==================== design 1
Design 1, cell area per tile:
(1.5 px per um) 16 x 17 tiles, from black (low) to pale yellow (high), 0 to 100% covered.
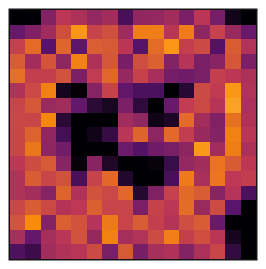

**config.mk**
```make
export PLATFORM = sky130hd
export DESIGN_NAME = fadd_arbiter_flat
export DESIGN_NICKNAME = d
export VERILOG_FILES = /design/src/rtl/fadd_arbiter_if.sv /design/src/rtl/fadd_arbiter.sv /design/src/flat_wrapper.sv
export SDC_FILE = /design/constraint.sdc
export NUM_CORES = 1
export LEC_CHECK = 0
export CAP_MARGIN = 20
export CORE_AREA = 2 2 162 164
export DETAILED_ROUTE_END_ITERATION = 8
export DIE_AREA = 0 0 164 166
export PLACE_DENSITY = 0.61
export RECOVER_POWER = 100
export SLEW_MARGIN = 25
export SYNTH_ARGS = -nofsm -noshare
export SYNTH_HDL_FRONTEND = slang
export SYNTH_SLANG_ARGS = --single-unit
```
**constraint.sdc**
```tcl
create_clock -name clock -period 4.2 [get_ports clock]
set_clock_uncertainty 0.2 [all_clocks]
set_input_delay 0.84 -clock clock [delete_from_list [all_inputs] [get_ports clock]]
set_output_delay 0.84 -clock clock [all_outputs]
set_load 0.05 [all_outputs]
```
**src/rtl/fadd_arbiter_if.sv**
```systemverilog
// fadd_arbiter_if: request/response channels of the requesters plus the shared adder hookup.
interface fadd_arbiter_if #(
  parameter int W    = 32,
  parameter int NREQ = 4
);
  logic [NREQ-1:0]   req_valid;
  logic [NREQ-1:0]   req_ready;
  logic [NREQ*W-1:0] req_a;
  logic [NREQ*W-1:0] req_b;
  logic [NREQ-1:0]   rsp_valid;
  logic [NREQ-1:0]   rsp_ready;
  logic [W-1:0]      rsp_sum;
  logic              rsp_err;
  logic [W-1:0]      add_a;
  logic [W-1:0]      add_b;
  logic              add_start;
  logic [W-1:0]      add_sum;
  logic              add_done;
  modport master (
    output req_valid, req_a, req_b, rsp_ready, add_sum, add_done,
    input  req_ready, rsp_valid, rsp_sum, rsp_err, add_a, add_b, add_start
  );
  modport slave (
    input  req_valid, req_a, req_b, rsp_ready, add_sum, add_done,
    output req_ready, rsp_valid, rsp_sum, rsp_err, add_a, add_b, add_start
  );
endinterface

```
**src/rtl/fadd_arbiter.sv**
```systemverilog
// fadd_arbiter: round-robin sharing of one floating-point adder among NREQ requesters,
// with a hung-adder timeout and a completed-operation counter.
module fadd_arbiter #(
  parameter int W       = 32,
  parameter int NREQ    = 4,
  parameter int TIMEOUT = 16
) (
  input  logic             clock,
  input  logic             reset,
  fadd_arbiter_if.slave    bus,
  output logic             busy,
  output logic [15:0]      op_count
);
  localparam int GW = $clog2(NREQ);
  localparam int CW = $clog2(TIMEOUT);
  typedef enum logic [1:0] {IDLE, ISSUE, WAIT, RESP} state_t;
  state_t        r_state;
  logic [GW-1:0] r_last;
  logic [GW-1:0] r_grant;
  logic [CW-1:0] r_cnt;
  logic [15:0]   r_ops;
  logic [W-1:0]  r_add_a;
  logic [W-1:0]  r_add_b;
  logic [W-1:0]  r_sum;
  logic          r_err;
  logic          w_found;
  logic [GW-1:0] w_win;
  // first valid requester strictly after the last grant, wrapping
  always_comb begin
    w_found = 1'b0;
    w_win   = '0;
    for (int k = 1; k <= NREQ; k++)
      if (!w_found && bus.req_valid[(int'(r_last) + k) % NREQ]) begin
        w_found = 1'b1;
        w_win   = GW'((int'(r_last) + k) % NREQ);
      end
  end
  assign bus.req_ready = (r_state == IDLE && w_found) ? NREQ'(1) << w_win : '0;
  assign bus.rsp_valid = (r_state == RESP) ? NREQ'(1) << r_grant : '0;
  assign bus.add_start = r_state == ISSUE;
  assign bus.add_a     = r_add_a;
  assign bus.add_b     = r_add_b;
  assign bus.rsp_sum   = r_sum;
  assign bus.rsp_err   = r_err;
  assign busy          = r_state != IDLE;
  assign op_count      = r_ops;
  always_ff @(posedge clock) begin
    if (reset) begin
      r_state <= IDLE;
      r_last  <= GW'(NREQ - 1);
      r_grant <= '0;
      r_cnt   <= '0;
      r_ops   <= '0;
      r_add_a <= '0;
      r_add_b <= '0;
      r_sum   <= '0;
      r_err   <= 1'b0;
    end else begin
      case (r_state)
        IDLE:
          if (w_found) begin
            r_add_a <= bus.req_a[int'(w_win)*W +: W];
            r_add_b <= bus.req_b[int'(w_win)*W +: W];
            r_grant <= w_win;
            r_last  <= w_win;
            r_state <= ISSUE;
          end
        ISSUE: begin
          r_cnt   <= '0;
          r_state <= WAIT;
        end
        WAIT:
          if (bus.add_done) begin
            r_sum   <= bus.add_sum;
            r_err   <= 1'b0;
            r_state <= RESP;
          end else if (r_cnt == CW'(TIMEOUT - 1)) begin
            r_sum   <= '1;
            r_err   <= 1'b1;
            r_state <= RESP;
          end else
            r_cnt <= r_cnt + 1'b1;
        RESP:
          if (bus.rsp_ready[r_grant]) begin
            r_ops   <= r_ops + 16'd1;
            r_state <= IDLE;
          end
        default: r_state <= IDLE;
      endcase
    end
  end
endmodule

```
**src/flat_wrapper.sv**
```systemverilog
// flat-port wrapper written by rule: the top's interface ports become plain ports
module fadd_arbiter_flat 
#(
  parameter int W       = 32,
  parameter int NREQ    = 4,
  parameter int TIMEOUT = 16
)
  (clock, reset, busy, op_count, bus_req_valid, bus_req_a, bus_req_b, bus_rsp_ready, bus_add_sum, bus_add_done, bus_req_ready, bus_rsp_valid, bus_rsp_sum, bus_rsp_err, bus_add_a, bus_add_b, bus_add_start);
  fadd_arbiter_if #(.W(W), .NREQ(NREQ)) bus_i ();
  input  logic clock;
  input  logic reset;
  output logic busy;
  output logic [15:0] op_count;
  input wire logic [$bits(bus_i.req_valid)-1:0] bus_req_valid;
  input wire logic [$bits(bus_i.req_a)-1:0] bus_req_a;
  input wire logic [$bits(bus_i.req_b)-1:0] bus_req_b;
  input wire logic [$bits(bus_i.rsp_ready)-1:0] bus_rsp_ready;
  input wire logic [$bits(bus_i.add_sum)-1:0] bus_add_sum;
  input wire logic [$bits(bus_i.add_done)-1:0] bus_add_done;
  output wire logic [$bits(bus_i.req_ready)-1:0] bus_req_ready;
  output wire logic [$bits(bus_i.rsp_valid)-1:0] bus_rsp_valid;
  output wire logic [$bits(bus_i.rsp_sum)-1:0] bus_rsp_sum;
  output wire logic [$bits(bus_i.rsp_err)-1:0] bus_rsp_err;
  output wire logic [$bits(bus_i.add_a)-1:0] bus_add_a;
  output wire logic [$bits(bus_i.add_b)-1:0] bus_add_b;
  output wire logic [$bits(bus_i.add_start)-1:0] bus_add_start;
  assign bus_i.req_valid = bus_req_valid;
  assign bus_i.req_a = bus_req_a;
  assign bus_i.req_b = bus_req_b;
  assign bus_i.rsp_ready = bus_rsp_ready;
  assign bus_i.add_sum = bus_add_sum;
  assign bus_i.add_done = bus_add_done;
  assign bus_req_ready = bus_i.req_ready;
  assign bus_rsp_valid = bus_i.rsp_valid;
  assign bus_rsp_sum = bus_i.rsp_sum;
  assign bus_rsp_err = bus_i.rsp_err;
  assign bus_add_a = bus_i.add_a;
  assign bus_add_b = bus_i.add_b;
  assign bus_add_start = bus_i.add_start;
  fadd_arbiter #(.W(W), .NREQ(NREQ), .TIMEOUT(TIMEOUT)) u_core (.clock(clock), .reset(reset), .bus(bus_i), .busy(busy), .op_count(op_count));
endmodule
```
==================== design 2
[config.mk]
export PLATFORM = sky130hd
export DESIGN_NAME = real_table_seq
export DESIGN_NICKNAME = d
export VERILOG_FILES = /design/src/rtl/real_table_seq.sv
export SDC_FILE = /design/constraint.sdc
export NUM_CORES = 1
export LEC_CHECK = 0
export CORE_AREA = 2 2 171 123
export DETAILED_ROUTE_END_ITERATION = 10
export DIE_AREA = 0 0 173 125
export GPL_TIMING_DRIVEN = 0
export PLACE_DENSITY = 0.56
export SLEW_MARGIN = 20
export SYNTH_ARGS = -nofsm -noshare
export SYNTH_HDL_FRONTEND = slang
export SYNTH_SLANG_ARGS = --single-unit
[constraint.sdc]
create_clock -name clk -period 7.3 [get_ports clk]
set_clock_uncertainty 0.15 [all_clocks]
set_input_delay 1.46 -clock clk [delete_from_list [all_inputs] [get_ports clk]]
set_output_delay 1.46 -clock clk [all_outputs]
set_load 0.01 [all_outputs]
[src/rtl/real_table_seq.sv]
// real_table_seq: writable table of DEPTH signed fixed-point samples
// (WIDTH bits, exponent EXPONENT). A programmable address window is played
// out through a valid/ready stream in one-shot, loop or ping-pong mode.
// Optional build macro REAL_TABLE_SEQ_GAIN_EN adds a signed gain port that
// scales each sample with saturation as it is loaded.
module real_table_seq #(
    parameter int DEPTH    = 8,
    parameter int ADDR_W   = $clog2(DEPTH),
    parameter int WIDTH    = 16,
    parameter int EXPONENT = -8,
    parameter int GAIN_W   = 16
) (
    input  logic              clk,
    input  logic              rst,
    input  logic              wr_en,
    input  logic [ADDR_W-1:0] wr_addr,
    input  logic [WIDTH-1:0]  wr_data,
    input  logic              start,
    input  logic              stop,
    input  logic [1:0]        mode,
    input  logic [ADDR_W-1:0] lo_addr,
    input  logic [ADDR_W-1:0] hi_addr,
`ifdef REAL_TABLE_SEQ_GAIN_EN
    input  logic [GAIN_W-1:0] gain,
`endif
    output logic              out_valid,
    input  logic              out_ready,
    output logic [WIDTH-1:0]  out_data,
    output logic [ADDR_W-1:0] out_addr,
    output logic              busy,
    output logic              done,
    output logic              err
);

    // state | meaning
    // IDLE  | waiting for an accepted start; output register not valid
    // RUN   | streaming the latched window; out_valid high
    typedef enum logic {IDLE, RUN} state_t;

    localparam logic [1:0] M_ONE  = 2'b00;
    localparam logic [1:0] M_LOOP = 2'b01;
    localparam logic [1:0] M_PING = 2'b10;
    localparam logic [1:0] M_RSV  = 2'b11;

    // EXPONENT is format metadata only; it is referenced here so it stays
    // part of the elaborated parameter set. Legal settings give an empty block.
    if (DEPTH < 2 || (1 << ADDR_W) != DEPTH || GAIN_W < 2 || EXPONENT < -1024) begin : g_param_guard
    end

    logic [WIDTH-1:0]  tbl_q [DEPTH];
    state_t            state_q, state_nxt;
    logic [1:0]        mode_q, mode_nxt;
    logic [ADDR_W-1:0] lo_q, lo_nxt, hi_q, hi_nxt;
    logic [ADDR_W-1:0] addr_q, load_addr, step_addr;
    logic [WIDTH-1:0]  data_q, load_data;
    logic              dir_up_q, dir_nxt, step_dir;
    logic              valid_q, valid_nxt, done_q, done_nxt, err_q, err_nxt;
    logic              load;

    // Table storage; reads elsewhere see the pre-edge contents, so a load
    // coinciding with a write to the same address takes the old sample.
    always_ff @(posedge clk) begin
        if (rst) begin
            for (int i = 0; i < DEPTH; i++) tbl_q[i] <= '0;
        end else if (wr_en) begin
            tbl_q[wr_addr] <= wr_data;
        end
    end

    // Successor address inside the window; never leaves [lo, hi] except the
    // one-shot increment past hi, which is never loaded.
    always_comb begin
        step_addr = addr_q + ADDR_W'(1);
        step_dir  = dir_up_q;
        case (mode_q)
            M_LOOP: if (addr_q == hi_q) step_addr = lo_q;
            M_PING: begin
                if (dir_up_q) begin
                    if (addr_q == hi_q) begin
                        if (addr_q == lo_q) begin
                            step_addr = addr_q;
                        end else begin
                            step_addr = addr_q - ADDR_W'(1);
                            step_dir  = 1'b0;
                        end
                    end
                end else begin
                    if (addr_q == lo_q) begin
                        step_dir = 1'b1;
                    end else begin
                        step_addr = addr_q - ADDR_W'(1);
                    end
                end
            end
            default: ;
        endcase
    end

    // Next-state and load control; stop outranks a simultaneous transfer.
    always_comb begin
        state_nxt = state_q;
        mode_nxt  = mode_q;
        lo_nxt    = lo_q;
        hi_nxt    = hi_q;
        load      = 1'b0;
        load_addr = addr_q;
        dir_nxt   = dir_up_q;
        valid_nxt = valid_q;
        done_nxt  = 1'b0;
        err_nxt   = 1'b0;
        case (state_q)
            IDLE: begin
                if (start) begin
                    if (mode == M_RSV || lo_addr > hi_addr) begin
                        err_nxt = 1'b1;
                    end else begin
                        state_nxt = RUN;
                        mode_nxt  = mode;
                        lo_nxt    = lo_addr;
                        hi_nxt    = hi_addr;
                        load      = 1'b1;
                        load_addr = lo_addr;
                        dir_nxt   = 1'b1;
                        valid_nxt = 1'b1;
                    end
                end
            end
            RUN: begin
                if (stop) begin
                    state_nxt = IDLE;
                    valid_nxt = 1'b0;
                end else if (valid_q && out_ready) begin
                    if (mode_q == M_ONE && addr_q == hi_q) begin
                        state_nxt = IDLE;
                        valid_nxt = 1'b0;
                        done_nxt  = 1'b1;
                    end else begin
                        load      = 1'b1;
                        load_addr = step_addr;
                        dir_nxt   = step_dir;
                    end
                end
            end
            default: state_nxt = IDLE;
        endcase
    end

`ifdef REAL_TABLE_SEQ_GAIN_EN
    localparam int PW = WIDTH + GAIN_W;
    localparam logic signed [PW-1:0] SAT_MAX = {{(GAIN_W+1){1'b0}}, {(WIDTH-1){1'b1}}};
    localparam logic signed [PW-1:0] SAT_MIN = {{(GAIN_W+1){1'b1}}, {(WIDTH-1){1'b0}}};
    logic signed [PW-1:0] prod, scaled;

    // Scale the fetched sample by gain (1.0 = 1<<(GAIN_W-2)) and clamp.
    always_comb begin
        prod   = PW'($signed(tbl_q[load_addr])) * PW'($signed(gain));
        scaled = prod >>> (GAIN_W - 2);
        if (scaled > SAT_MAX)      load_data = SAT_MAX[WIDTH-1:0];
        else if (scaled < SAT_MIN) load_data = SAT_MIN[WIDTH-1:0];
        else                       load_data = scaled[WIDTH-1:0];
    end
`else
    assign load_data = tbl_q[load_addr];
`endif

    // State and output registers; the output sample changes only on a load.
    always_ff @(posedge clk) begin
        if (rst) begin
            state_q  <= IDLE;
            mode_q   <= M_ONE;
            lo_q     <= '0;
            hi_q     <= '0;
            addr_q   <= '0;
            data_q   <= '0;
            dir_up_q <= 1'b1;
            valid_q  <= 1'b0;
            done_q   <= 1'b0;
            err_q    <= 1'b0;
        end else begin
            state_q <= state_nxt;
            mode_q  <= mode_nxt;
            lo_q    <= lo_nxt;
            hi_q    <= hi_nxt;
            valid_q <= valid_nxt;
            done_q  <= done_nxt;
            err_q   <= err_nxt;
            if (load) begin
                addr_q   <= load_addr;
                data_q   <= load_data;
                dir_up_q <= dir_nxt;
            end
        end
    end

    assign out_valid = valid_q;
    assign out_data  = data_q;
    assign out_addr  = addr_q;
    assign busy      = (state_q == RUN);
    assign done      = done_q;
    assign err       = err_q;

endmodule

Design 1, clock wiring as the flow saved it:
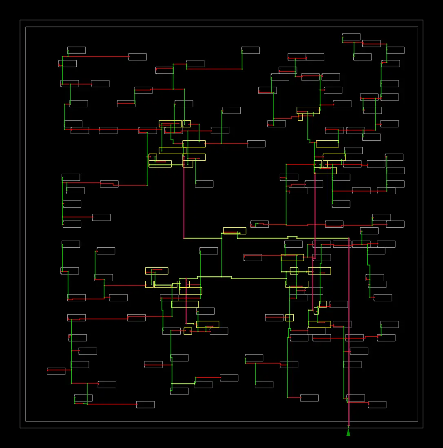
Layout clock buffers: 17
Clock Sink Count: 123

## Picture notes: 'cell area per tile' of design 1
mean over tiles = 42%
fullest tile = 80%
tiles over 75% full = 1.8%
emptiest ninth of the die = middle
nearly empty tiles = 8.5%

==> out/qor.csv, design 1 <==
metric;value;unit
switching power;3.59;mW
Vias;7424;
TritonCTS clock tree;done;
DP Area;11300;um^2
non-filler cells, final;1543;
origin of the critical flop-to-flop path;u_core.r_state[0]$_SDFFE_PP0P_;
die height;166;um
# diodes;1;
outcome;finished, violations left;
Post-synth mux share;6.22;%
Seq/Total Area, Yosys;36.2;%
syn nets;1125;
worst r2r dst;u_core.bus.add_a[31]$_SDFFE_PP0P_;
final hold vios;0;
number of gates resized after CTS;0;
hold endpoint;u_core.bus.add_a[21]$_SDFFE_PP0P_;
inverters;41;
drt pass-1 iters;4;
Biggest Area Class;buffers;
worst reg2reg path depth;8;
Log Warnings;31;
Max Cap Viol;2;
vias per cell;4.81;
Pwr Total;7.37;mW
Yosys cell types;44;
multi-input gate count;575;
Fillers;2537;
# hold bufs at CTS;0;
Final nets;1499;
Reg2Reg Setup Slack;1.04;ns
Final Slew Violations;65;
cts bufs inserted;17;
Comb pwr share;55.9;%
Setup Buffers After CTS;0;
buffering overhead;36.6;%
top sig layer;met5;
routed wl met2;13.7;mm
Final Core Density;46.1;%
GR Layer Usage met2;34.1;%
failing checks;capacitance limit, slew limit;
final antenna-violating net count;0;
row count;59;
EDFF count, synth;0;
## design 1: synthesized netlist by cell type, types with 2 or more instances
cell type / n / share of area [%]
nand2_1: 14 / 0.77
buf_2: 20 / 1.5
a31oi_1: 39 / 3.6
mux2i_1: 40 / 5.9
a211oi_1: 129 / 14
nor2b_1: 56 / 5.2
xnor2_1: 3 / 0.39
nand3_1: 7 / 0.52
xor2_1: 13 / 1.7
a21oi_1: 6 / 0.44
nor3_1: 38 / 2.8
o31ai_1: 26 / 2.9
and4_1: 2 / 0.26
nor2_1: 94 / 5.2
nand3b_1: 26 / 2.9
dfxtp_1: 123 / 36
a21o_1: 2 / 0.22
nand4_1: 7 / 0.64
and3_1: 4 / 0.37
o21ai_0: 2 / 0.15
inv_1: 41 / 2.3
nand2b_1: 4 / 0.37
clkbuf_1: 48 / 2.6
and2_1: 2 / 0.18
buf_4: 9 / 0.99
buf_1: 3 / 0.17
o21bai_1: 40 / 4.4
ha_1: 6 / 1.1
## design 1: critical path: stages
cell and delay, ns:
clkdlybuf4s50_1 0.50, and2b_1 0.26, o21ai_4 0.17, nand3_1 0.20, nor3_1 0.23, clkbuf_1 0.50
Design 2, cell area per tile:
(1.5 px per um) 17 x 12 tiles, from black (low) to pale yellow (high), 0 to 100% covered.
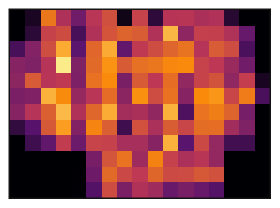
tiles over 75% full = 6.4%
emptiest ninth of the die = bottom left
fullest tile = 96%

Design 2, clock wires, drivers and flops:
(3 px per um)
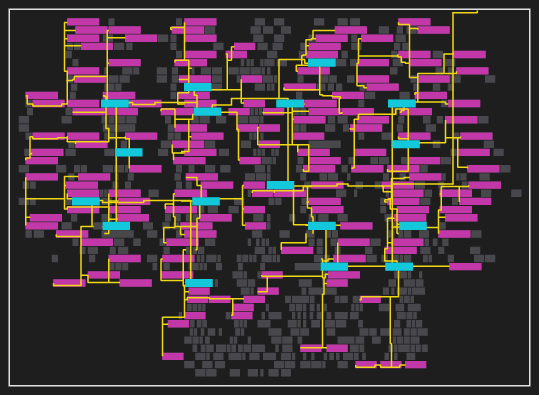
magenta -> flip-flops  # count 160
cyan -> cells driving clock nets  # count 17
yellow -> clock wires  # length 1960 um
routed clock nets = 18

==> out/qor.csv, design 2 <==
metric;value;unit
Final Critical Period;5.21;ns
Fillers;1863;
post-route cell area;9140;um^2
Final nets;740;
CP Capture Point;out_data[1]$_SDFFE_PP0P_;
final antenna-violating net count;0;
smallest setup slack after layout;2.09;ns
Relative slew margins;32.4;%
hold endpoint;mode_q[0]$_SDFFE_PP0P_;
global route total overflow;0;
Worst EP required;7.52;ns
vias in the first global route;4930;
Final TNS setup;0;ns
crit-path cells;clkdlybuf4s50_1 > inv_1 > ha_1 > nand3_1 > o21ai_0 > o21ai_1 > nand2_1 > o2111a_1 > clkbuf_1 > clkbuf_1 > mux2i_1 > a22oi_1 > o211a_1;
Area Growth Syn to Fin;19.3;%
CP dominant cell by count;clkbuf_1;
synth warn;0;
outcome;finished clean;
design 2: cells by family after synthesis:
logic type	Yosys count	synth area share (%)
xor gates and xnor gates	9	1.13
AOI/OAI and AO/OA	73	7.61
muxes	81	10.6
buffers and inverters	42	2.34
and+or+nand+nor	249	18.1
DFF	160	58.6
adders and majority gates	10	1.63
design 2: through the flow:
step | hold WS [ns] | power (mW)
after floorplan | 0.303 | 1.28
after global placement | 0.335 | 1.40
after detailed placement | 0.334 | 1.41
after CTS | 0.343 | 2.31
after global routing | 0.374 | 2.38
final | 0.341 | 2.29
design 2: routing by layer:
metal	GRT usage [%]	routed length, um	part of all wire, %	up-vias
met2	26.9	8210	43	118
met1	26.6	9470	50	2432
met5	0	0	0	-
li1	-	-	-	2397
met4	6.18	289	1.5	0
met3	3.89	969	5.1	22
design 2: sequential cells by signal (all words and copies together), names as in the netlist:
register   flops
out_addr       3
hi_q           3
mode_q         2
busy           1
out_data      16
lo_q           3
err            1
dir_up_q       1
out_valid      1
done           1
tbl_q        128
design 2: where the power goes:
group	leakage, nW	internal, mW	switching (mW)
clock	0.292	0.537	0.364
sequential	1.49	1.05	0.0253
combinational	2.01	0.134	0.187

==> gallery <==
Close-up of the layout.
shot_01.png
Window x 70 to 95, y 70 to 95 um. Cells in grey, sequential cells in the stronger grey; small squares are vias.
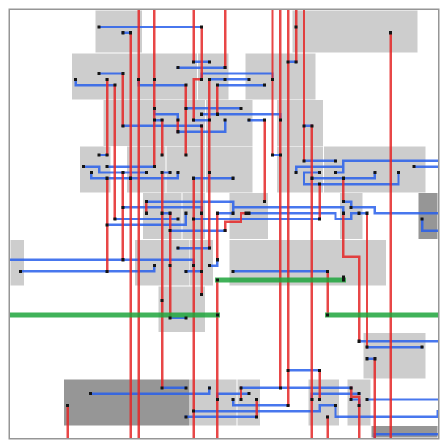
shot_02.png
Window x 74 to 99, y 50 to 75 um. Cells in grey, sequential cells in the stronger grey; small squares are vias.
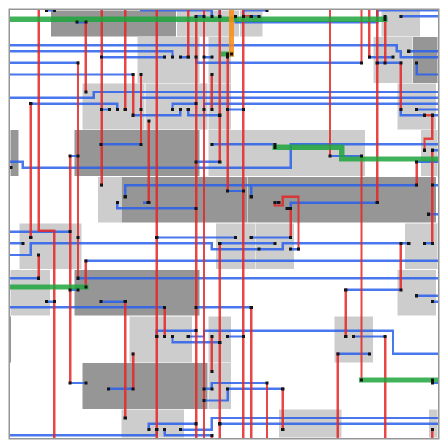
design 1 -> shot_01.png
design 2 -> shot_02.png

Key to shot_02.png:
orange -> met4
red -> met2
blue -> met1
green -> met3
cells with their middle in the window = 30
most frequent = and2_1 (7), o211a_1 (6)
netlist names of flops here include = out_data (5), tbl_q (1)
sequential cells in the window = 6


==================== design 3
Design 3, clock wires, drivers and flops:
(4 px per um)
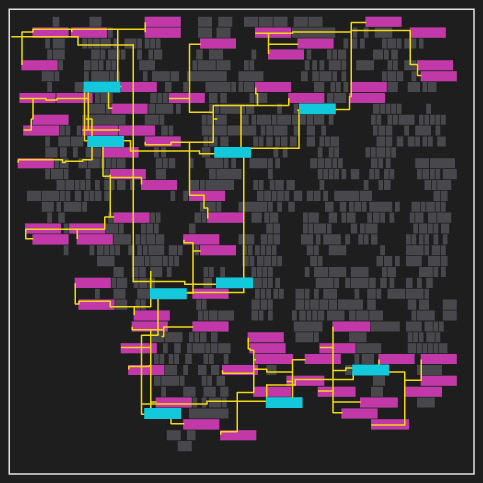

### config.mk
export PLATFORM = sky130hd
export DESIGN_NAME = mole_generator
export DESIGN_NICKNAME = d
export VERILOG_FILES = /design/src/rtl/mole_pkg.sv /design/src/rtl/mole_lfsr16.sv /design/src/rtl/mole_generator.sv
export SDC_FILE = /design/constraint.sdc
export NUM_CORES = 1
export LEC_CHECK = 0
export ABC_AREA = 1
export CAP_MARGIN = 20
export CORE_UTILIZATION = 40
export DETAILED_ROUTE_END_ITERATION = 6
export GPL_ROUTABILITY_DRIVEN = 0
export GPL_TIMING_DRIVEN = 0
export SLEW_MARGIN = 20
export SYNTH_ARGS = -nofsm -noshare
export SYNTH_HDL_FRONTEND = slang
export SYNTH_SLANG_ARGS = --single-unit
### constraint.sdc
create_clock -name clock -period 6.9 [get_ports clock]
set_clock_uncertainty 0.15 [all_clocks]
set_input_delay 1.38 -clock clock [delete_from_list [all_inputs] [get_ports clock]]
set_output_delay 1.38 -clock clock [all_outputs]
set_load 0.01 [all_outputs]
### src/rtl/mole_pkg.sv
// Shared constants, state encoding and small helpers for the mole generator
// and anything downstream that decodes moleHit codes.
package mole_pkg;

    localparam int          NUM_HOLES         = 5;
    localparam logic [2:0]  HIT_NONE          = 3'd0;
    localparam logic [2:0]  HIT_MIN           = 3'd1;
    localparam logic [2:0]  HIT_MAX           = 3'd5;
    localparam logic [15:0] LFSR_SEED_DEFAULT = 16'hACE1;
    // x^16 + x^14 + x^13 + x^11 + 1, taps on bits 15, 13, 12, 10 of a left-shifting register
    localparam logic [15:0] LFSR_TAPS         = 16'hB400;

    typedef enum logic [1:0] {
        IDLE  = 2'd0,
        RUN   = 2'd1,
        DRAIN = 2'd2
    } gen_state_t;

    function automatic logic [2:0] start_hole(input logic [2:0] raw);
        return (raw >= 3'd5) ? raw - 3'd5 : raw;
    endfunction

    // One-hot of the first free hole scanning upward from start, wrapping at NUM_HOLES.
    function automatic logic [NUM_HOLES-1:0] pick_free(input logic [NUM_HOLES-1:0] busy,
                                                       input logic [2:0]           start);
        logic [NUM_HOLES-1:0] pick;
        logic                 found;
        int                   idx;
        pick  = '0;
        found = 1'b0;
        for (int k = 0; k < NUM_HOLES; k++) begin
            idx = int'(start) + k;
            if (idx >= NUM_HOLES) idx = idx - NUM_HOLES;
            if (!found && !busy[idx]) begin
                pick[idx] = 1'b1;
                found     = 1'b1;
            end
        end
        return pick;
    endfunction

    function automatic logic [2:0] popcount_holes(input logic [NUM_HOLES-1:0] v);
        logic [2:0] c;
        c = '0;
        for (int k = 0; k < NUM_HOLES; k++) c = c + {2'b00, v[k]};
        return c;
    endfunction

endpackage

### src/rtl/mole_lfsr16.sv
// Free-running 16-bit Fibonacci LFSR; a zero seed is replaced by the default
// so the register can never lock up. Exposes the low OUT_W bits.
module mole_lfsr16
    import mole_pkg::*;
#(
    parameter logic [15:0] SEED  = LFSR_SEED_DEFAULT,
    parameter int          OUT_W = 16
) (
    input  logic             i_clock,
    input  logic             i_reset,
    output logic [OUT_W-1:0] o_rand
);

    localparam logic [15:0] INIT = (SEED == 16'h0000) ? LFSR_SEED_DEFAULT : SEED;

    logic [15:0] r_state;
    logic        w_feedback;

    assign w_feedback = ^(r_state & LFSR_TAPS);

    always_ff @(posedge i_clock or posedge i_reset) begin
        if (i_reset) begin
            r_state <= INIT;
        end else begin
            r_state <= {r_state[14:0], w_feedback};
        end
    end

    assign o_rand = r_state[OUT_W-1:0];

endmodule

### src/rtl/mole_generator.sv
// Spawns moles at pseudo-random free holes, ages them per tick, clears on hit/expiry.
// Optional MOLE_SPEEDUP_EN shortens new-mole lifetime after every 4th spawn.
module mole_generator
    import mole_pkg::*;
#(
    parameter int          SPAWN_TICKS = 8,
    parameter int          LIFE_TICKS  = 12,
    parameter int          MAX_ACTIVE  = 3,
    parameter logic [15:0] LFSR_SEED   = LFSR_SEED_DEFAULT
) (
    input  logic                 clock,
    input  logic                 reset,
    input  logic                 enable,
    input  logic                 tick,
    input  logic [2:0]           moleHit,
    output logic [NUM_HOLES-1:0] molesGenerated,
    output logic                 spawnPulse,
    output logic                 expirePulse,
    output logic [2:0]           activeCount
);

    localparam int              SC_W      = (SPAWN_TICKS > 1) ? $clog2(SPAWN_TICKS) : 1;
    localparam logic [SC_W-1:0] SC_LAST   = SC_W'(SPAWN_TICKS - 1);
    localparam logic [7:0]      LIFE_INIT = 8'(LIFE_TICKS);

    gen_state_t                      r_state;
    logic [SC_W-1:0]                 r_spawn_cnt;
    logic [NUM_HOLES-1:0]            r_mask;
    logic [NUM_HOLES-1:0][7:0]       r_life;
    logic                            r_spawn_pulse;
    logic                            r_expire_pulse;

    logic [2:0]                      w_rand;
    logic [2:0]                      w_count;
    logic                            w_hit_valid;
    logic [NUM_HOLES-1:0]            w_hit;
    logic [NUM_HOLES-1:0]            w_expire;
    logic [NUM_HOLES-1:0]            w_pick;
    logic [NUM_HOLES-1:0]            w_spawn_sel;
    logic [NUM_HOLES-1:0]            w_mask_next;
    logic [NUM_HOLES-1:0][7:0]       w_life_next;
    logic                            w_spawn_try;
    logic                            w_spawn_ok;
    logic [7:0]                      w_life_load;

    mole_lfsr16 #(
        .SEED  (LFSR_SEED),
        .OUT_W (3)
    ) u_lfsr (
        .i_clock (clock),
        .i_reset (reset),
        .o_rand  (w_rand)
    );

    // Spawn decisions use only start-of-cycle state, so a hole freed this cycle waits a cycle.
    assign w_count     = popcount_holes(r_mask);
    assign w_spawn_try = (r_state == RUN) && tick && (r_spawn_cnt == SC_LAST);
    assign w_pick      = pick_free(r_mask, start_hole(w_rand));
    assign w_spawn_ok  = w_spawn_try && (int'(w_count) < MAX_ACTIVE) && (|w_pick);
    assign w_spawn_sel = w_spawn_ok ? w_pick : '0;
    assign w_hit_valid = (moleHit >= HIT_MIN) && (moleHit <= HIT_MAX);

    generate
        for (genvar gi = 0; gi < NUM_HOLES; gi++) begin : g_hole
            assign w_hit[gi]       = w_hit_valid && r_mask[gi] && (moleHit == 3'(gi + 1));
            // A hit on the final tick wins: the hole clears but is not reported as expired.
            assign w_expire[gi]    = tick && r_mask[gi] && (r_life[gi] == 8'd1) && !w_hit[gi];
            assign w_mask_next[gi] = (r_mask[gi] && !w_hit[gi] && !w_expire[gi]) || w_spawn_sel[gi];
            assign w_life_next[gi] = w_hit[gi]              ? 8'd0 :
                                     w_spawn_sel[gi]        ? w_life_load :
                                     (tick && r_mask[gi])   ? r_life[gi] - 8'd1 :
                                                              r_life[gi];
        end
    endgenerate

    always_ff @(posedge clock or posedge reset) begin
        if (reset) begin
            r_mask <= '0;
            r_life <= '0;
        end else begin
            r_mask <= w_mask_next;
            r_life <= w_life_next;
        end
    end

    always_ff @(posedge clock or posedge reset) begin
        if (reset) begin
            r_state        <= IDLE;
            r_spawn_cnt    <= '0;
            r_spawn_pulse  <= 1'b0;
            r_expire_pulse <= 1'b0;
        end else begin
            r_spawn_pulse  <= w_spawn_ok;
            r_expire_pulse <= |w_expire;
            case (r_state)
                IDLE: begin
                    if (enable) begin
                        r_state     <= RUN;
                        r_spawn_cnt <= '0;
                    end
                end
                RUN: begin
                    if (tick) begin
                        r_spawn_cnt <= (r_spawn_cnt == SC_LAST) ? '0 : r_spawn_cnt + 1'b1;
                    end
                    if (!enable) r_state <= DRAIN;
                end
                DRAIN: begin
                    if (enable) begin
                        r_state     <= RUN;
                        r_spawn_cnt <= '0;
                    end else if (r_mask == '0) begin
                        r_state <= IDLE;
                    end
                end
                default: r_state <= IDLE;
            endcase
        end
    end

`ifdef MOLE_SPEEDUP_EN
    logic [7:0] r_life_load;
    logic [1:0] r_spawn_quad;
    logic       w_to_idle;

    assign w_to_idle = (r_state == DRAIN) && !enable && (r_mask == '0);

    always_ff @(posedge clock or posedge reset) begin
        if (reset) begin
            r_life_load  <= LIFE_INIT;
            r_spawn_quad <= 2'd0;
        end else if (w_to_idle) begin
            r_life_load  <= LIFE_INIT;
            r_spawn_quad <= 2'd0;
        end else if (w_spawn_ok) begin
            r_spawn_quad <= r_spawn_quad + 2'd1;
            if ((r_spawn_quad == 2'd3) && (r_life_load > 8'd3)) begin
                r_life_load <= r_life_load - 8'd1;
            end
        end
    end

    assign w_life_load = r_life_load;
`else
    assign w_life_load = LIFE_INIT;
`endif

    assign molesGenerated = r_mask;
    assign spawnPulse     = r_spawn_pulse;
    assign expirePulse    = r_expire_pulse;
    assign activeCount    = w_count;

endmodule
==================== design 4
==> config.mk <==
export PLATFORM = sky130hd
export DESIGN_NAME = pwl_interp_seq
export DESIGN_NICKNAME = d
export VERILOG_FILES = /design/src/rtl/pwl_interp_seq.sv
export SDC_FILE = /design/constraint.sdc
export NUM_CORES = 2
export LEC_CHECK = 0
export ABC_AREA = 1
export CELL_PAD_IN_SITES_DETAIL_PLACEMENT = 0
export CELL_PAD_IN_SITES_GLOBAL_PLACEMENT = 1
export CORE_MARGIN = 10
export CORE_UTILIZATION = 50
export DETAILED_ROUTE_END_ITERATION = 7
export HOLD_SLACK_MARGIN = 0.15
export PLACE_DENSITY = 0.93
export SLEW_MARGIN = 40
export SYNTH_ARGS = -nofsm -noshare
export SYNTH_HDL_FRONTEND = slang
export SYNTH_SLANG_ARGS = --single-unit
==> constraint.sdc <==
create_clock -name clk -period 34.8 [get_ports clk]
set_clock_uncertainty 0.1 [all_clocks]
set_input_delay 3.48 -clock clk [delete_from_list [all_inputs] [get_ports clk]]
set_output_delay 3.48 -clock clk [all_outputs]
set_load 0.005 [all_outputs]
==> src/rtl/pwl_interp_seq.sv <==
// Sequential piecewise-linear interpolator over a runtime-loadable breakpoint table.
// Ports: clk/rst (sync, active-high); tbl_we/tbl_addr/tbl_x/tbl_y table write, tbl_err
// pulses when a write is dropped; in_valid/in_ready/in_x query input; out_valid/out_ready/
// out_y/out_clamped result; busy while a transaction is in flight.
module pwl_interp_seq #(
    parameter int unsigned DATA_WIDTH = 16,
    parameter int unsigned NUM_POINTS = 8,
    parameter int unsigned ADDR_WIDTH = 3
) (
    input  logic                  clk,
    input  logic                  rst,
    input  logic                  tbl_we,
    input  logic [ADDR_WIDTH-1:0] tbl_addr,
    input  logic [DATA_WIDTH-1:0] tbl_x,
    input  logic [DATA_WIDTH-1:0] tbl_y,
    output logic                  tbl_err,
    input  logic                  in_valid,
    output logic                  in_ready,
    input  logic [DATA_WIDTH-1:0] in_x,
    output logic                  out_valid,
    input  logic                  out_ready,
    output logic [DATA_WIDTH-1:0] out_y,
    output logic                  out_clamped,
    output logic                  busy
);
    localparam int unsigned W     = DATA_WIDTH;
    localparam int unsigned NUM_W = 2 * DATA_WIDTH;
    localparam int unsigned CNT_W = $clog2(DATA_WIDTH);

    typedef enum logic [1:0] {ST_IDLE, ST_SEARCH, ST_DIV, ST_DONE} state_t;

    state_t                state_q, state_d;
    logic [W-1:0]          tbl_x_q [NUM_POINTS];
    logic [W-1:0]          tbl_x_d [NUM_POINTS];
    logic [W-1:0]          tbl_y_q [NUM_POINTS];
    logic [W-1:0]          tbl_y_d [NUM_POINTS];
    logic [W-1:0]          x_q, x_d;
    logic [ADDR_WIDTH-1:0] cnt_q, cnt_d;
    logic [ADDR_WIDTH-1:0] seg_q, seg_d;
    logic [CNT_W-1:0]      div_cnt_q, div_cnt_d;
    logic [W-1:0]          rem_q, rem_d;
    logic [W-1:0]          lo_q, lo_d;
    logic [W-1:0]          quo_q, quo_d;
    logic [W-1:0]          den_q, den_d;
    logic [W-1:0]          base_q, base_d;
    logic                  neg_q, neg_d;
    logic                  forced_q, forced_d;
    logic                  clamp_q, clamp_d;
    logic                  tbl_err_q, tbl_err_d;
    logic                  in_ready_q, in_ready_d;
    logic                  out_valid_q, out_valid_d;
    logic [W-1:0]          out_y_q, out_y_d;
    logic                  out_clamped_q, out_clamped_d;
    logic                  busy_q, busy_d;

    // Segment selection including this cycle's comparison, and the operands it implies
    logic [ADDR_WIDTH-1:0] seg_fin, seg_nxt;
    logic [W-1:0]          op_x0, op_x1, op_y0, op_y1, op_dx, op_dy, op_den;
    logic [NUM_W-1:0]      op_num;
    logic                  op_neg, clamp_lo, clamp_hi, addr_ok, wr_ok;

    assign seg_fin  = (tbl_x_q[cnt_q] <= x_q) ? cnt_q : seg_q;
    assign seg_nxt  = seg_fin + ADDR_WIDTH'(1);
    assign op_x0    = tbl_x_q[seg_fin];
    assign op_x1    = tbl_x_q[seg_nxt];
    assign op_y0    = tbl_y_q[seg_fin];
    assign op_y1    = tbl_y_q[seg_nxt];
    assign op_neg   = op_y1 < op_y0;
    assign op_dx    = x_q - op_x0;
    assign op_dy    = op_neg ? (op_y0 - op_y1) : (op_y1 - op_y0);
    assign op_den   = op_x1 - op_x0;
    assign op_num   = NUM_W'(op_dx) * NUM_W'(op_dy);
    assign clamp_lo = x_q < tbl_x_q[0];
    assign clamp_hi = x_q > tbl_x_q[NUM_POINTS-1];
    assign addr_ok  = 32'(tbl_addr) < NUM_POINTS;
    assign wr_ok    = tbl_we && (state_q == ST_IDLE) && addr_ok;

    // Restoring divider step: remainder stays below den, so W+1 bits suffice for the trial
    logic [W:0] div_trial, div_sub;
    logic       div_ge;
    logic [W-1:0] res_y;

    assign div_trial = {rem_q, lo_q[W-1]};
    assign div_ge    = div_trial >= {1'b0, den_q};
    assign div_sub   = div_trial - {1'b0, den_q};
    assign res_y     = forced_q ? base_q : (neg_q ? (base_q - quo_q) : (base_q + quo_q));

    // Next-state, datapath and output logic
    always_comb begin
        state_d       = state_q;
        tbl_x_d       = tbl_x_q;
        tbl_y_d       = tbl_y_q;
        x_d           = x_q;
        cnt_d         = cnt_q;
        seg_d         = seg_q;
        div_cnt_d     = div_cnt_q;
        rem_d         = rem_q;
        lo_d          = lo_q;
        quo_d         = quo_q;
        den_d         = den_q;
        base_d        = base_q;
        neg_d         = neg_q;
        forced_d      = forced_q;
        clamp_d       = clamp_q;
        out_valid_d   = out_valid_q;
        out_y_d       = out_y_q;
        out_clamped_d = out_clamped_q;
        tbl_err_d     = tbl_we && !wr_ok;

        if (wr_ok) begin
            tbl_x_d[tbl_addr] = tbl_x;
            tbl_y_d[tbl_addr] = tbl_y;
        end

        case (state_q)
            ST_IDLE: begin
                if (in_valid && in_ready_q) begin
                    x_d     = in_x;
                    cnt_d   = '0;
                    seg_d   = '0;
                    state_d = ST_SEARCH;
                end
            end
            ST_SEARCH: begin
                seg_d = seg_fin;
                if (cnt_q == ADDR_WIDTH'(NUM_POINTS - 2)) begin
                    rem_d     = op_num[NUM_W-1:W];
                    lo_d      = op_num[W-1:0];
                    quo_d     = '0;
                    den_d     = op_den;
                    neg_d     = op_neg;
                    div_cnt_d = '0;
                    clamp_d   = clamp_lo || clamp_hi;
                    forced_d  = clamp_lo || clamp_hi || (op_den == '0);
                    if (clamp_lo)      base_d = tbl_y_q[0];
                    else if (clamp_hi) base_d = tbl_y_q[NUM_POINTS-1];
                    else               base_d = op_y0;
                    state_d   = ST_DIV;
                end else begin
                    cnt_d = cnt_q + ADDR_WIDTH'(1);
                end
            end
            ST_DIV: begin
                rem_d = div_ge ? W'(div_sub) : W'(div_trial);
                lo_d  = {lo_q[W-2:0], 1'b0};
                quo_d = {quo_q[W-2:0], div_ge};
                if (div_cnt_q == CNT_W'(DATA_WIDTH - 1)) begin
                    state_d = ST_DONE;
                end else begin
                    div_cnt_d = div_cnt_q + CNT_W'(1);
                end
            end
            ST_DONE: begin
                // First DONE cycle registers the result; it then holds until accepted
                if (!out_valid_q) begin
                    out_valid_d   = 1'b1;
                    out_y_d       = res_y;
                    out_clamped_d = clamp_q;
                end else if (out_ready) begin
                    out_valid_d = 1'b0;
                    state_d     = ST_IDLE;
                end
            end
            default: state_d = ST_IDLE;
        endcase

        in_ready_d = (state_d == ST_IDLE);
        busy_d     = (state_d != ST_IDLE);
    end

    // State and datapath registers
    always_ff @(posedge clk) begin
        if (rst) begin
            state_q       <= ST_IDLE;
            for (int i = 0; i < int'(NUM_POINTS); i++) begin
                tbl_x_q[i] <= '0;
                tbl_y_q[i] <= '0;
            end
            x_q           <= '0;
            cnt_q         <= '0;
            seg_q         <= '0;
            div_cnt_q     <= '0;
            rem_q         <= '0;
            lo_q          <= '0;
            quo_q         <= '0;
            den_q         <= '0;
            base_q        <= '0;
            neg_q         <= 1'b0;
            forced_q      <= 1'b0;
            clamp_q       <= 1'b0;
            tbl_err_q     <= 1'b0;
            in_ready_q    <= 1'b1;
            out_valid_q   <= 1'b0;
            out_y_q       <= '0;
            out_clamped_q <= 1'b0;
            busy_q        <= 1'b0;
        end else begin
            state_q       <= state_d;
            tbl_x_q       <= tbl_x_d;
            tbl_y_q       <= tbl_y_d;
            x_q           <= x_d;
            cnt_q         <= cnt_d;
            seg_q         <= seg_d;
            div_cnt_q     <= div_cnt_d;
            rem_q         <= rem_d;
            lo_q          <= lo_d;
            quo_q         <= quo_d;
            den_q         <= den_d;
            base_q        <= base_d;
            neg_q         <= neg_d;
            forced_q      <= forced_d;
            clamp_q       <= clamp_d;
            tbl_err_q     <= tbl_err_d;
            in_ready_q    <= in_ready_d;
            out_valid_q   <= out_valid_d;
            out_y_q       <= out_y_d;
            out_clamped_q <= out_clamped_d;
            busy_q        <= busy_d;
        end
    end

    assign tbl_err     = tbl_err_q;
    assign in_ready    = in_ready_q;
    assign out_valid   = out_valid_q;
    assign out_y       = out_y_q;
    assign out_clamped = out_clamped_q;
    assign busy        = busy_q;

endmodule
==================== design 5
[config.mk]
export PLATFORM = sky130hd
export DESIGN_NAME = hdr_rx_dec
export DESIGN_NICKNAME = d
export VERILOG_FILES = /design/src/rtl/hdr_rx_dec.sv
export SDC_FILE = /design/constraint.sdc
export NUM_CORES = 1
export LEC_CHECK = 0
export ABC_AREA = 1
export CAP_MARGIN = 20
export CORE_UTILIZATION = 50
export CTS_CLUSTER_SIZE = 16
export DETAILED_ROUTE_END_ITERATION = 10
export PLACE_DENSITY_LB_ADDON = 0.12
export SLEW_MARGIN = 20
export SYNTH_ARGS = -nofsm -noshare
export SYNTH_HDL_FRONTEND = slang
export SYNTH_SLANG_ARGS = --single-unit
[constraint.sdc]
create_clock -name clk_6M -period 1.8 [get_ports clk_6M]
set_input_delay 0.45 -clock clk_6M [delete_from_list [all_inputs] [get_ports clk_6M]]
set_output_delay 0.45 -clock clk_6M [all_outputs]
set_load 0.01 [all_outputs]
[src/rtl/hdr_rx_dec.sv]
`default_nettype none
// ============================================================================
// Module      : hdr_rx_dec
// Description : Receive-side packet-header decoder. Collects the 54 raw header
//               bits (18 info bits, each repeated 3x), majority-votes every
//               triplet, de-whitens the voted bit and runs it through the
//               UAP-seeded HEC LFSR. On completion it latches
//               LT_ADDR/TYPE/FLOW/ARQN/SEQN, reports the HEC result and pulses
//               hdr_done_p so the payload bit processor may start.
// Optional    : define HDR_FEC13_ERRCNT_EN to count non-unanimous triplets
//               on fec13_errcnt (tied to 0 otherwise).
// Ports       : clk_6M, rstz (async, active-low)
//               p_1us/rxbit      - received bit strobe and data
//               hdr_st_p         - header start (restarts from any state)
//               whiten_ini       - whitening seed, loaded on hdr_st_p
//               regi_*_UAP, mpr/spr/ir - HEC seed sources and select
//               hdr_lt_addr/type/flow/arqn/seqn - decoded header fields
//               hec_good, hdr_done_p, hdr_busy, fec13_errcnt
// Revision    : 1.0 - initial release
// ============================================================================
module hdr_rx_dec #(
    parameter int HDR_INFO_BITS = 18,
    parameter int FEC_REP       = 3
) (
    input  logic       clk_6M,
    input  logic       rstz,
    input  logic       p_1us,
    input  logic       rxbit,
    input  logic       hdr_st_p,
    input  logic [6:0] whiten_ini,
    input  logic [7:0] regi_paged_BD_ADDR_UAP,
    input  logic [7:0] regi_master_BD_ADDR_UAP,
    input  logic [7:0] regi_my_BD_ADDR_UAP,
    input  logic       mpr,
    input  logic       spr,
    input  logic       ir,
    output logic [2:0] hdr_lt_addr,
    output logic [3:0] hdr_type,
    output logic       hdr_flow,
    output logic       hdr_arqn,
    output logic       hdr_seqn,
    output logic       hec_good,
    output logic       hdr_done_p,
    output logic       hdr_busy,
    output logic [4:0] fec13_errcnt
);

    localparam int                 c_IDX_W     = $clog2(HDR_INFO_BITS + 1);
    localparam int                 c_DATA_BITS = HDR_INFO_BITS - 8;
    localparam logic [c_IDX_W-1:0] c_LAST_IDX  = c_IDX_W'(HDR_INFO_BITS);
    localparam logic [1:0]         c_TRI_LAST  = 2'(FEC_REP - 1);

    typedef enum logic [1:0] {
        S_IDLE = 2'd0,
        S_RX   = 2'd1,
        S_CHK  = 2'd2
    } state_t;

    state_t                 r_state;
    state_t                 w_state_nxt;
    logic [1:0]             r_tri_cnt;
    logic                   r_b0;
    logic                   r_b1;
    logic [6:0]             r_w;
    logic [7:0]             r_h;
    logic [c_DATA_BITS-1:0] r_sr;
    logic [c_IDX_W-1:0]     r_bit_idx;
    logic [2:0]             r_lt_addr;
    logic [3:0]             r_type;
    logic                   r_flow;
    logic                   r_arqn;
    logic                   r_seqn;
    logic                   r_hec_good;
    logic                   r_done_p;

    logic                   w_maj;
    logic                   w_d;
    logic                   w_fb;
    logic [7:0]             w_seed;
    logic                   w_sample;
    logic                   w_bit_end;

    always_comb begin
        w_maj  = (r_b0 & r_b1) | (r_b0 & rxbit) | (r_b1 & rxbit);
        w_d    = w_maj ^ r_w[6];
        w_fb   = w_d ^ r_h[7];
        w_seed = mpr ? regi_paged_BD_ADDR_UAP :
                 spr ? regi_my_BD_ADDR_UAP    :
                 ir  ? 8'h00                  : regi_master_BD_ADDR_UAP;
        // A start in the same cycle as a strobe drops that strobe; strobes
        // arriving after the last info bit but before CHK are ignored too.
        w_sample  = (r_state == S_RX) && p_1us && !hdr_st_p && (r_bit_idx != c_LAST_IDX);
        w_bit_end = w_sample && (r_tri_cnt == c_TRI_LAST);
    end

    always_comb begin
        w_state_nxt = r_state;
        if (hdr_st_p) begin
            w_state_nxt = S_RX;
        end else begin
            case (r_state)
                S_RX:    if (r_bit_idx == c_LAST_IDX) w_state_nxt = S_CHK;
                S_CHK:   w_state_nxt = S_IDLE;
                default: w_state_nxt = S_IDLE;
            endcase
        end
    end

    always_ff @(posedge clk_6M or negedge rstz) begin
        if (!rstz) r_state <= S_IDLE;
        else       r_state <= w_state_nxt;
    end

    always_ff @(posedge clk_6M or negedge rstz) begin
        if (!rstz) begin
            r_tri_cnt  <= 2'd0;
            r_b0       <= 1'b0;
            r_b1       <= 1'b0;
            r_w        <= 7'd0;
            r_h        <= 8'd0;
            r_sr       <= '0;
            r_bit_idx  <= '0;
            r_lt_addr  <= 3'd0;
            r_type     <= 4'd0;
            r_flow     <= 1'b0;
            r_arqn     <= 1'b0;
            r_seqn     <= 1'b0;
            r_hec_good <= 1'b0;
            r_done_p   <= 1'b0;
        end else begin
            r_done_p <= 1'b0;
            if (hdr_st_p) begin
                r_w       <= whiten_ini;
                r_h       <= w_seed;
                r_tri_cnt <= 2'd0;
                r_bit_idx <= '0;
            end else begin
                if (w_sample) begin
                    if (r_tri_cnt == 2'd0) r_b0 <= rxbit;
                    if (r_tri_cnt == 2'd1) r_b1 <= rxbit;
                    if (w_bit_end) begin
                        r_tri_cnt <= 2'd0;
                        // Whitening LFSR D^7+D^4+1, output tap w[6]
                        r_w <= {r_w[5:4], r_w[3] ^ r_w[6], r_w[2:0], r_w[6]};
                        // HEC LFSR D^8+D^7+D^5+D^2+D+1; feeding the received
                        // HEC bits through it leaves 0 for a clean header.
                        r_h <= {r_h[6] ^ w_fb, r_h[5], r_h[4] ^ w_fb, r_h[3:2],
                                r_h[1] ^ w_fb, r_h[0] ^ w_fb, w_fb};
                        // Only the data bits are kept; HEC bits live in r_h.
                        for (int k = 0; k < c_DATA_BITS; k++) begin
                            if (r_bit_idx == c_IDX_W'(k)) r_sr[k] <= w_d;
                        end
                        r_bit_idx <= r_bit_idx + 1'b1;
                    end else begin
                        r_tri_cnt <= r_tri_cnt + 2'd1;
                    end
                end
                if (r_state == S_CHK) begin
                    r_hec_good <= (r_h == 8'd0);
                    r_lt_addr  <= r_sr[2:0];
                    r_type     <= r_sr[6:3];
                    r_flow     <= r_sr[7];
                    r_arqn     <= r_sr[8];
                    r_seqn     <= r_sr[9];
                    r_done_p   <= 1'b1;
                end
            end
        end
    end

`ifdef HDR_FEC13_ERRCNT_EN
    localparam logic [4:0] c_ERR_MAX = 5'(HDR_INFO_BITS);
    logic [4:0] r_errcnt;
    logic       w_split;

    assign w_split = !((r_b0 == r_b1) && (r_b1 == rxbit));

    always_ff @(posedge clk_6M or negedge rstz) begin
        if (!rstz) begin
            r_errcnt <= 5'd0;
        end else if (hdr_st_p) begin
            r_errcnt <= 5'd0;
        end else if (w_bit_end && w_split && (r_errcnt != c_ERR_MAX)) begin
            r_errcnt <= r_errcnt + 5'd1;
        end
    end

    assign fec13_errcnt = r_errcnt;
`else
    assign fec13_errcnt = 5'd0;
`endif

    assign hdr_lt_addr = r_lt_addr;
    assign hdr_type    = r_type;
    assign hdr_flow    = r_flow;
    assign hdr_arqn    = r_arqn;
    assign hdr_seqn    = r_seqn;
    assign hec_good    = r_hec_good;
    assign hdr_done_p  = r_done_p;
    assign hdr_busy    = (r_state == S_RX) || (r_state == S_CHK);

endmodule
`default_nettype wire


==> gallery <==
Cell area per tile.
Plate I
(4 px per um) 7 x 7 tiles, from black (low) to pale yellow (high), 0 to 100% covered.
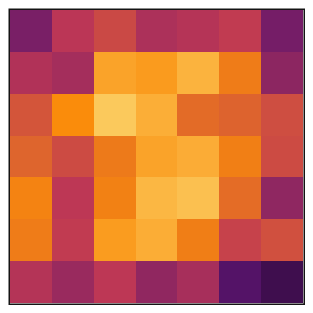
Plate II
(1 px per um) 28 x 28 tiles, from black (low) to pale yellow (high), 0 to 100% covered.
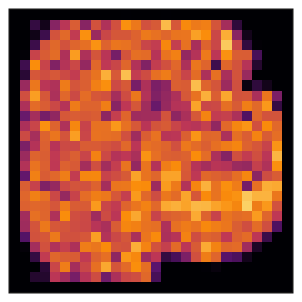
Plate III
(2 px per um) 12 x 12 tiles, from black (low) to pale yellow (high), 0 to 100% covered.
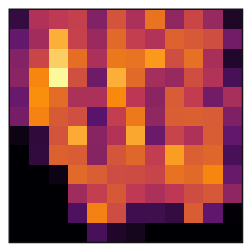
Plate II is design 4.
Plate I is design 5.
Plate III is design 3.

Key to Plate III:
tiles over 75% full = 6.2%
nearly empty tiles = 13%
emptiest ninth of the die = bottom left
mean over tiles = 43%

Design 3, close-up of the layout:
Window x 45 to 70, y 45 to 70 um. Cells in grey, sequential cells in the stronger grey; small squares are vias.
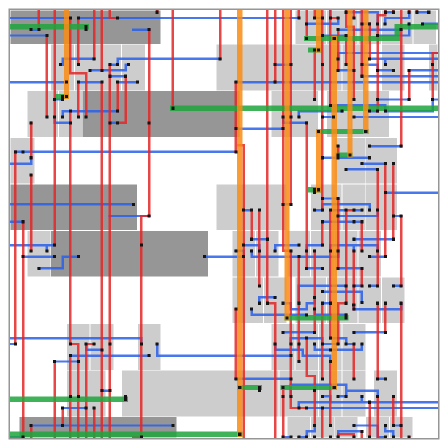
green -> met3
red -> met2
blue -> met1
orange -> met4
cells with their middle in the window = 53
netlist names of flops here include = molesGenerated (3), r_life (1)
most frequent = nand2_1 (18), nor2_1 (5), nand3_1 (5)
sequential cells in the window = 4

About 'clock wires, drivers and flops' of design 3:
cyan -> cells driving clock nets  # count 9
yellow -> clock wires  # length 1070 um
magenta -> flip-flops  # count 68
routed clock nets = 10
flops lie = widely spread

==> out/qor.csv, design 3 <==
metric;value;unit
largest net degree at the start of global routing;50;
buffering overhead;3.26;%
wire per inst;13.6;um
Vias;4512;
outcome;finished clean;
H-Tree Level Count;3;
TritonCTS clock tree;done;
CP max stage delay;0.58;ns
Final Critical Period;4.48;ns
Reg with most FFs;r_life;
unrepaired setup endpoints after global routing;false;
Worst EP required;7.02;ns
non-filler cells, final;880;
comb area leader;simple AND/OR/NAND/NOR gates;
aoi/oai-family share of the synthesized area;6.25;%
Log Warnings;42;
# Taps;172;
final hold vios;0;
Final Core Density;46.9;%
post-synthesis cell area;5180;um^2
logic area;3140;um^2
smallest setup slack after layout;2.42;ns
==> design 3: synthesized netlist by cell type (all sizes together) <==
cell,instances,area share [%]
a2111oi,1,0.29
a211oi,2,0.29
a21boi,1,0.14
a21oi,12,1.4
a221o,1,0.19
a31o,1,0.17
a32o,1,0.19
buf,1,0.14
clkbuf,2,0.14
clkinv,2,0.17
dfrtp,60,29
dfstp,8,4.1
fa,3,1.2
ha,28,6.8
inv,84,6.1
nand2,194,16
nand3,66,9.9
nand3b,4,0.58
nand4,25,3.0
nor2,82,6.8
nor3,11,1.1
nor3b,2,0.29
nor4,14,1.8
o21ai,29,3.1
o31ai,3,0.43
or2,4,0.48
or3,1,0.12
or4,1,0.14
xnor2,15,2.5
xor2,18,3.2
==> design 3: per-layer routing <==
layer | track usage (%) | wire (um) | part of all wire (%) | vias up
met4 | 7.78 | 261 | 2.2 | 0
met3 | 4.34 | 516 | 4.3 | 21
met1 | 25.2 | 5510 | 46 | 2147
met2 | 31.7 | 5660 | 47 | 80
met5 | 0 | 0 | 0 | -
li1 | - | - | - | 2264
Design 4, clock wires, drivers and flops:
(2 px per um)
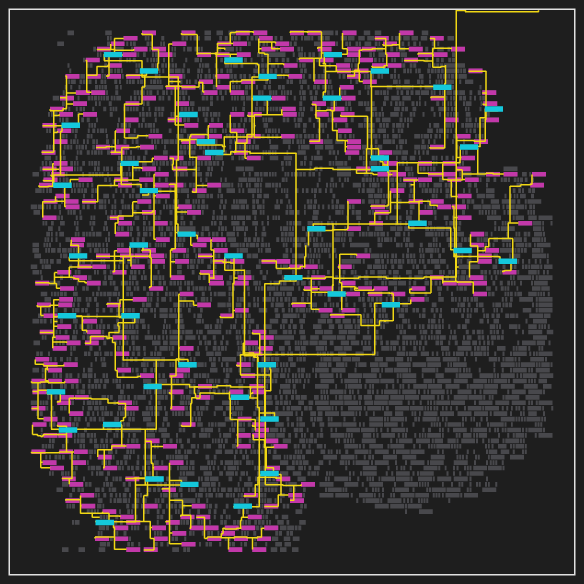
magenta -> flip-flops  # count 388
cyan -> cells driving clock nets  # count 46
yellow -> clock wires  # length 5840 um
flops lie = widely spread

Design 4, close-up of the layout:
Window x 129 to 154, y 129 to 154 um. Cells in grey, sequential cells in the stronger grey; small squares are vias.
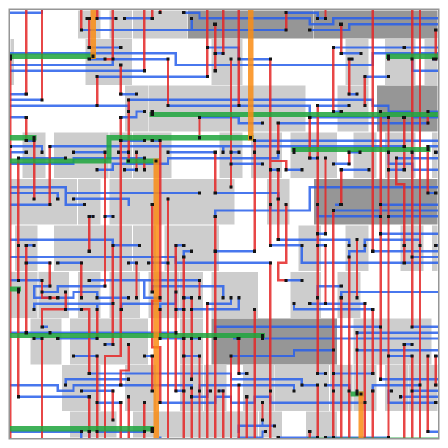
red -> met2
orange -> met4
green -> met3
blue -> met1
cells with their middle in the window = 61
most frequent = inv_1 (11), nand2_1 (8)
sequential cells in the window = 4
netlist names of flops here include = den_q (3), x_q (1)

==> out/qor.csv, design 4 <==
metric;value;unit
yosys stat chip area;34300;um^2
Synth top cell by count;nand2_1;
Final Slew Violations;0;
FFs & Latches;388;
die height;282;um
outcome;finished clean;
Gate Count Post-Synth;5033;
Area leader share;22.6;%
Worst Path Max Fanout;50;
Final Core Density;54.4;%
Basic Gates by Area;20.4;%
CP dominant cell by count;inv_1;
Yosys reg bits;388;
Final Critical Period;14.61;ns
Adders+Majority by Area;20.8;%
Die X;282;um
CP max stage delay;0.91;ns
most frequent logic cells in the routed design;nand2_1, inv_1, o21ai_0;
Core Region;68300;um^2
largest net degree at the start of global routing;168;
Worst Path Buf+Inv;14;
fmax;68.4;MHz
worst reg2reg path depth;56;
Worst EP required;35.17;ns
Relative slew margins;42.0;%
syn nets;5541;
min-delay worst type;register to register;
row count;96;
Initial Util;50.2;%
## design 4: cells by family (layout without fill, tap and decap cells)
kind of cell	count (synthesis)	in the layout
compound gates	1394	1394
xor+xnor	95	95
fa+ha+maj	452	452
buf+inv	968	901
flops	388	388
simple gates	1736	1736
## design 4: final timing paths
kind,to,start,slack [ns]
min reg2reg,lo_q[13]$_SDFFE_PP0P_,lo_q[13]$_SDFFE_PP0P_,0.37
max reg2reg,rem_q[15]$_SDFFE_PP0P_,cnt_q[2]$_SDFFE_PP0P_,20.19
max,rem_q[15]$_SDFFE_PP0P_,cnt_q[2]$_SDFFE_PP0P_,20.19
min,lo_q[13]$_SDFFE_PP0P_,lo_q[13]$_SDFFE_PP0P_,0.37
## design 4: metal layers
layer | global-route usage [%] | routed length (um)
met4 | 11.2 | 4610
met3 | 3.60 | 8830
met5 | 0 | 13
met2 | 45.0 | 51000
met1 | 38.9 | 50300
## design 4: sequential cells by signal (all words and copies together), names as in the netlist, 2 cells and up
name / count
base_q: 16
cnt_q: 3
den_q: 16
div_cnt_q: 4
lo_q: 16
out_y: 16
quo_q: 16
rem_q: 16
seg_q: 3
state_q: 2
tbl_x_q: 128
tbl_y_q: 128
x_q: 16
Design 5, cells coloured by class:
(4 px per um) Fill, decap, tap and diode cells in grey.
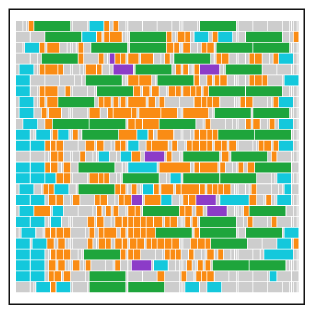
green -> flip-flops  # cells 48, share of their area 38%
orange -> all other logic  # cells 255, share of their area 39%
purple -> clock drivers and dummy loads  # cells 8, share of their area 2.9%
cyan -> other buffers and delay cells  # cells 65, share of their area 20%

Design 5, clock wires, drivers and flops:
(8 px per um)
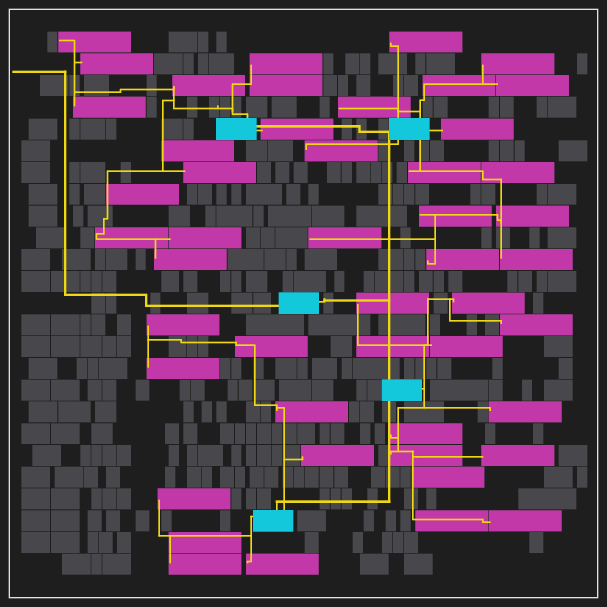
magenta -> flip-flops  # count 48
cyan -> cells driving clock nets  # count 5
yellow -> clock wires  # length 539 um
flops lie = widely spread
routed clock nets = 6

==> out/qor.csv, design 5 <==
metric;value;unit
DR WL met3;292;um
routed wire length;5.30;mm
Yosys reg bits;48;
drt pass-1 iters;5;
Core Region;4820;um^2
final setup vio count;0;
CP Launch Type;register;
outcome;finished clean;
number of flip-flops in the largest register;10;
DR DRC count;0;
min-delay worst type;input port to asynchronous set/reset pin;
routed wl met2;2.55;mm
Worst EP required;1.98;ns
Worst-path clk slew;0.08;ns
crit path DAT;1.84;ns
fmax;602;MHz
Placer Congestion;0.881;
synth warn;0;
==> design 5: cell type report <==
class                   instances  area share, %
repair buffers                 65           19.6
clock inverters                 1          0.228
flip-flops and latches         48           36.6
well taps                      67           2.55
clock buffers                   7           2.63
inverters                      47           5.37
multi-input cells             208           33.1
==> design 5: cells in the mapped netlist <==
cell,count
xor2_1,2
nor2_2,1
conb_1,1
inv_2,1
clkbuf_1,2
buf_4,6
a21oi_1,30
inv_1,46
nor3_1,1
nor2_4,5
a31o_2,1
nor2_1,19
o221ai_1,5
dfrtp_1,48
nand4_1,2
nand2_1,72
nand3_1,21
o31ai_1,2
buf_6,3
xnor2_1,1
nand2_2,1
nand3_2,1
o22ai_1,1
nand4_4,1
ha_1,6
buf_2,5
a31oi_1,1
o21ai_0,27
o211ai_1,3
==> design 5: cell families after synthesis <==
| kind of cell | synth area share (%) |
|---|---|
| fa+ha+maj | 2.95 |
| other cells | 0.147 |
| xor+xnor | 1.03 |
| simple gates | 22.2 |
| buf+inv | 11.3 |
| compound gates | 15.2 |
| flops | 47.2 |

==================== design 6
Design 6, clock wiring as the flow saved it:
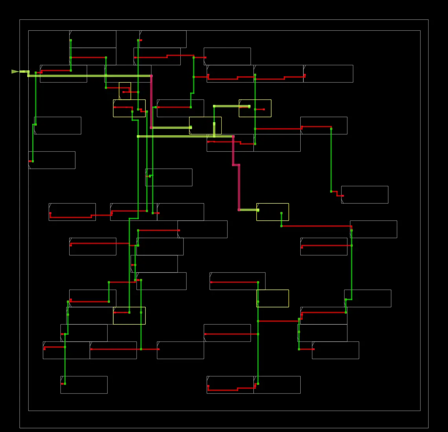

**src/rtl/aer_pkg.sv**
```systemverilog
// Shared encodings for the AER word assembler: symbol codes and FSM states.
package aer_pkg;

    // Symbol codes as {bit1, bit0} from the asynchronous bit decoder.
    localparam logic [1:0] SYM_ILL = 2'b00;
    localparam logic [1:0] SYM_D0  = 2'b01;
    localparam logic [1:0] SYM_D1  = 2'b10;
    localparam logic [1:0] SYM_EOW = 2'b11;

    typedef enum logic [2:0] {
        IDLE,
        SAMPLE,
        EVAL,
        STALL,
        ACK,
        W_LOW
    } state_t;

    // True for the two data-carrying symbol codes.
    function automatic logic sym_is_data(input logic [1:0] sym);
        return (sym == SYM_D0) || (sym == SYM_D1);
    endfunction

endpackage

```
**src/rtl/aer_sync.sv**
```systemverilog
// Multi-flop synchroniser for the three asynchronous decoder outputs.
module aer_sync #(
    parameter int SYNC_FF = 2
) (
    input  logic       clk,
    input  logic       reset,
    input  logic [2:0] din,
    output logic [2:0] dout
);

    logic [SYNC_FF-1:0][2:0] sync_p;

    // Shift the raw inputs through SYNC_FF flops; index 0 is the metastable stage.
    always_ff @(posedge clk) begin
        if (!reset) begin
            sync_p <= '0;
        end else begin
            sync_p <= {sync_p[SYNC_FF-2:0], din};
        end
    end

    assign dout = sync_p[SYNC_FF-1];

endmodule

```
**src/rtl/aer_word_assembler.sv**
```systemverilog
// Assembles AER data symbols into event addresses, acknowledging each symbol
// back to the decoder with a 4-phase handshake and presenting finished words
// on a valid/ready interface.
module aer_word_assembler
    import aer_pkg::*;
#(
    parameter int ADDR_W  = 8,
    parameter int SYNC_FF = 2,
    parameter int TIMEOUT = 255
) (
    input  logic              clk,
    input  logic              reset,
    input  logic              bit0,
    input  logic              bit1,
    input  logic              Dt,
    output logic              senack,
    output logic [ADDR_W-1:0] addr,
    output logic              addr_valid,
    input  logic              addr_ready,
    output logic              frame_err
);

    localparam int CNT_W = $clog2(ADDR_W + 1);
    localparam int TMO_W = $clog2(TIMEOUT + 1);
    localparam logic [CNT_W-1:0] CNT_FULL = CNT_W'(ADDR_W);
    localparam logic [TMO_W-1:0] TMO_LAST = TMO_W'(TIMEOUT - 1);

    logic [2:0]        sync_out;
    logic              dt_s;
    logic [1:0]        sym_in_s;

    state_t            state;
    state_t            state_nxt;
    logic [1:0]        sym;
    logic [CNT_W-1:0]  cnt;
    logic [ADDR_W-1:0] shreg;
    logic [ADDR_W-1:0] shreg_shifted;
    logic [TMO_W-1:0]  tcnt;
    logic              word_done;

    logic              slot_free;
    logic              accepted;
    logic              shift_en;
    logic              load_en;
    logic              err;

    aer_sync #(
        .SYNC_FF (SYNC_FF)
    ) u_sync (
        .clk   (clk),
        .reset (reset),
        .din   ({Dt, bit1, bit0}),
        .dout  (sync_out)
    );

    assign dt_s     = sync_out[2];
    assign sym_in_s = sync_out[1:0];

    // A pending word leaving this cycle frees the slot for a same-cycle refill.
    assign accepted  = addr_valid && addr_ready;
    assign slot_free = !addr_valid || addr_ready;

    // Next-state decode and datapath enables.
    always_comb begin
        state_nxt        = state;
        shift_en         = 1'b0;
        load_en          = 1'b0;
        err              = 1'b0;
        shreg_shifted    = shreg << 1;
        shreg_shifted[0] = (sym == SYM_D1);
        case (state)
            IDLE: begin
                if (dt_s) state_nxt = SAMPLE;
            end
            SAMPLE: begin
                state_nxt = EVAL;
            end
            EVAL: begin
                if (sym_is_data(sym) && (cnt < CNT_FULL)) begin
                    shift_en  = 1'b1;
                    state_nxt = ACK;
                end else if ((sym == SYM_EOW) && (cnt == CNT_FULL)) begin
                    if (slot_free) begin
                        load_en   = 1'b1;
                        state_nxt = ACK;
                    end else begin
                        state_nxt = STALL;
                    end
                end else begin
                    err       = 1'b1;
                    state_nxt = ACK;
                end
            end
            STALL: begin
                if (slot_free) begin
                    load_en   = 1'b1;
                    state_nxt = ACK;
                end
            end
            ACK: begin
                state_nxt = W_LOW;
            end
            W_LOW: begin
                if (!dt_s) begin
                    state_nxt = IDLE;
                end else if (tcnt == TMO_LAST) begin
                    err       = 1'b1;
                    state_nxt = IDLE;
                end
            end
            default: begin
                state_nxt = IDLE;
            end
        endcase
    end

    // FSM state register.
    always_ff @(posedge clk) begin
        if (!reset) begin
            state <= IDLE;
        end else begin
            state <= state_nxt;
        end
    end

    // Handshake outputs registered from the next state so senack never glitches.
    always_ff @(posedge clk) begin
        if (!reset) begin
            senack    <= 1'b0;
            frame_err <= 1'b0;
        end else begin
            senack    <= (state_nxt == ACK) || (state_nxt == W_LOW);
            frame_err <= err;
        end
    end

    // Symbol latch, bit counter, shift register and W_LOW timeout counter.
    always_ff @(posedge clk) begin
        if (!reset) begin
            sym       <= SYM_ILL;
            cnt       <= '0;
            shreg     <= '0;
            tcnt      <= '0;
            word_done <= 1'b0;
        end else begin
            if (state == SAMPLE) sym <= sym_in_s;

            if (state != W_LOW) tcnt <= '0;
            else if (dt_s)      tcnt <= tcnt + 1'b1;

            if (err) begin
                cnt       <= '0;
                shreg     <= '0;
                word_done <= 1'b0;
            end else if (shift_en) begin
                cnt   <= cnt + 1'b1;
                shreg <= shreg_shifted;
            end else if (load_en) begin
                word_done <= 1'b1;
            end else if ((state == W_LOW) && !dt_s) begin
                // The word stays counted until its EOW handshake completes.
                if (word_done) begin
                    cnt   <= '0;
                    shreg <= '0;
                end
                word_done <= 1'b0;
            end
        end
    end

    // Output slot: load on completed word, drop valid once consumed.
    always_ff @(posedge clk) begin
        if (!reset) begin
            addr       <= '0;
            addr_valid <= 1'b0;
        end else if (load_en) begin
            addr       <= shreg;
            addr_valid <= 1'b1;
        end else if (accepted) begin
            addr_valid <= 1'b0;
        end
    end

endmodule

```
**config.mk**
```make
export PLATFORM = sky130hd
export DESIGN_NAME = aer_word_assembler
export DESIGN_NICKNAME = d
export VERILOG_FILES = /design/src/rtl/aer_pkg.sv /design/src/rtl/aer_sync.sv /design/src/rtl/aer_word_assembler.sv
export SDC_FILE = /design/constraint.sdc
export NUM_CORES = 1
export LEC_CHECK = 0
export CAP_MARGIN = 20
export CORE_UTILIZATION = 45
export CTS_CLUSTER_DIAMETER = 60
export DETAILED_ROUTE_END_ITERATION = 8
export GPL_ROUTABILITY_DRIVEN = 0
export GPL_TIMING_DRIVEN = 0
export PLACE_DENSITY = 0.69
export SYNTH_ARGS = -nofsm -noshare
export SYNTH_HDL_FRONTEND = slang
export SYNTH_SLANG_ARGS = --single-unit
```
**constraint.sdc**
```tcl
create_clock -name clk -period 1.4 [get_ports clk]
set_input_delay 0.28 -clock clk [delete_from_list [all_inputs] [get_ports clk]]
set_output_delay 0.28 -clock clk [all_outputs]
set_load 0.02 [all_outputs]
```
==================== design 7
$ cat config.mk
export PLATFORM = sky130hd
export DESIGN_NAME = pc_sequencer
export DESIGN_NICKNAME = d
export VERILOG_FILES = /design/src/rtl/pc_sequencer.sv
export SDC_FILE = /design/constraint.sdc
export NUM_CORES = 1
export LEC_CHECK = 0
export CORE_MARGIN = 4
export CORE_UTILIZATION = 50
export CTS_BUF_LIST = sky130_fd_sc_hd__clkbuf_8
export DETAILED_ROUTE_END_ITERATION = 6
export PLACE_DENSITY_LB_ADDON = 0.15
export SLEW_MARGIN = 20
export SYNTH_ARGS = -nofsm -noshare
export SYNTH_HDL_FRONTEND = slang
export SYNTH_SLANG_ARGS = --single-unit
export TNS_END_PERCENT = 20
$ cat constraint.sdc
create_clock -name clk -period 3.7 [get_ports clk]
set_input_delay 0.74 -clock clk [delete_from_list [all_inputs] [get_ports clk]]
set_output_delay 0.74 -clock clk [all_outputs]
set_load 0.02 [all_outputs]
$ cat src/rtl/pc_sequencer.sv
// pc_sequencer: program-counter sequencer for the single-cycle core.
// Each cycle it picks the next fetch address: sequential advance, absolute jump,
// signed relative branch, or call/return through a small return-address stack.
// It supports a stall hold and sets a sticky done flag on halt, on run-off-end
// or on a stack fault.
//
// Optional feature macro: PC_SEQ_CALL_STACK_EN builds the return stack and
// enables call_en/ret_en/fault. Without it, call_en/ret_en are ignored, fault
// is tied to 0, stack_empty to 1 and stack_full to 0.
//
// Ports:
//   clk         rising-edge clock
//   reset       synchronous active-high reset
//   stall       hold all state this cycle (drops any request)
//   halt        current instruction is halt
//   jmp_en      absolute jump to absaddress
//   absaddress  absolute target (jump/call)
//   rel_en      relative branch taken
//   rel_off     signed two's-complement branch offset
//   call_en     push PC+1, jump to absaddress
//   ret_en      pop return address into PC
//   prog_ctr    current fetch address (registered)
//   done        sticky program-finished flag
//   fault       sticky stack overflow/underflow flag
//   stack_empty stack pointer == 0
//   stack_full  stack pointer == STACK_D
module pc_sequencer #(
  parameter int unsigned PC_W     = 10,
  parameter int unsigned PROG_LEN = 1024,
  parameter int unsigned OFF_W    = 8,
  parameter int unsigned STACK_D  = 4
) (
  input  logic             clk,
  input  logic             reset,
  input  logic             stall,
  input  logic             halt,
  input  logic             jmp_en,
  input  logic [PC_W-1:0]  absaddress,
  input  logic             rel_en,
  input  logic [OFF_W-1:0] rel_off,
  input  logic             call_en,
  input  logic             ret_en,
  output logic [PC_W-1:0]  prog_ctr,
  output logic             done,
  output logic             fault,
  output logic             stack_empty,
  output logic             stack_full
);

  localparam logic [PC_W-1:0] LAST_PC = PC_W'(PROG_LEN - 1);

  typedef enum logic {ST_RUN, ST_HALTED} state_e;

  state_e                  state_q, state_d;
  logic [PC_W-1:0]         pc_q, pc_d;
  logic                    done_q, done_d;
  logic [PC_W-1:0]         pc_inc;
  logic [PC_W-1:0]         pc_rel;
  logic signed [PC_W-1:0]  off_sext;

  // Sequential and relative successors; both wrap modulo 2^PC_W.
  assign pc_inc   = pc_q + PC_W'(1);
  assign off_sext = PC_W'($signed(rel_off));
  assign pc_rel   = pc_q + $unsigned(off_sext);

`ifdef PC_SEQ_CALL_STACK_EN
  localparam int unsigned SP_W  = $clog2(STACK_D + 1);
  localparam int unsigned IDX_W = (STACK_D > 1) ? $clog2(STACK_D) : 1;

  logic [PC_W-1:0]  stack_q [STACK_D];
  logic [SP_W-1:0]  sp_q, sp_d;
  logic [IDX_W-1:0] wr_idx, rd_idx;
  logic             push;
  logic             fault_q, fault_d;
  logic             empty_q, full_q;

  assign wr_idx = IDX_W'(sp_q);
  assign rd_idx = IDX_W'(sp_q - SP_W'(1));
`endif

  // Next-state / next-PC selection.
  always_comb begin
    state_d = state_q;
    pc_d    = pc_q;
    done_d  = done_q;
`ifdef PC_SEQ_CALL_STACK_EN
    sp_d    = sp_q;
    push    = 1'b0;
    fault_d = fault_q;
`endif
    if (state_q == ST_RUN && !stall) begin
      if (halt) begin
        state_d = ST_HALTED;
        done_d  = 1'b1;
      end
`ifdef PC_SEQ_CALL_STACK_EN
      else if (ret_en) begin
        if (sp_q == SP_W'(0)) begin
          state_d = ST_HALTED;
          done_d  = 1'b1;
          fault_d = 1'b1;
        end else begin
          sp_d = sp_q - SP_W'(1);
          pc_d = stack_q[rd_idx];
        end
      end
      else if (call_en) begin
        if (sp_q == SP_W'(STACK_D)) begin
          state_d = ST_HALTED;
          done_d  = 1'b1;
          fault_d = 1'b1;
        end else begin
          push = 1'b1;
          sp_d = sp_q + SP_W'(1);
          pc_d = absaddress;
        end
      end
`endif
      else if (jmp_en) begin
        pc_d = absaddress;
      end
      else if (rel_en) begin
        pc_d = pc_rel;
      end
      else if (pc_q == LAST_PC) begin
        // Running off the end halts in place instead of wrapping to 0.
        state_d = ST_HALTED;
        done_d  = 1'b1;
      end
      else begin
        pc_d = pc_inc;
      end
    end
  end

  // State register.
  always_ff @(posedge clk) begin
    if (reset) begin
      state_q <= ST_RUN;
      pc_q    <= '0;
      done_q  <= 1'b0;
    end else begin
      state_q <= state_d;
      pc_q    <= pc_d;
      done_q  <= done_d;
    end
  end

`ifdef PC_SEQ_CALL_STACK_EN
  // Stack pointer and registered stack flags.
  always_ff @(posedge clk) begin
    if (reset) begin
      sp_q    <= '0;
      fault_q <= 1'b0;
      empty_q <= 1'b1;
      full_q  <= 1'b0;
    end else begin
      sp_q    <= sp_d;
      fault_q <= fault_d;
      empty_q <= (sp_d == SP_W'(0));
      full_q  <= (sp_d == SP_W'(STACK_D));
    end
  end

  // Stack storage has no reset; contents are meaningless until pushed.
  always_ff @(posedge clk) begin
    if (!reset && push) begin
      stack_q[wr_idx] <= pc_inc;
    end
  end

  assign fault       = fault_q;
  assign stack_empty = empty_q;
  assign stack_full  = full_q;
`else
  logic unused_stack_inputs;
  assign unused_stack_inputs = call_en ^ ret_en;

  assign fault       = 1'b0;
  assign stack_empty = 1'b1;
  assign stack_full  = 1'b0;
`endif

  assign prog_ctr = pc_q;
  assign done     = done_q;

endmodule

==================== design 8
`config.mk`:
```
export PLATFORM = sky130hd
export DESIGN_NAME = thinkgear_parser
export DESIGN_NICKNAME = d
export VERILOG_FILES = /design/src/rtl/thinkgear_parser.sv
export SDC_FILE = /design/constraint.sdc
export NUM_CORES = 1
export LEC_CHECK = 0
export CAP_MARGIN = 0
export CORE_ASPECT_RATIO = 0.75
export CORE_MARGIN = 2
export CORE_UTILIZATION = 35
export CTS_CLUSTER_SIZE = 10
export DETAILED_ROUTE_END_ITERATION = 8
export PLACE_DENSITY = 0.64
export SYNTH_ARGS = -nofsm -noshare
export SYNTH_HDL_FRONTEND = slang
export SYNTH_SLANG_ARGS = --single-unit
```
`constraint.sdc`:
```
create_clock -name clk -period 6.98 [get_ports clk]
set_input_delay 1.396 -clock clk [delete_from_list [all_inputs] [get_ports clk]]
set_output_delay 1.396 -clock clk [all_outputs]
set_load 0.1 [all_outputs]
```
`src/rtl/thinkgear_parser.sv`:
```
// ThinkGear packet parser: locks onto AA AA, validates PLEN, rows and checksum,
// and commits ATTENTION / MEDITATION / POOR_SIGNAL from good packets only.
module thinkgear_parser #(
    parameter int unsigned TIMEOUT_CYC  = 200_000_000,
    parameter int unsigned TO_W         = 28,
    parameter int unsigned MAX_PLEN     = 169,
    parameter logic [7:0]  POOR_DEFAULT = 8'd200
) (
    input  logic       clk,
    input  logic       rst,
    input  logic [7:0] rx_data,
    input  logic       rx_valid,
    output logic [7:0] attention_data,
    output logic [7:0] meditation_data,
    output logic [7:0] signal_data,
    output logic       link_up,
    output logic       pkt_ok,
    output logic       pkt_err
);
    localparam logic [7:0]      SYNC_BYTE   = 8'hAA;
    localparam logic [7:0]      EXCODE_BYTE = 8'h55;
    localparam logic [7:0]      MAX_PLEN_B  = 8'(MAX_PLEN);
    localparam logic [TO_W-1:0] TO_LAST     = TO_W'(TIMEOUT_CYC - 1);

    typedef enum logic [2:0] {
        S_SYNC1,
        S_SYNC2,
        S_PLEN,
        S_CODE,
        S_VLEN,
        S_VALUE,
        S_SKIP,
        S_CSUM
    } state_t;

    state_t          state_reg;
    logic [7:0]      sum_reg;
    logic [7:0]      count_reg;
    logic [7:0]      vlen_reg;
    logic [7:0]      code_reg;
    logic [7:0]      excode_reg;
    logic            single_reg;
    logic            malformed_reg;
    logic            link_reg;
    logic            ok_reg;
    logic            err_reg;
    logic [TO_W-1:0] to_cnt_reg;

    logic [7:0] sum_next;
    logic [7:0] count_next;
    logic       csum_match;
    logic       csum_good;
    logic       csum_bad;
    logic       plen_bad;
    logic       pkt_start;
    logic       value_capture;
    logic       timeout_hit;

    assign sum_next      = sum_reg + rx_data;
    assign count_next    = count_reg - 8'd1;
    assign csum_match    = (rx_data == ~sum_reg) && !malformed_reg;
    assign csum_good     = rx_valid && (state_reg == S_CSUM) && csum_match;
    assign csum_bad      = rx_valid && (state_reg == S_CSUM) && !csum_match;
    assign plen_bad      = rx_valid && (state_reg == S_PLEN) && (rx_data != SYNC_BYTE)
                           && (rx_data > MAX_PLEN_B);
    assign pkt_start     = rx_valid && (state_reg == S_SYNC2) && (rx_data == SYNC_BYTE);
    // Only a single-byte value row outside any extended-code level is a field we track.
    assign value_capture = rx_valid && (state_reg == S_VALUE) && single_reg && (excode_reg == 8'd0);
    assign timeout_hit   = link_reg && (to_cnt_reg == TO_LAST);

    always_ff @(posedge clk) begin
        if (rst) begin
            state_reg     <= S_SYNC1;
            sum_reg       <= 8'd0;
            count_reg     <= 8'd0;
            vlen_reg      <= 8'd0;
            code_reg      <= 8'd0;
            excode_reg    <= 8'd0;
            single_reg    <= 1'b0;
            malformed_reg <= 1'b0;
        end else if (rx_valid) begin
            case (state_reg)
                S_SYNC1: begin
                    if (rx_data == SYNC_BYTE) begin
                        state_reg <= S_SYNC2;
                    end
                end
                S_SYNC2: begin
                    if (rx_data == SYNC_BYTE) begin
                        state_reg     <= S_PLEN;
                        sum_reg       <= 8'd0;
                        count_reg     <= 8'd0;
                        excode_reg    <= 8'd0;
                        malformed_reg <= 1'b0;
                    end else begin
                        state_reg <= S_SYNC1;
                    end
                end
                S_PLEN: begin
                    if (rx_data == SYNC_BYTE) begin
                        state_reg <= S_PLEN;
                    end else if (rx_data > MAX_PLEN_B) begin
                        state_reg <= S_SYNC1;
                    end else if (rx_data == 8'd0) begin
                        state_reg <= S_CSUM;
                    end else begin
                        count_reg <= rx_data;
                        sum_reg   <= 8'd0;
                        state_reg <= S_CODE;
                    end
                end
                S_CODE: begin
                    sum_reg   <= sum_next;
                    count_reg <= count_next;
                    code_reg  <= rx_data;
                    if (count_next == 8'd0) begin
                        // A code byte (or excode prefix) cannot end the payload.
                        malformed_reg <= 1'b1;
                        state_reg     <= S_CSUM;
                    end else if (rx_data == EXCODE_BYTE) begin
                        excode_reg <= excode_reg + 8'd1;
                    end else if (rx_data < 8'h80) begin
                        vlen_reg   <= 8'd1;
                        single_reg <= 1'b1;
                        state_reg  <= S_VALUE;
                    end else begin
                        state_reg <= S_VLEN;
                    end
                end
                S_VLEN: begin
                    sum_reg    <= sum_next;
                    count_reg  <= count_next;
                    vlen_reg   <= rx_data;
                    single_reg <= (rx_data == 8'd1);
                    if (count_next == 8'd0) begin
                        malformed_reg <= 1'b1;
                        state_reg     <= S_CSUM;
                    end else if ((rx_data == 8'd0) || (rx_data > count_next)) begin
                        malformed_reg <= 1'b1;
                        state_reg     <= S_SKIP;
                    end else begin
                        state_reg <= S_VALUE;
                    end
                end
                S_VALUE: begin
                    sum_reg   <= sum_next;
                    count_reg <= count_next;
                    vlen_reg  <= vlen_reg - 8'd1;
                    if (vlen_reg == 8'd1) begin
                        excode_reg <= 8'd0;
                        state_reg  <= (count_next == 8'd0) ? S_CSUM : S_CODE;
                    end else if (count_next == 8'd0) begin
                        malformed_reg <= 1'b1;
                        state_reg     <= S_CSUM;
                    end
                end
                S_SKIP: begin
                    sum_reg   <= sum_next;
                    count_reg <= count_next;
                    if (count_next == 8'd0) begin
                        state_reg <= S_CSUM;
                    end
                end
                S_CSUM: begin
                    state_reg <= S_SYNC1;
                end
                default: begin
                    state_reg <= S_SYNC1;
                end
            endcase
        end
    end

    // Field 0 = POOR_SIGNAL, 1 = ATTENTION, 2 = MEDITATION.
    for (genvar gi = 0; gi < 3; gi++) begin : g_field
        localparam logic [7:0] FCODE  = (gi == 0) ? 8'h02 : ((gi == 1) ? 8'h04 : 8'h05);
        localparam logic [7:0] FRESET = (gi == 0) ? POOR_DEFAULT : 8'd0;

        logic       pend_vld_reg;
        logic [7:0] pend_val_reg;
        logic [7:0] field_reg;

        always_ff @(posedge clk) begin
            if (rst) begin
                pend_vld_reg <= 1'b0;
                pend_val_reg <= 8'd0;
                field_reg    <= FRESET;
            end else begin
                if (pkt_start) begin
                    pend_vld_reg <= 1'b0;
                end else if (value_capture && (code_reg == FCODE)) begin
                    pend_vld_reg <= 1'b1;
                    pend_val_reg <= rx_data;
                end
                // A good packet wins over a timeout landing on the same cycle.
                if (csum_good) begin
                    if (pend_vld_reg) begin
                        field_reg <= pend_val_reg;
                    end
                end else if (timeout_hit) begin
                    field_reg <= FRESET;
                end
            end
        end
    end

    always_ff @(posedge clk) begin
        if (rst) begin
            link_reg   <= 1'b0;
            to_cnt_reg <= '0;
            ok_reg     <= 1'b0;
            err_reg    <= 1'b0;
        end else begin
            ok_reg  <= csum_good;
            err_reg <= csum_bad || plen_bad;
            if (csum_good) begin
                link_reg   <= 1'b1;
                to_cnt_reg <= '0;
            end else if (timeout_hit) begin
                link_reg   <= 1'b0;
                to_cnt_reg <= '0;
            end else if (link_reg) begin
                to_cnt_reg <= to_cnt_reg + TO_W'(1);
            end
        end
    end

    assign signal_data     = g_field[0].field_reg;
    assign attention_data  = g_field[1].field_reg;
    assign meditation_data = g_field[2].field_reg;
    assign link_up         = link_reg;
    assign pkt_ok          = ok_reg;
    assign pkt_err         = err_reg;

endmodule
```
Design 8, cell area per tile:
(1.5 px per um) 16 x 12 tiles, from black (low) to pale yellow (high), 0 to 100% covered.
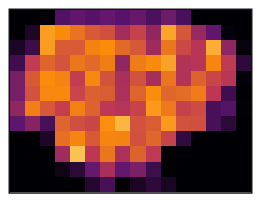
emptiest ninth of the die = bottom right
nearly empty tiles = 26%
fullest tile = 87%
densest ninth of the die = middle

==> out/qor.csv, design 8 <==
metric;value;unit
TritonCTS clock tree;done;
Area leader share;39.5;%
fmax;228;MHz
DP Area;6950;um^2
largest net degree at the start of global routing;90;
post-synthesis cell area;6440;um^2
cts bufs inserted;17;
Synth top cell by count;dfxtp_1;
drt pass-1 iters;5;
Tot GR Track Use;17.9;%
final setup vio count;0;
number of flip-flops in the largest register;28;
switching power;0.396;mW
outcome;finished clean;
Die X;161;um
design 8: critical path, delay by kind of cell:
| family | cells | cell delay [ns] |
|---|---|---|
| AOI/OAI and AO/OA | 1 | 0.16 |
| adders and majority gates | 1 | 0.56 |
| buffers and inverters | 1 | 0.77 |
| and+or+nand+nor | 5 | 1.84 |
design 8: cell type report:
| cell class | instances | area [um^2] |
|---|---|---|
| well taps | 242 | 303 |
| clock inverters | 15 | 141 |
| flip-flops and latches | 127 | 2540 |
| fillers | 1783 | 10300 |
| inverters | 14 | 52.6 |
| clock buffers | 17 | 425 |
| repair buffers | 41 | 395 |
| multi-input cells | 596 | 3660 |
design 8: routing by layer:
| metal | GRT usage [%] | vias up |
|---|---|---|
| met5 | 0 | - |
| met4 | 4.62 | 0 |
| met3 | 4.37 | 21 |
| met2 | 25.5 | 166 |
| met1 | 26.9 | 2688 |
| li1 | - | 2797 |
design 8: cells by family after synthesis:
group,after synthesis
XOR/XNOR,47
adder cells (fa/ha/maj),21
buffers and inverters,60
AND-OR/OR-AND,151
flip-flops,127
multiplexers,26
AND/OR/NAND/NOR,351
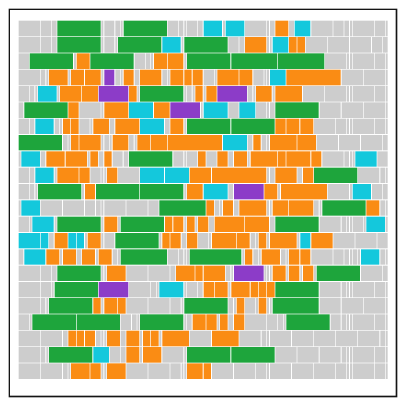
Design 6: cells coloured by class
(6 px per um) Fill, decap, tap and diode cells in grey.
orange -> all other logic  # cells 136, share of their area 44%
purple -> clock drivers and dummy loads  # cells 7, share of their area 4.0%
green -> flip-flops  # cells 43, share of their area 39%
cyan -> other buffers and delay cells  # cells 32, share of their area 13%

About 'clock wiring as the flow saved it' of design 6:
Latency at later pin: 0.29 ns
Worst Skew: 0.00664 ns

==> out/qor.csv, design 6 <==
metric;value;unit
origin of the critical flop-to-flop path;cnt[1]$_SDFFE_PP0P_;
routed wire length;3.77;mm
Yosys cell types;37;
Reg power frac;58.4;%
num ports;17;
final setup vio count;23;
Gate Count Post-Synth;187;
CP Capture Point;shreg[1]$_SDFFE_PP0P_;
row count;22;
outcome;finished, violations left;
Largest delay share family, worst path;simple AND/OR/NAND/NOR gates;
Area Growth Syn to Fin;30.0;%
unrepaired setup endpoints after global routing;true;
buffering overhead;12.4;%
Worst EP required;1.64;ns
met1 Use GR;25.5;%
failing checks;setup timing;
syn nets;199;
Syn Area/Cell;9.33;um^2
initial antenna violation count;0;
sequential power;1.24;mW
Logic power comb;0.0957;mW
Die X;64.3;um
cts bufs inserted;5;
FFs & Latches;43;
CP max stage delay;0.43;ns
smallest setup slack after layout;-0.203;ns
Yosys reg bits;43;
Final TNS setup;-2.97;ns
final hold vios;0;
Final nets;230;
Reg2Reg Setup Slack;-0.20;ns
Fillers;330;
DR DRC count;0;
Basic Gates by Area;24.4;%
first-pass GRT wire length;6.40;mm
post-synthesis cell area;1750;um^2
crit path capture type;register;
-- design 6: worst min-delay path, delay by kind of cell --
family	cells	cell delay, ns
buf+inv	1	0.19
simple gates	1	0.11
compound gates	1	0.06
-- design 6: cells by family (layout without fill, tap and decap cells) --
group | count (synthesis) | after routing
buffers and inverters | 13 | 44
xor gates and xnor gates | 6 | 6
muxes | 1 | 1
adders and majority gates | 6 | 6
DFF | 43 | 43
and+or+nand+nor | 77 | 77
AOI/OAI and AO/OA | 41 | 41
-- design 6: cells in the mapped netlist, drive strengths merged --
cell type	number
a211oi	2
a21oi	10
a221o	1
a22oi	10
a2bb2oi	1
a31oi	1
and2	7
and2b	1
and3	3
and4b	1
and4bb	1
buf	4
clkbuf	4
dfxtp	43
ha	6
inv	5
mux2i	1
nand2	19
nand2b	3
nand3	11
nand4	5
nor2	20
nor2b	1
nor3	1
nor3b	1
o211ai	1
o21a	1
o21ai	14
or3	2
or3b	1
xnor2	2
xor2	4
-- design 6: layer usage --
layer  part of all wire [%]  wire length, um  vias up
met5                      0                0        -
met4                   0.53               20        0
met3                    3.7              139        4
met2                     51             1920       32
met1                     45             1690      690
li1                       -                -      713
Design 7, close-up of the layout:
Window x 15 to 40, y 15 to 40 um. Cells in grey, sequential cells in the stronger grey; small squares are vias.
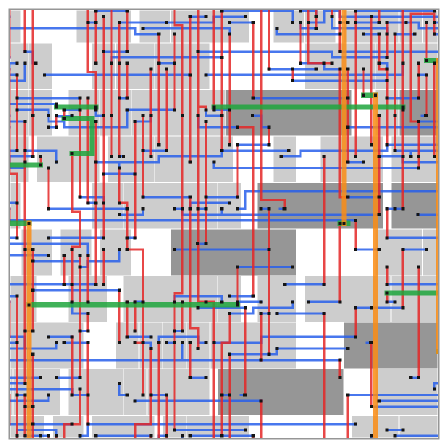
green -> met3
red -> met2
blue -> met1
orange -> met4
netlist names of flops here include = prog_ctr (5)
sequential cells in the window = 5
most frequent = nand2_1 (7), o21ai_0 (5), dfxtp_1 (5)
cells with their middle in the window = 54

Design 7, cell area per tile:
(4 px per um) 11 x 11 tiles, from black (low) to pale yellow (high), 0 to 100% covered.
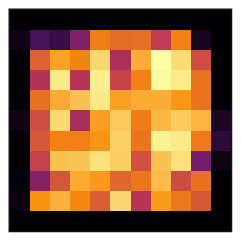
fullest tile = 100%
mean over tiles = 48%
tiles over 75% full = 32%
nearly empty tiles = 28%

==> out/qor.csv, design 7 <==
metric;value;unit
outcome;finished clean;
row count;16;
drt pass-1 iters;4;
IO buf count;34;
num ports;40;
Worst Path Buf+Inv;1;
FFs w/ async S/R, synth;0;%
Latency at later pin;0.23;ns
first-pass GRT wire length;4.55;mm
layout cell share with drive strength beyond 1;13.8;%
crit-path cells;clkdlybuf4s50_1 > or2b_1 > ha_1 > fa_1 > a211oi_1 > o21ai_1 > o31ai_1 > xor2_1 > o311ai_2;
Area leader share;19.8;%
Reg2Reg Setup Slack;1.51;ns
Syn Area/Cell;8.44;um^2
Final Critical Period;3.08;ns
Worst EP required;3.85;ns
Final nets;204;
most frequent logic cells in the routed design;clkdlybuf4s50_1, nand2_1, dfxtp_1;
yosys stat chip area;1110;um^2
Vias;1130;
unrepaired setup endpoints after global routing;false;
final hold vios;0;
number of gates resized after CTS;0;
crit path capture type;register;
critical path class;input port to register;
die area;3050;um^2
Core Region;2040;um^2
H-Tree Level Count;1;
post-route cell area;1500;um^2
EDFF count, synth;0;
area leader, netlist;dfxtp_1;
Slew @ Worst Pin;0.712;ns
Final Slew Violations;0;
global route total overflow;0;
Worst Path Max Fanout;3;
die height;55.2;um
Leak;0.613;nW
[design 7: cell type report]
cell class	instances	area, um^2
Multi-Input combinational cell	110	817
Fill cell	177	544
Timing Repair Buffer	37	363
Sequential cell	11	220
Clock buffer	3	41.3
Tap cell	27	33.8
Inverter	5	18.8
Clock inverter	1	3.75
[design 7: flip-flops by register name, summed over array words and instances (netlist names)]
register	count
done	1
prog_ctr	10
[design 7: cell families (layout without fill, tap and decap cells)]
kind of cell / after synthesis / count (layout) / share of synthesized area [%]
AND-OR/OR-AND: 37 / 37 / 26.5
AND/OR/NAND/NOR: 50 / 50 / 25.5
adder cells (fa/ha/maj): 10 / 10 / 11.9
multiplexers: 5 / 5 / 4.49
flip-flops: 11 / 11 / 19.8
other: 2 / 3 / 0.674
buffers and inverters: 12 / 46 / 7.19
XOR/XNOR: 5 / 5 / 3.93
[design 7: power breakdown]
part / switching (mW) / total (mW) / internal, mW
sequential: 0.0104 / 0.137 / 0.127
clock: 0.0431 / 0.116 / 0.0727
combinational: 0.0742 / 0.149 / 0.0749
[design 7: metal layers]
layer / global-route usage, % / wire length, um
met1: 22.9 / 1120
met2: 37.2 / 1410
met3: 4.83 / 208
met4: 10.1 / 91
met5: 0 / 0

## Gallery

Clock wires, drivers and flops.
panel A
(4 px per um)
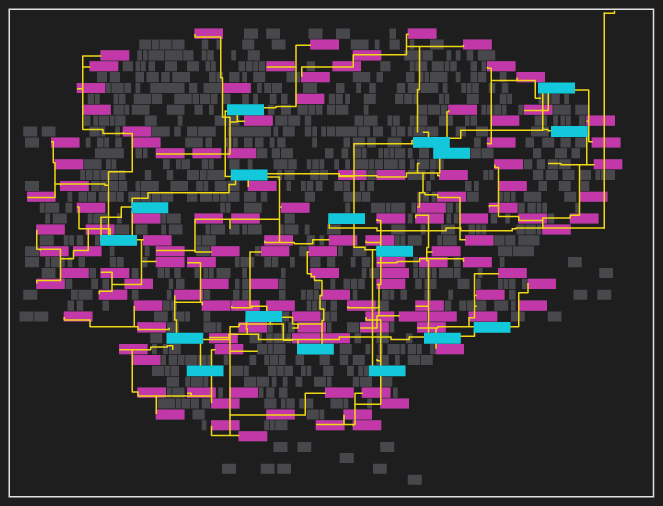
panel B
(10 px per um)
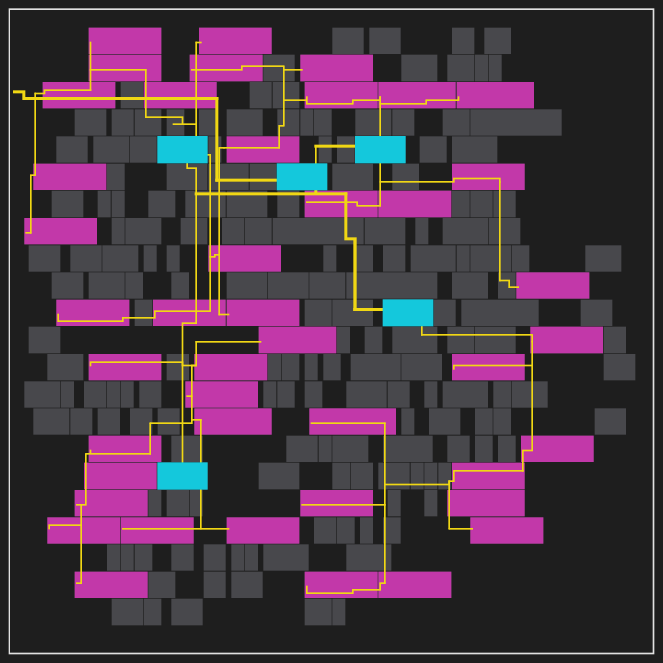
panel C
(10 px per um)
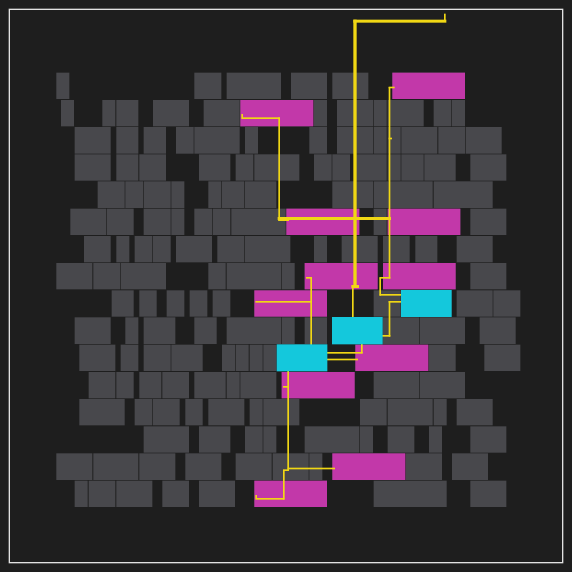
design 7 -> panel C
design 6 -> panel B
design 8 -> panel A
- fewest sequential cells: panel C
- largest die: panel A

Key to panel B:
cyan -> cells driving clock nets  # count 5
magenta -> flip-flops  # count 43
yellow -> clock wires  # length 495 um
routed clock nets = 6
flops lie = widely spread


==================== design 9
Design 9, clock wiring as the flow saved it:
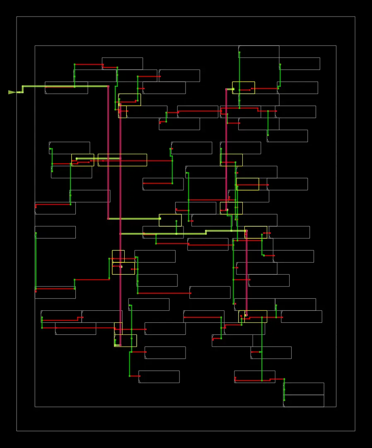

File: src/rtl/uart_receiver_stage3.sv
// uart_receiver_stage3: 8N1 UART receiver with a 2-flop input synchronizer,
// mid-bit sampling, a 4-entry received-byte history and one-cycle pulses for
// each accepted byte (rxValid) and each rejected frame (frameErr).
module uart_receiver_stage3 #(
    parameter int CLKS_PER_BIT = 868
) (
    input  logic            clk,
    input  logic            reset,
    input  logic            RX,
    input  logic            bufClr,
    output logic [3:0][7:0] RXBUF,
    output logic [7:0]      outLight,
    output logic            rxValid,
    output logic            frameErr,
    output logic            busy
);

    // Bit timer only ever has to hold CLKS_PER_BIT-1.
    localparam int TW = (CLKS_PER_BIT > 1) ? $clog2(CLKS_PER_BIT) : 1;
    localparam logic [TW-1:0] BIT_LAST  = TW'(CLKS_PER_BIT - 1);
    localparam logic [TW-1:0] HALF_LAST = TW'(CLKS_PER_BIT / 2 - 1);

    typedef enum logic [2:0] {IDLE, START, DATA, STOP, WAITHI} state_t;

    state_t          state_q, state_d;
    logic [TW-1:0]   timer_q, timer_d;
    logic [2:0]      bitcnt_q, bitcnt_d;
    logic [7:0]      shift_q, shift_d;
    logic            push_d, ferr_d;
    logic            valid_q, ferr_q;
    logic            rx_meta_q, rxS_q;
    logic [3:0][7:0] buf_q;

    // Two-flop synchronizer; idle-high line so both flops reset to 1.
    always_ff @(posedge clk or posedge reset) begin
        if (reset) begin
            rx_meta_q <= 1'b1;
            rxS_q     <= 1'b1;
        end else begin
            rx_meta_q <= RX;
            rxS_q     <= rx_meta_q;
        end
    end

    // FSM, bit timer, bit counter, shift register and registered pulses.
    always_ff @(posedge clk or posedge reset) begin
        if (reset) begin
            state_q  <= IDLE;
            timer_q  <= '0;
            bitcnt_q <= '0;
            shift_q  <= '0;
            valid_q  <= 1'b0;
            ferr_q   <= 1'b0;
        end else begin
            state_q  <= state_d;
            timer_q  <= timer_d;
            bitcnt_q <= bitcnt_d;
            shift_q  <= shift_d;
            valid_q  <= push_d;
            ferr_q   <= ferr_d;
        end
    end

    // Next-state logic: sample mid start bit, then every full bit period.
    always_comb begin
        state_d  = state_q;
        timer_d  = timer_q;
        bitcnt_d = bitcnt_q;
        shift_d  = shift_q;
        push_d   = 1'b0;
        ferr_d   = 1'b0;
        case (state_q)
            IDLE: begin
                timer_d  = '0;
                bitcnt_d = '0;
                if (!rxS_q) state_d = START;
            end
            START: begin
                if (timer_q == HALF_LAST) begin
                    timer_d = '0;
                    // A high line at mid start bit was only a glitch.
                    state_d = rxS_q ? IDLE : DATA;
                end else begin
                    timer_d = timer_q + 1'b1;
                end
            end
            DATA: begin
                if (timer_q == BIT_LAST) begin
                    timer_d  = '0;
                    shift_d  = {rxS_q, shift_q[7:1]};
                    bitcnt_d = bitcnt_q + 3'd1;
                    if (bitcnt_q == 3'd7) state_d = STOP;
                end else begin
                    timer_d = timer_q + 1'b1;
                end
            end
            STOP: begin
                if (timer_q == BIT_LAST) begin
                    timer_d = '0;
                    if (rxS_q) begin
                        push_d  = 1'b1;
                        state_d = IDLE;
                    end else begin
                        ferr_d  = 1'b1;
                        state_d = WAITHI;
                    end
                end else begin
                    timer_d = timer_q + 1'b1;
                end
            end
            WAITHI: begin
                // Hold off start detection until the line returns high.
                timer_d = '0;
                if (rxS_q) state_d = IDLE;
            end
            default: begin
                state_d = IDLE;
                timer_d = '0;
            end
        endcase
    end

    // History buffer: push happens in the rxValid cycle so a coincident
    // bufClr keeps the new byte and clears only the older entries.
    always_ff @(posedge clk or posedge reset) begin
        if (reset) begin
            buf_q <= '0;
        end else if (valid_q && bufClr) begin
            buf_q <= {24'h0, shift_q};
        end else if (bufClr) begin
            buf_q <= '0;
        end else if (valid_q) begin
            buf_q <= {buf_q[2:0], shift_q};
        end
    end

    assign RXBUF    = buf_q;
    assign outLight = buf_q[0];
    assign rxValid  = valid_q;
    assign frameErr = ferr_q;
    assign busy     = (state_q != IDLE);

endmodule

File: config.mk
export PLATFORM = sky130hd
export DESIGN_NAME = uart_receiver_stage3
export DESIGN_NICKNAME = d
export VERILOG_FILES = /design/src/rtl/uart_receiver_stage3.sv
export SDC_FILE = /design/constraint.sdc
export NUM_CORES = 1
export LEC_CHECK = 0
export CAP_MARGIN = 15
export CORE_ASPECT_RATIO = 1.25
export CORE_MARGIN = 4
export CORE_UTILIZATION = 45
export CTS_BUF_LIST = sky130_fd_sc_hd__clkbuf_8
export DETAILED_ROUTE_END_ITERATION = 8
export PLACE_DENSITY = 0.7
export SYNTH_ARGS = -nofsm -noshare
export SYNTH_HDL_FRONTEND = slang
export SYNTH_SLANG_ARGS = --single-unit
File: constraint.sdc
create_clock -name clk -period 4.31 [get_ports clk]
set_input_delay 0.862 -clock clk [delete_from_list [all_inputs] [get_ports clk]]
set_output_delay 0.862 -clock clk [all_outputs]
set_load 0.02 [all_outputs]
==================== design 10
===== src/rtl/tff_ctrl_pkg.sv =====
// Shared types and default sizing for the toggle-cell controller.
package tff_ctrl_pkg;

  localparam int unsigned DEF_WIDTH = 4;
  localparam int unsigned DEF_CNT_W = 8;

  typedef enum logic [1:0] {
    IDLE = 2'd0,
    RUN  = 2'd1,
    DONE = 2'd2
  } state_e;

endpackage : tff_ctrl_pkg


===== src/rtl/tff_cell.sv =====
// Single toggle flip-flop: inverts its output on every rising edge with i_t high.
module tff_cell (
  input  logic clk,
  input  logic reset,
  input  logic i_t,
  output logic o_q
);

  always_ff @(posedge clk or negedge reset) begin
    if (!reset) begin
      o_q <= 1'b0;
    end else if (i_t) begin
      o_q <= ~o_q;
    end
  end

endmodule : tff_cell


===== src/rtl/tff_toggle_ctrl.sv =====
// Command-driven controller that toggles a masked set of TFF cells for N cycles,
// with abort, a one-cycle done pulse and a ready/valid command handshake.
module tff_toggle_ctrl
  import tff_ctrl_pkg::*;
#(
  parameter int unsigned WIDTH = DEF_WIDTH,
  parameter int unsigned CNT_W = DEF_CNT_W
) (
  input  logic             clk,
  input  logic             reset,
  input  logic             i_valid,
  output logic             o_ready,
  input  logic [WIDTH-1:0] i_mask,
  input  logic [CNT_W-1:0] i_count,
  input  logic             i_abort,
  output logic [WIDTH-1:0] o_q,
  output logic             o_busy,
  output logic             o_done
);

  state_e           state_q;
  logic [CNT_W-1:0] rem_q;
  logic [WIDTH-1:0] mask_q;
  logic             tog_en_c;
  logic [WIDTH-1:0] t_c;

  // Control state: command latch, remaining count and phase.
  always_ff @(posedge clk or negedge reset) begin
    if (!reset) begin
      state_q <= IDLE;
      rem_q   <= '0;
      mask_q  <= '0;
    end else begin
      case (state_q)
        IDLE: begin
          if (i_valid) begin
            mask_q  <= i_mask;
            rem_q   <= i_count;
            state_q <= (i_count == '0) ? DONE : RUN;
          end
        end
        RUN: begin
          // Abort takes priority over the final-count transition.
          if (i_abort) begin
            state_q <= DONE;
          end else begin
            rem_q <= rem_q - CNT_W'(1);
            if (rem_q == CNT_W'(1)) begin
              state_q <= DONE;
            end
          end
        end
        DONE: begin
          state_q <= IDLE;
        end
        default: begin
          state_q <= IDLE;
        end
      endcase
    end
  end

  assign o_ready  = (state_q == IDLE);
  assign o_busy   = (state_q != IDLE);
  assign o_done   = (state_q == DONE);
  assign tog_en_c = (state_q == RUN) && !i_abort;
  assign t_c      = mask_q & {WIDTH{tog_en_c}};

  for (genvar i = 0; i < int'(WIDTH); i++) begin : g_cell
    tff_cell u_cell (
      .clk   (clk),
      .reset (reset),
      .i_t   (t_c[i]),
      .o_q   (o_q[i])
    );
  end

endmodule : tff_toggle_ctrl


===== config.mk =====
export PLATFORM = sky130hd
export DESIGN_NAME = tff_toggle_ctrl
export DESIGN_NICKNAME = d
export VERILOG_FILES = /design/src/rtl/tff_ctrl_pkg.sv /design/src/rtl/tff_cell.sv /design/src/rtl/tff_toggle_ctrl.sv
export SDC_FILE = /design/constraint.sdc
export NUM_CORES = 1
export LEC_CHECK = 0
export CAP_MARGIN = 20
export CORE_MARGIN = 2
export CORE_UTILIZATION = 35
export CTS_CLUSTER_SIZE = 16
export DETAILED_ROUTE_END_ITERATION = 8
export GPL_TIMING_DRIVEN = 0
export SYNTH_ARGS = -nofsm -noshare
export SYNTH_HDL_FRONTEND = slang
export SYNTH_HIERARCHICAL = 1
export SYNTH_SLANG_ARGS = --single-unit

===== constraint.sdc =====
create_clock -name clk -period 4.05 [get_ports clk]
set_input_delay 0.81 -clock clk [delete_from_list [all_inputs] [get_ports clk]]
set_output_delay 0.81 -clock clk [all_outputs]
set_load 0.05 [all_outputs]

Design 10, clock wires, drivers and flops:
(10 px per um)
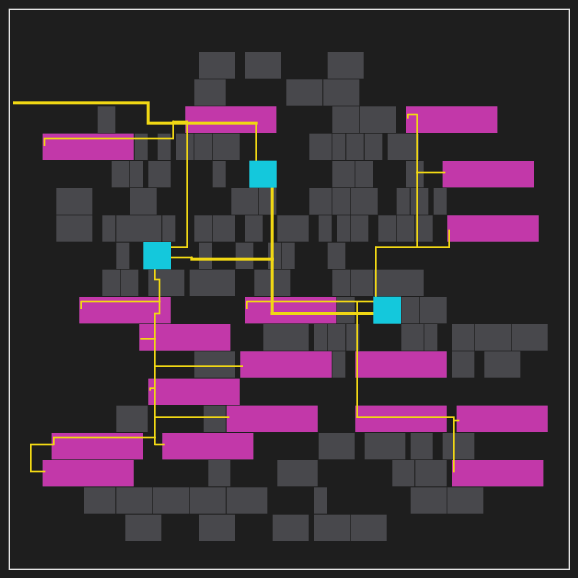
magenta -> flip-flops  # count 18
yellow -> clock wires  # length 240 um
cyan -> cells driving clock nets  # count 3
routed clock nets = 4

==> out/qor.csv, design 10 <==
metric;value;unit
logic share of the area;37.3;%
syn nets;117;
logic area;460;um^2
comb area leader;simple AND/OR/NAND/NOR gates;
vias in the first global route;805;
Adders+Majority by Area;2.66;%
row count;18;
layout cell share with drive strength beyond 1;6.40;%
most frequent logic cells in the routed design;clkdlybuf4s50_1, dfrtp_1, nor2_1;
Basic Gates by Area;18.8;%
synth warn;6;
Final Slew Violations;0;
yosys stat chip area;941;um^2
outcome;finished clean;
largest net degree at the start of global routing;19;
area leader, netlist;dfrtp_1;
Comb pwr share;53.1;%
IO buf count;22;
Worst Path Buf+Inv;1;
Synth top cell by count;dfrtp_1;
Die X;55.9;um
clock group total power;0.115;mW
DP Area;1200;um^2
[design 10: logic make-up after synthesis]
| kind of cell | after synthesis |
|---|---|
| simple gates | 35 |
| compound gates | 28 |
| flops | 18 |
| buf+inv | 7 |
| mux | 5 |
| xor+xnor | 4 |
| fa+ha+maj | 2 |
[design 10: path summary, 6_finish.rpt]
check	to	slack (ns)	start	cells after the start
max	o_ready	1.43	state_q[1]$_DFFE_PN0P_	2
min reg2reg	g_cell[0].u_cell/o_q$_DFFE_PN0P_	0.47	g_cell[0].u_cell/o_q$_DFFE_PN0P_	1
min in group asynchronous	g_cell[0].u_cell/o_q$_DFFE_PN0P_	0.97	reset	1
max in group asynchronous	rem_q[5]$_DFFE_PN0P_	2.56	reset	1
min	g_cell[0].u_cell/o_q$_DFFE_PN0P_	0.47	g_cell[0].u_cell/o_q$_DFFE_PN0P_	1
max reg2reg	g_cell[0].u_cell/o_q$_DFFE_PN0P_	2.39	state_q[1]$_DFFE_PN0P_	5
[design 10: flip-flops by register name, summed over array words and instances (netlist names)]
signal             cells
mask_q                 4
g_cell.u_cell/o_q      4
rem_q                  8
state_q                2
Design 9, close-up of the layout:
Window x 26 to 51, y 34 to 59 um. Cells in grey, sequential cells in the stronger grey; small squares are vias.
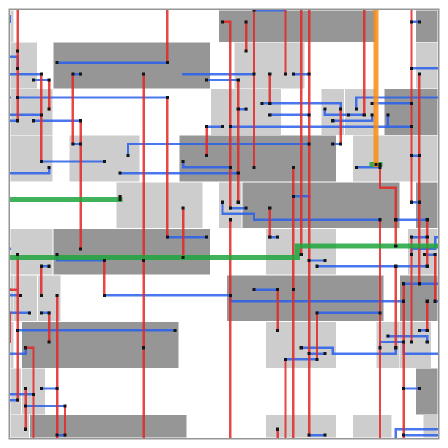
green -> met3
orange -> met4
red -> met2
blue -> met1
cells with their middle in the window = 29
sequential cells in the window = 8
most frequent = dfrtp_1 (8), mux2_2 (6), nand2_1 (3)
netlist names of flops here include = shift_q (5), timer_q (2)

About 'clock wiring as the flow saved it' of design 9:
FFs & Latches: 60
Latency at later pin: 0.33 ns

==> out/qor.csv, design 9 <==
metric;value;unit
Placer Congestion;0.759;
Log Warnings;27;
post-route cell area;3280;um^2
most frequent logic cells in the routed design;dfrtp_1, clkdlybuf4s50_1, nor2_1;
Clock Sink Count;60;
num ports;47;
Vias;1795;
Leak;1.39;nW
Relative slew margins;33.4;%
CP Launch Type;register;
die area;7160;um^2
GR Layer Usage met2;22.5;%
Worst-path clk slew;0.06;ns
# hold bufs at CTS;0;
power density of the placed cells;331;nW/um^2
first-pass GRT wire length;7.87;mm
Worst Path Buf+Inv;2;
met1 Use GR;16.3;%
Worst Skew;0.00500;ns
xor+xnor area frac;2.32;%
non-filler cells, final;345;
Worst EP required;3.45;ns
crit path DAT;1.82;ns
Int Pwr;0.863;mW
Post-synth mux share;12.5;%
global route total overflow;0;
maximum clock path buffer count;2;
Seq/Total Area, Yosys;57.0;%
post-synthesis cell area;2640;um^2
final antenna-violating net count;0;
outcome;finished clean;
Adders+Majority by Area;1.90;%
DR DRC count;0;
design 9: state kept, by name, summed over array words and instances, names as in the netlist:
| signal | count |
|---|---|
| RXBUF | 24 |
| timer_q | 10 |
| outLight | 8 |
| shift_q | 8 |
| bitcnt_q | 3 |
| state_q | 3 |
| frameErr | 1 |
| rxS_q | 1 |
| rxValid | 1 |
| rx_meta_q | 1 |
design 9: area by class of cell:
class / count / area (um^2) / area share, %
inverters: 6 / 22.5 / 0.686
clock inverters: 5 / 51.3 / 1.56
well taps: 64 / 80.1 / 2.44
flip-flops and latches: 60 / 1510 / 45.9
repair buffers: 48 / 475 / 14.5
clock buffers: 11 / 151 / 4.61
multi-input cells: 151 / 995 / 30.3
design 9: cell usage after synthesis, drive strengths merged:
library cell / count
xor2: 2
nor2b: 1
inv: 6
nand3b: 1
or3: 2
o21ai: 12
buf: 9
nand4bb: 1
or4: 2
a31oi: 3
a32oi: 2
dfrtp: 58
nand3: 9
nand2: 16
o2bb2ai: 1
clkbuf: 12
nand4: 1
or4b: 1
xnor2: 5
dfstp: 2
ha: 4
a21oi: 2
mux2: 8
nor3: 2
nor2: 39
nor4: 3
a21boi: 1
o211ai: 1
mux2i: 24
nand2b: 8


==> layout pictures side by side <==
Close-up of the layout.
picture 1
Window x 68 to 93, y 48 to 73 um. Cells in grey, sequential cells in the stronger grey; small squares are vias.
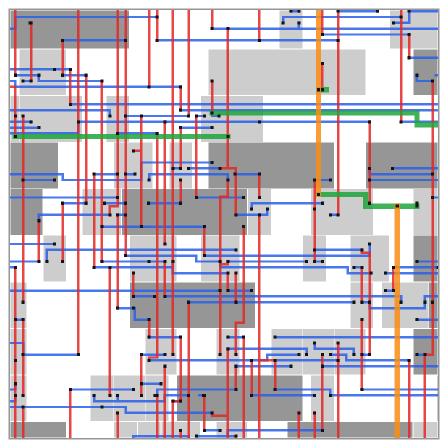
picture 2
Window x 20 to 45, y 20 to 45 um. Cells in grey, sequential cells in the stronger grey; small squares are vias.
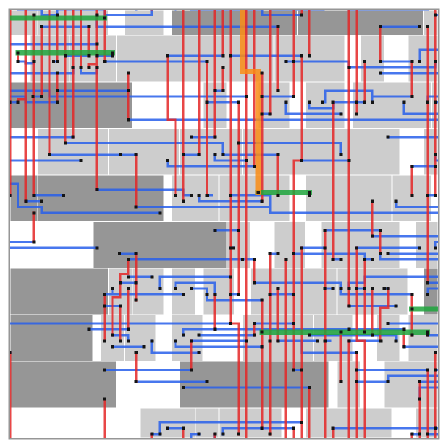
picture 3
Window x 24 to 49, y 24 to 49 um. Cells in grey, sequential cells in the stronger grey; small squares are vias.
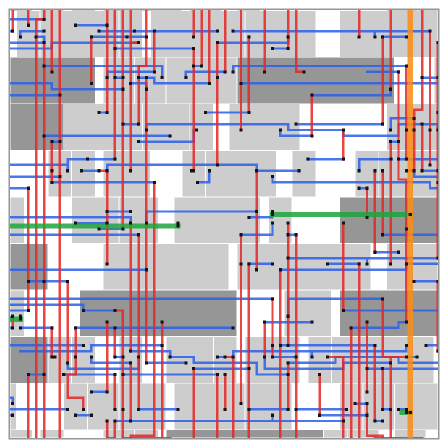
picture 4
Window x 15 to 40, y 15 to 40 um. Cells in grey, sequential cells in the stronger grey; small squares are vias.
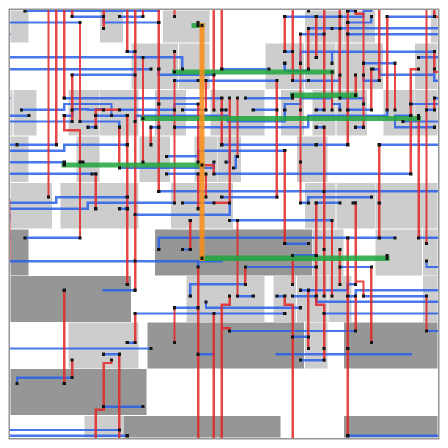
For design 6, see picture 2.
For design 10, see picture 4.
For design 8, see picture 1.
For design 5, see picture 3.

Key to picture 4:
red -> met2
orange -> met4
blue -> met1
green -> met3
cells with their middle in the window = 45
most frequent = nor2_1 (6), dfrtp_1 (5)
sequential cells in the window = 5
netlist names of flops here include = rem_q (2), state_q (2)


==> gallery <==
Cells coloured by class.
image #1
(3 px per um) Fill, decap, tap and diode cells in grey.
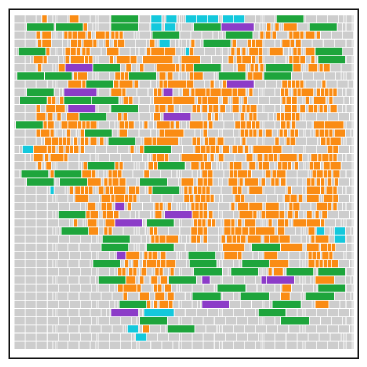
image #2
(6 px per um) Fill, decap, tap and diode cells in grey.
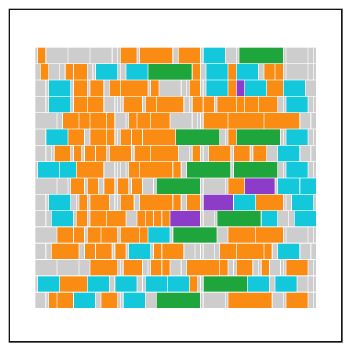
image #3
(2 px per um) Fill, decap, tap and diode cells in grey.
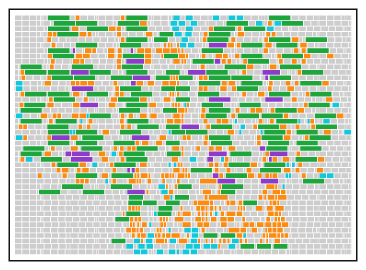
image #4
(4 px per um) Fill, decap, tap and diode cells in grey.
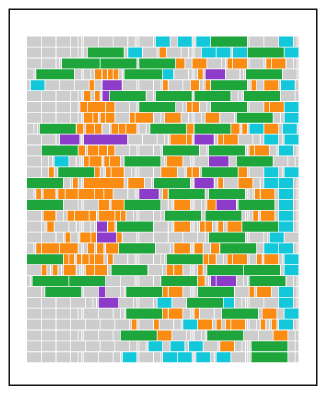
image #5
(1.5 px per um) Fill, decap, tap and diode cells in grey.
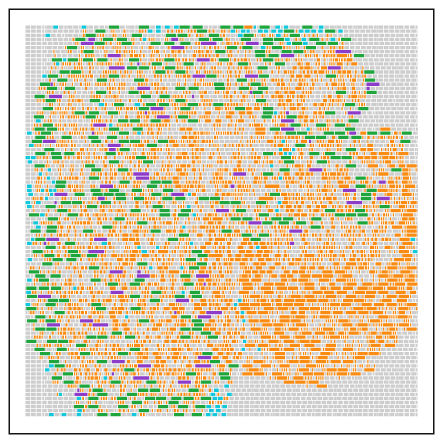
image #6
(6 px per um) Fill, decap, tap and diode cells in grey.
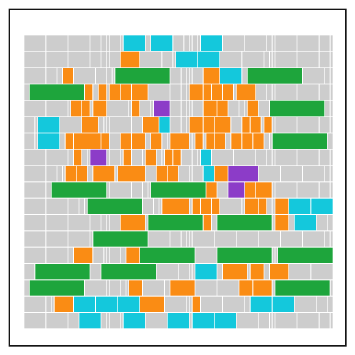
- fewest sequential cells: image #2
Image #6 is design 10.
Image #2 is design 7.
Image #1 is design 3.
Image #3 is design 2.
Image #4 is design 9.
Image #5 is design 4.

Power figures rest on the tool's default switching activity, not on a simulated workload.
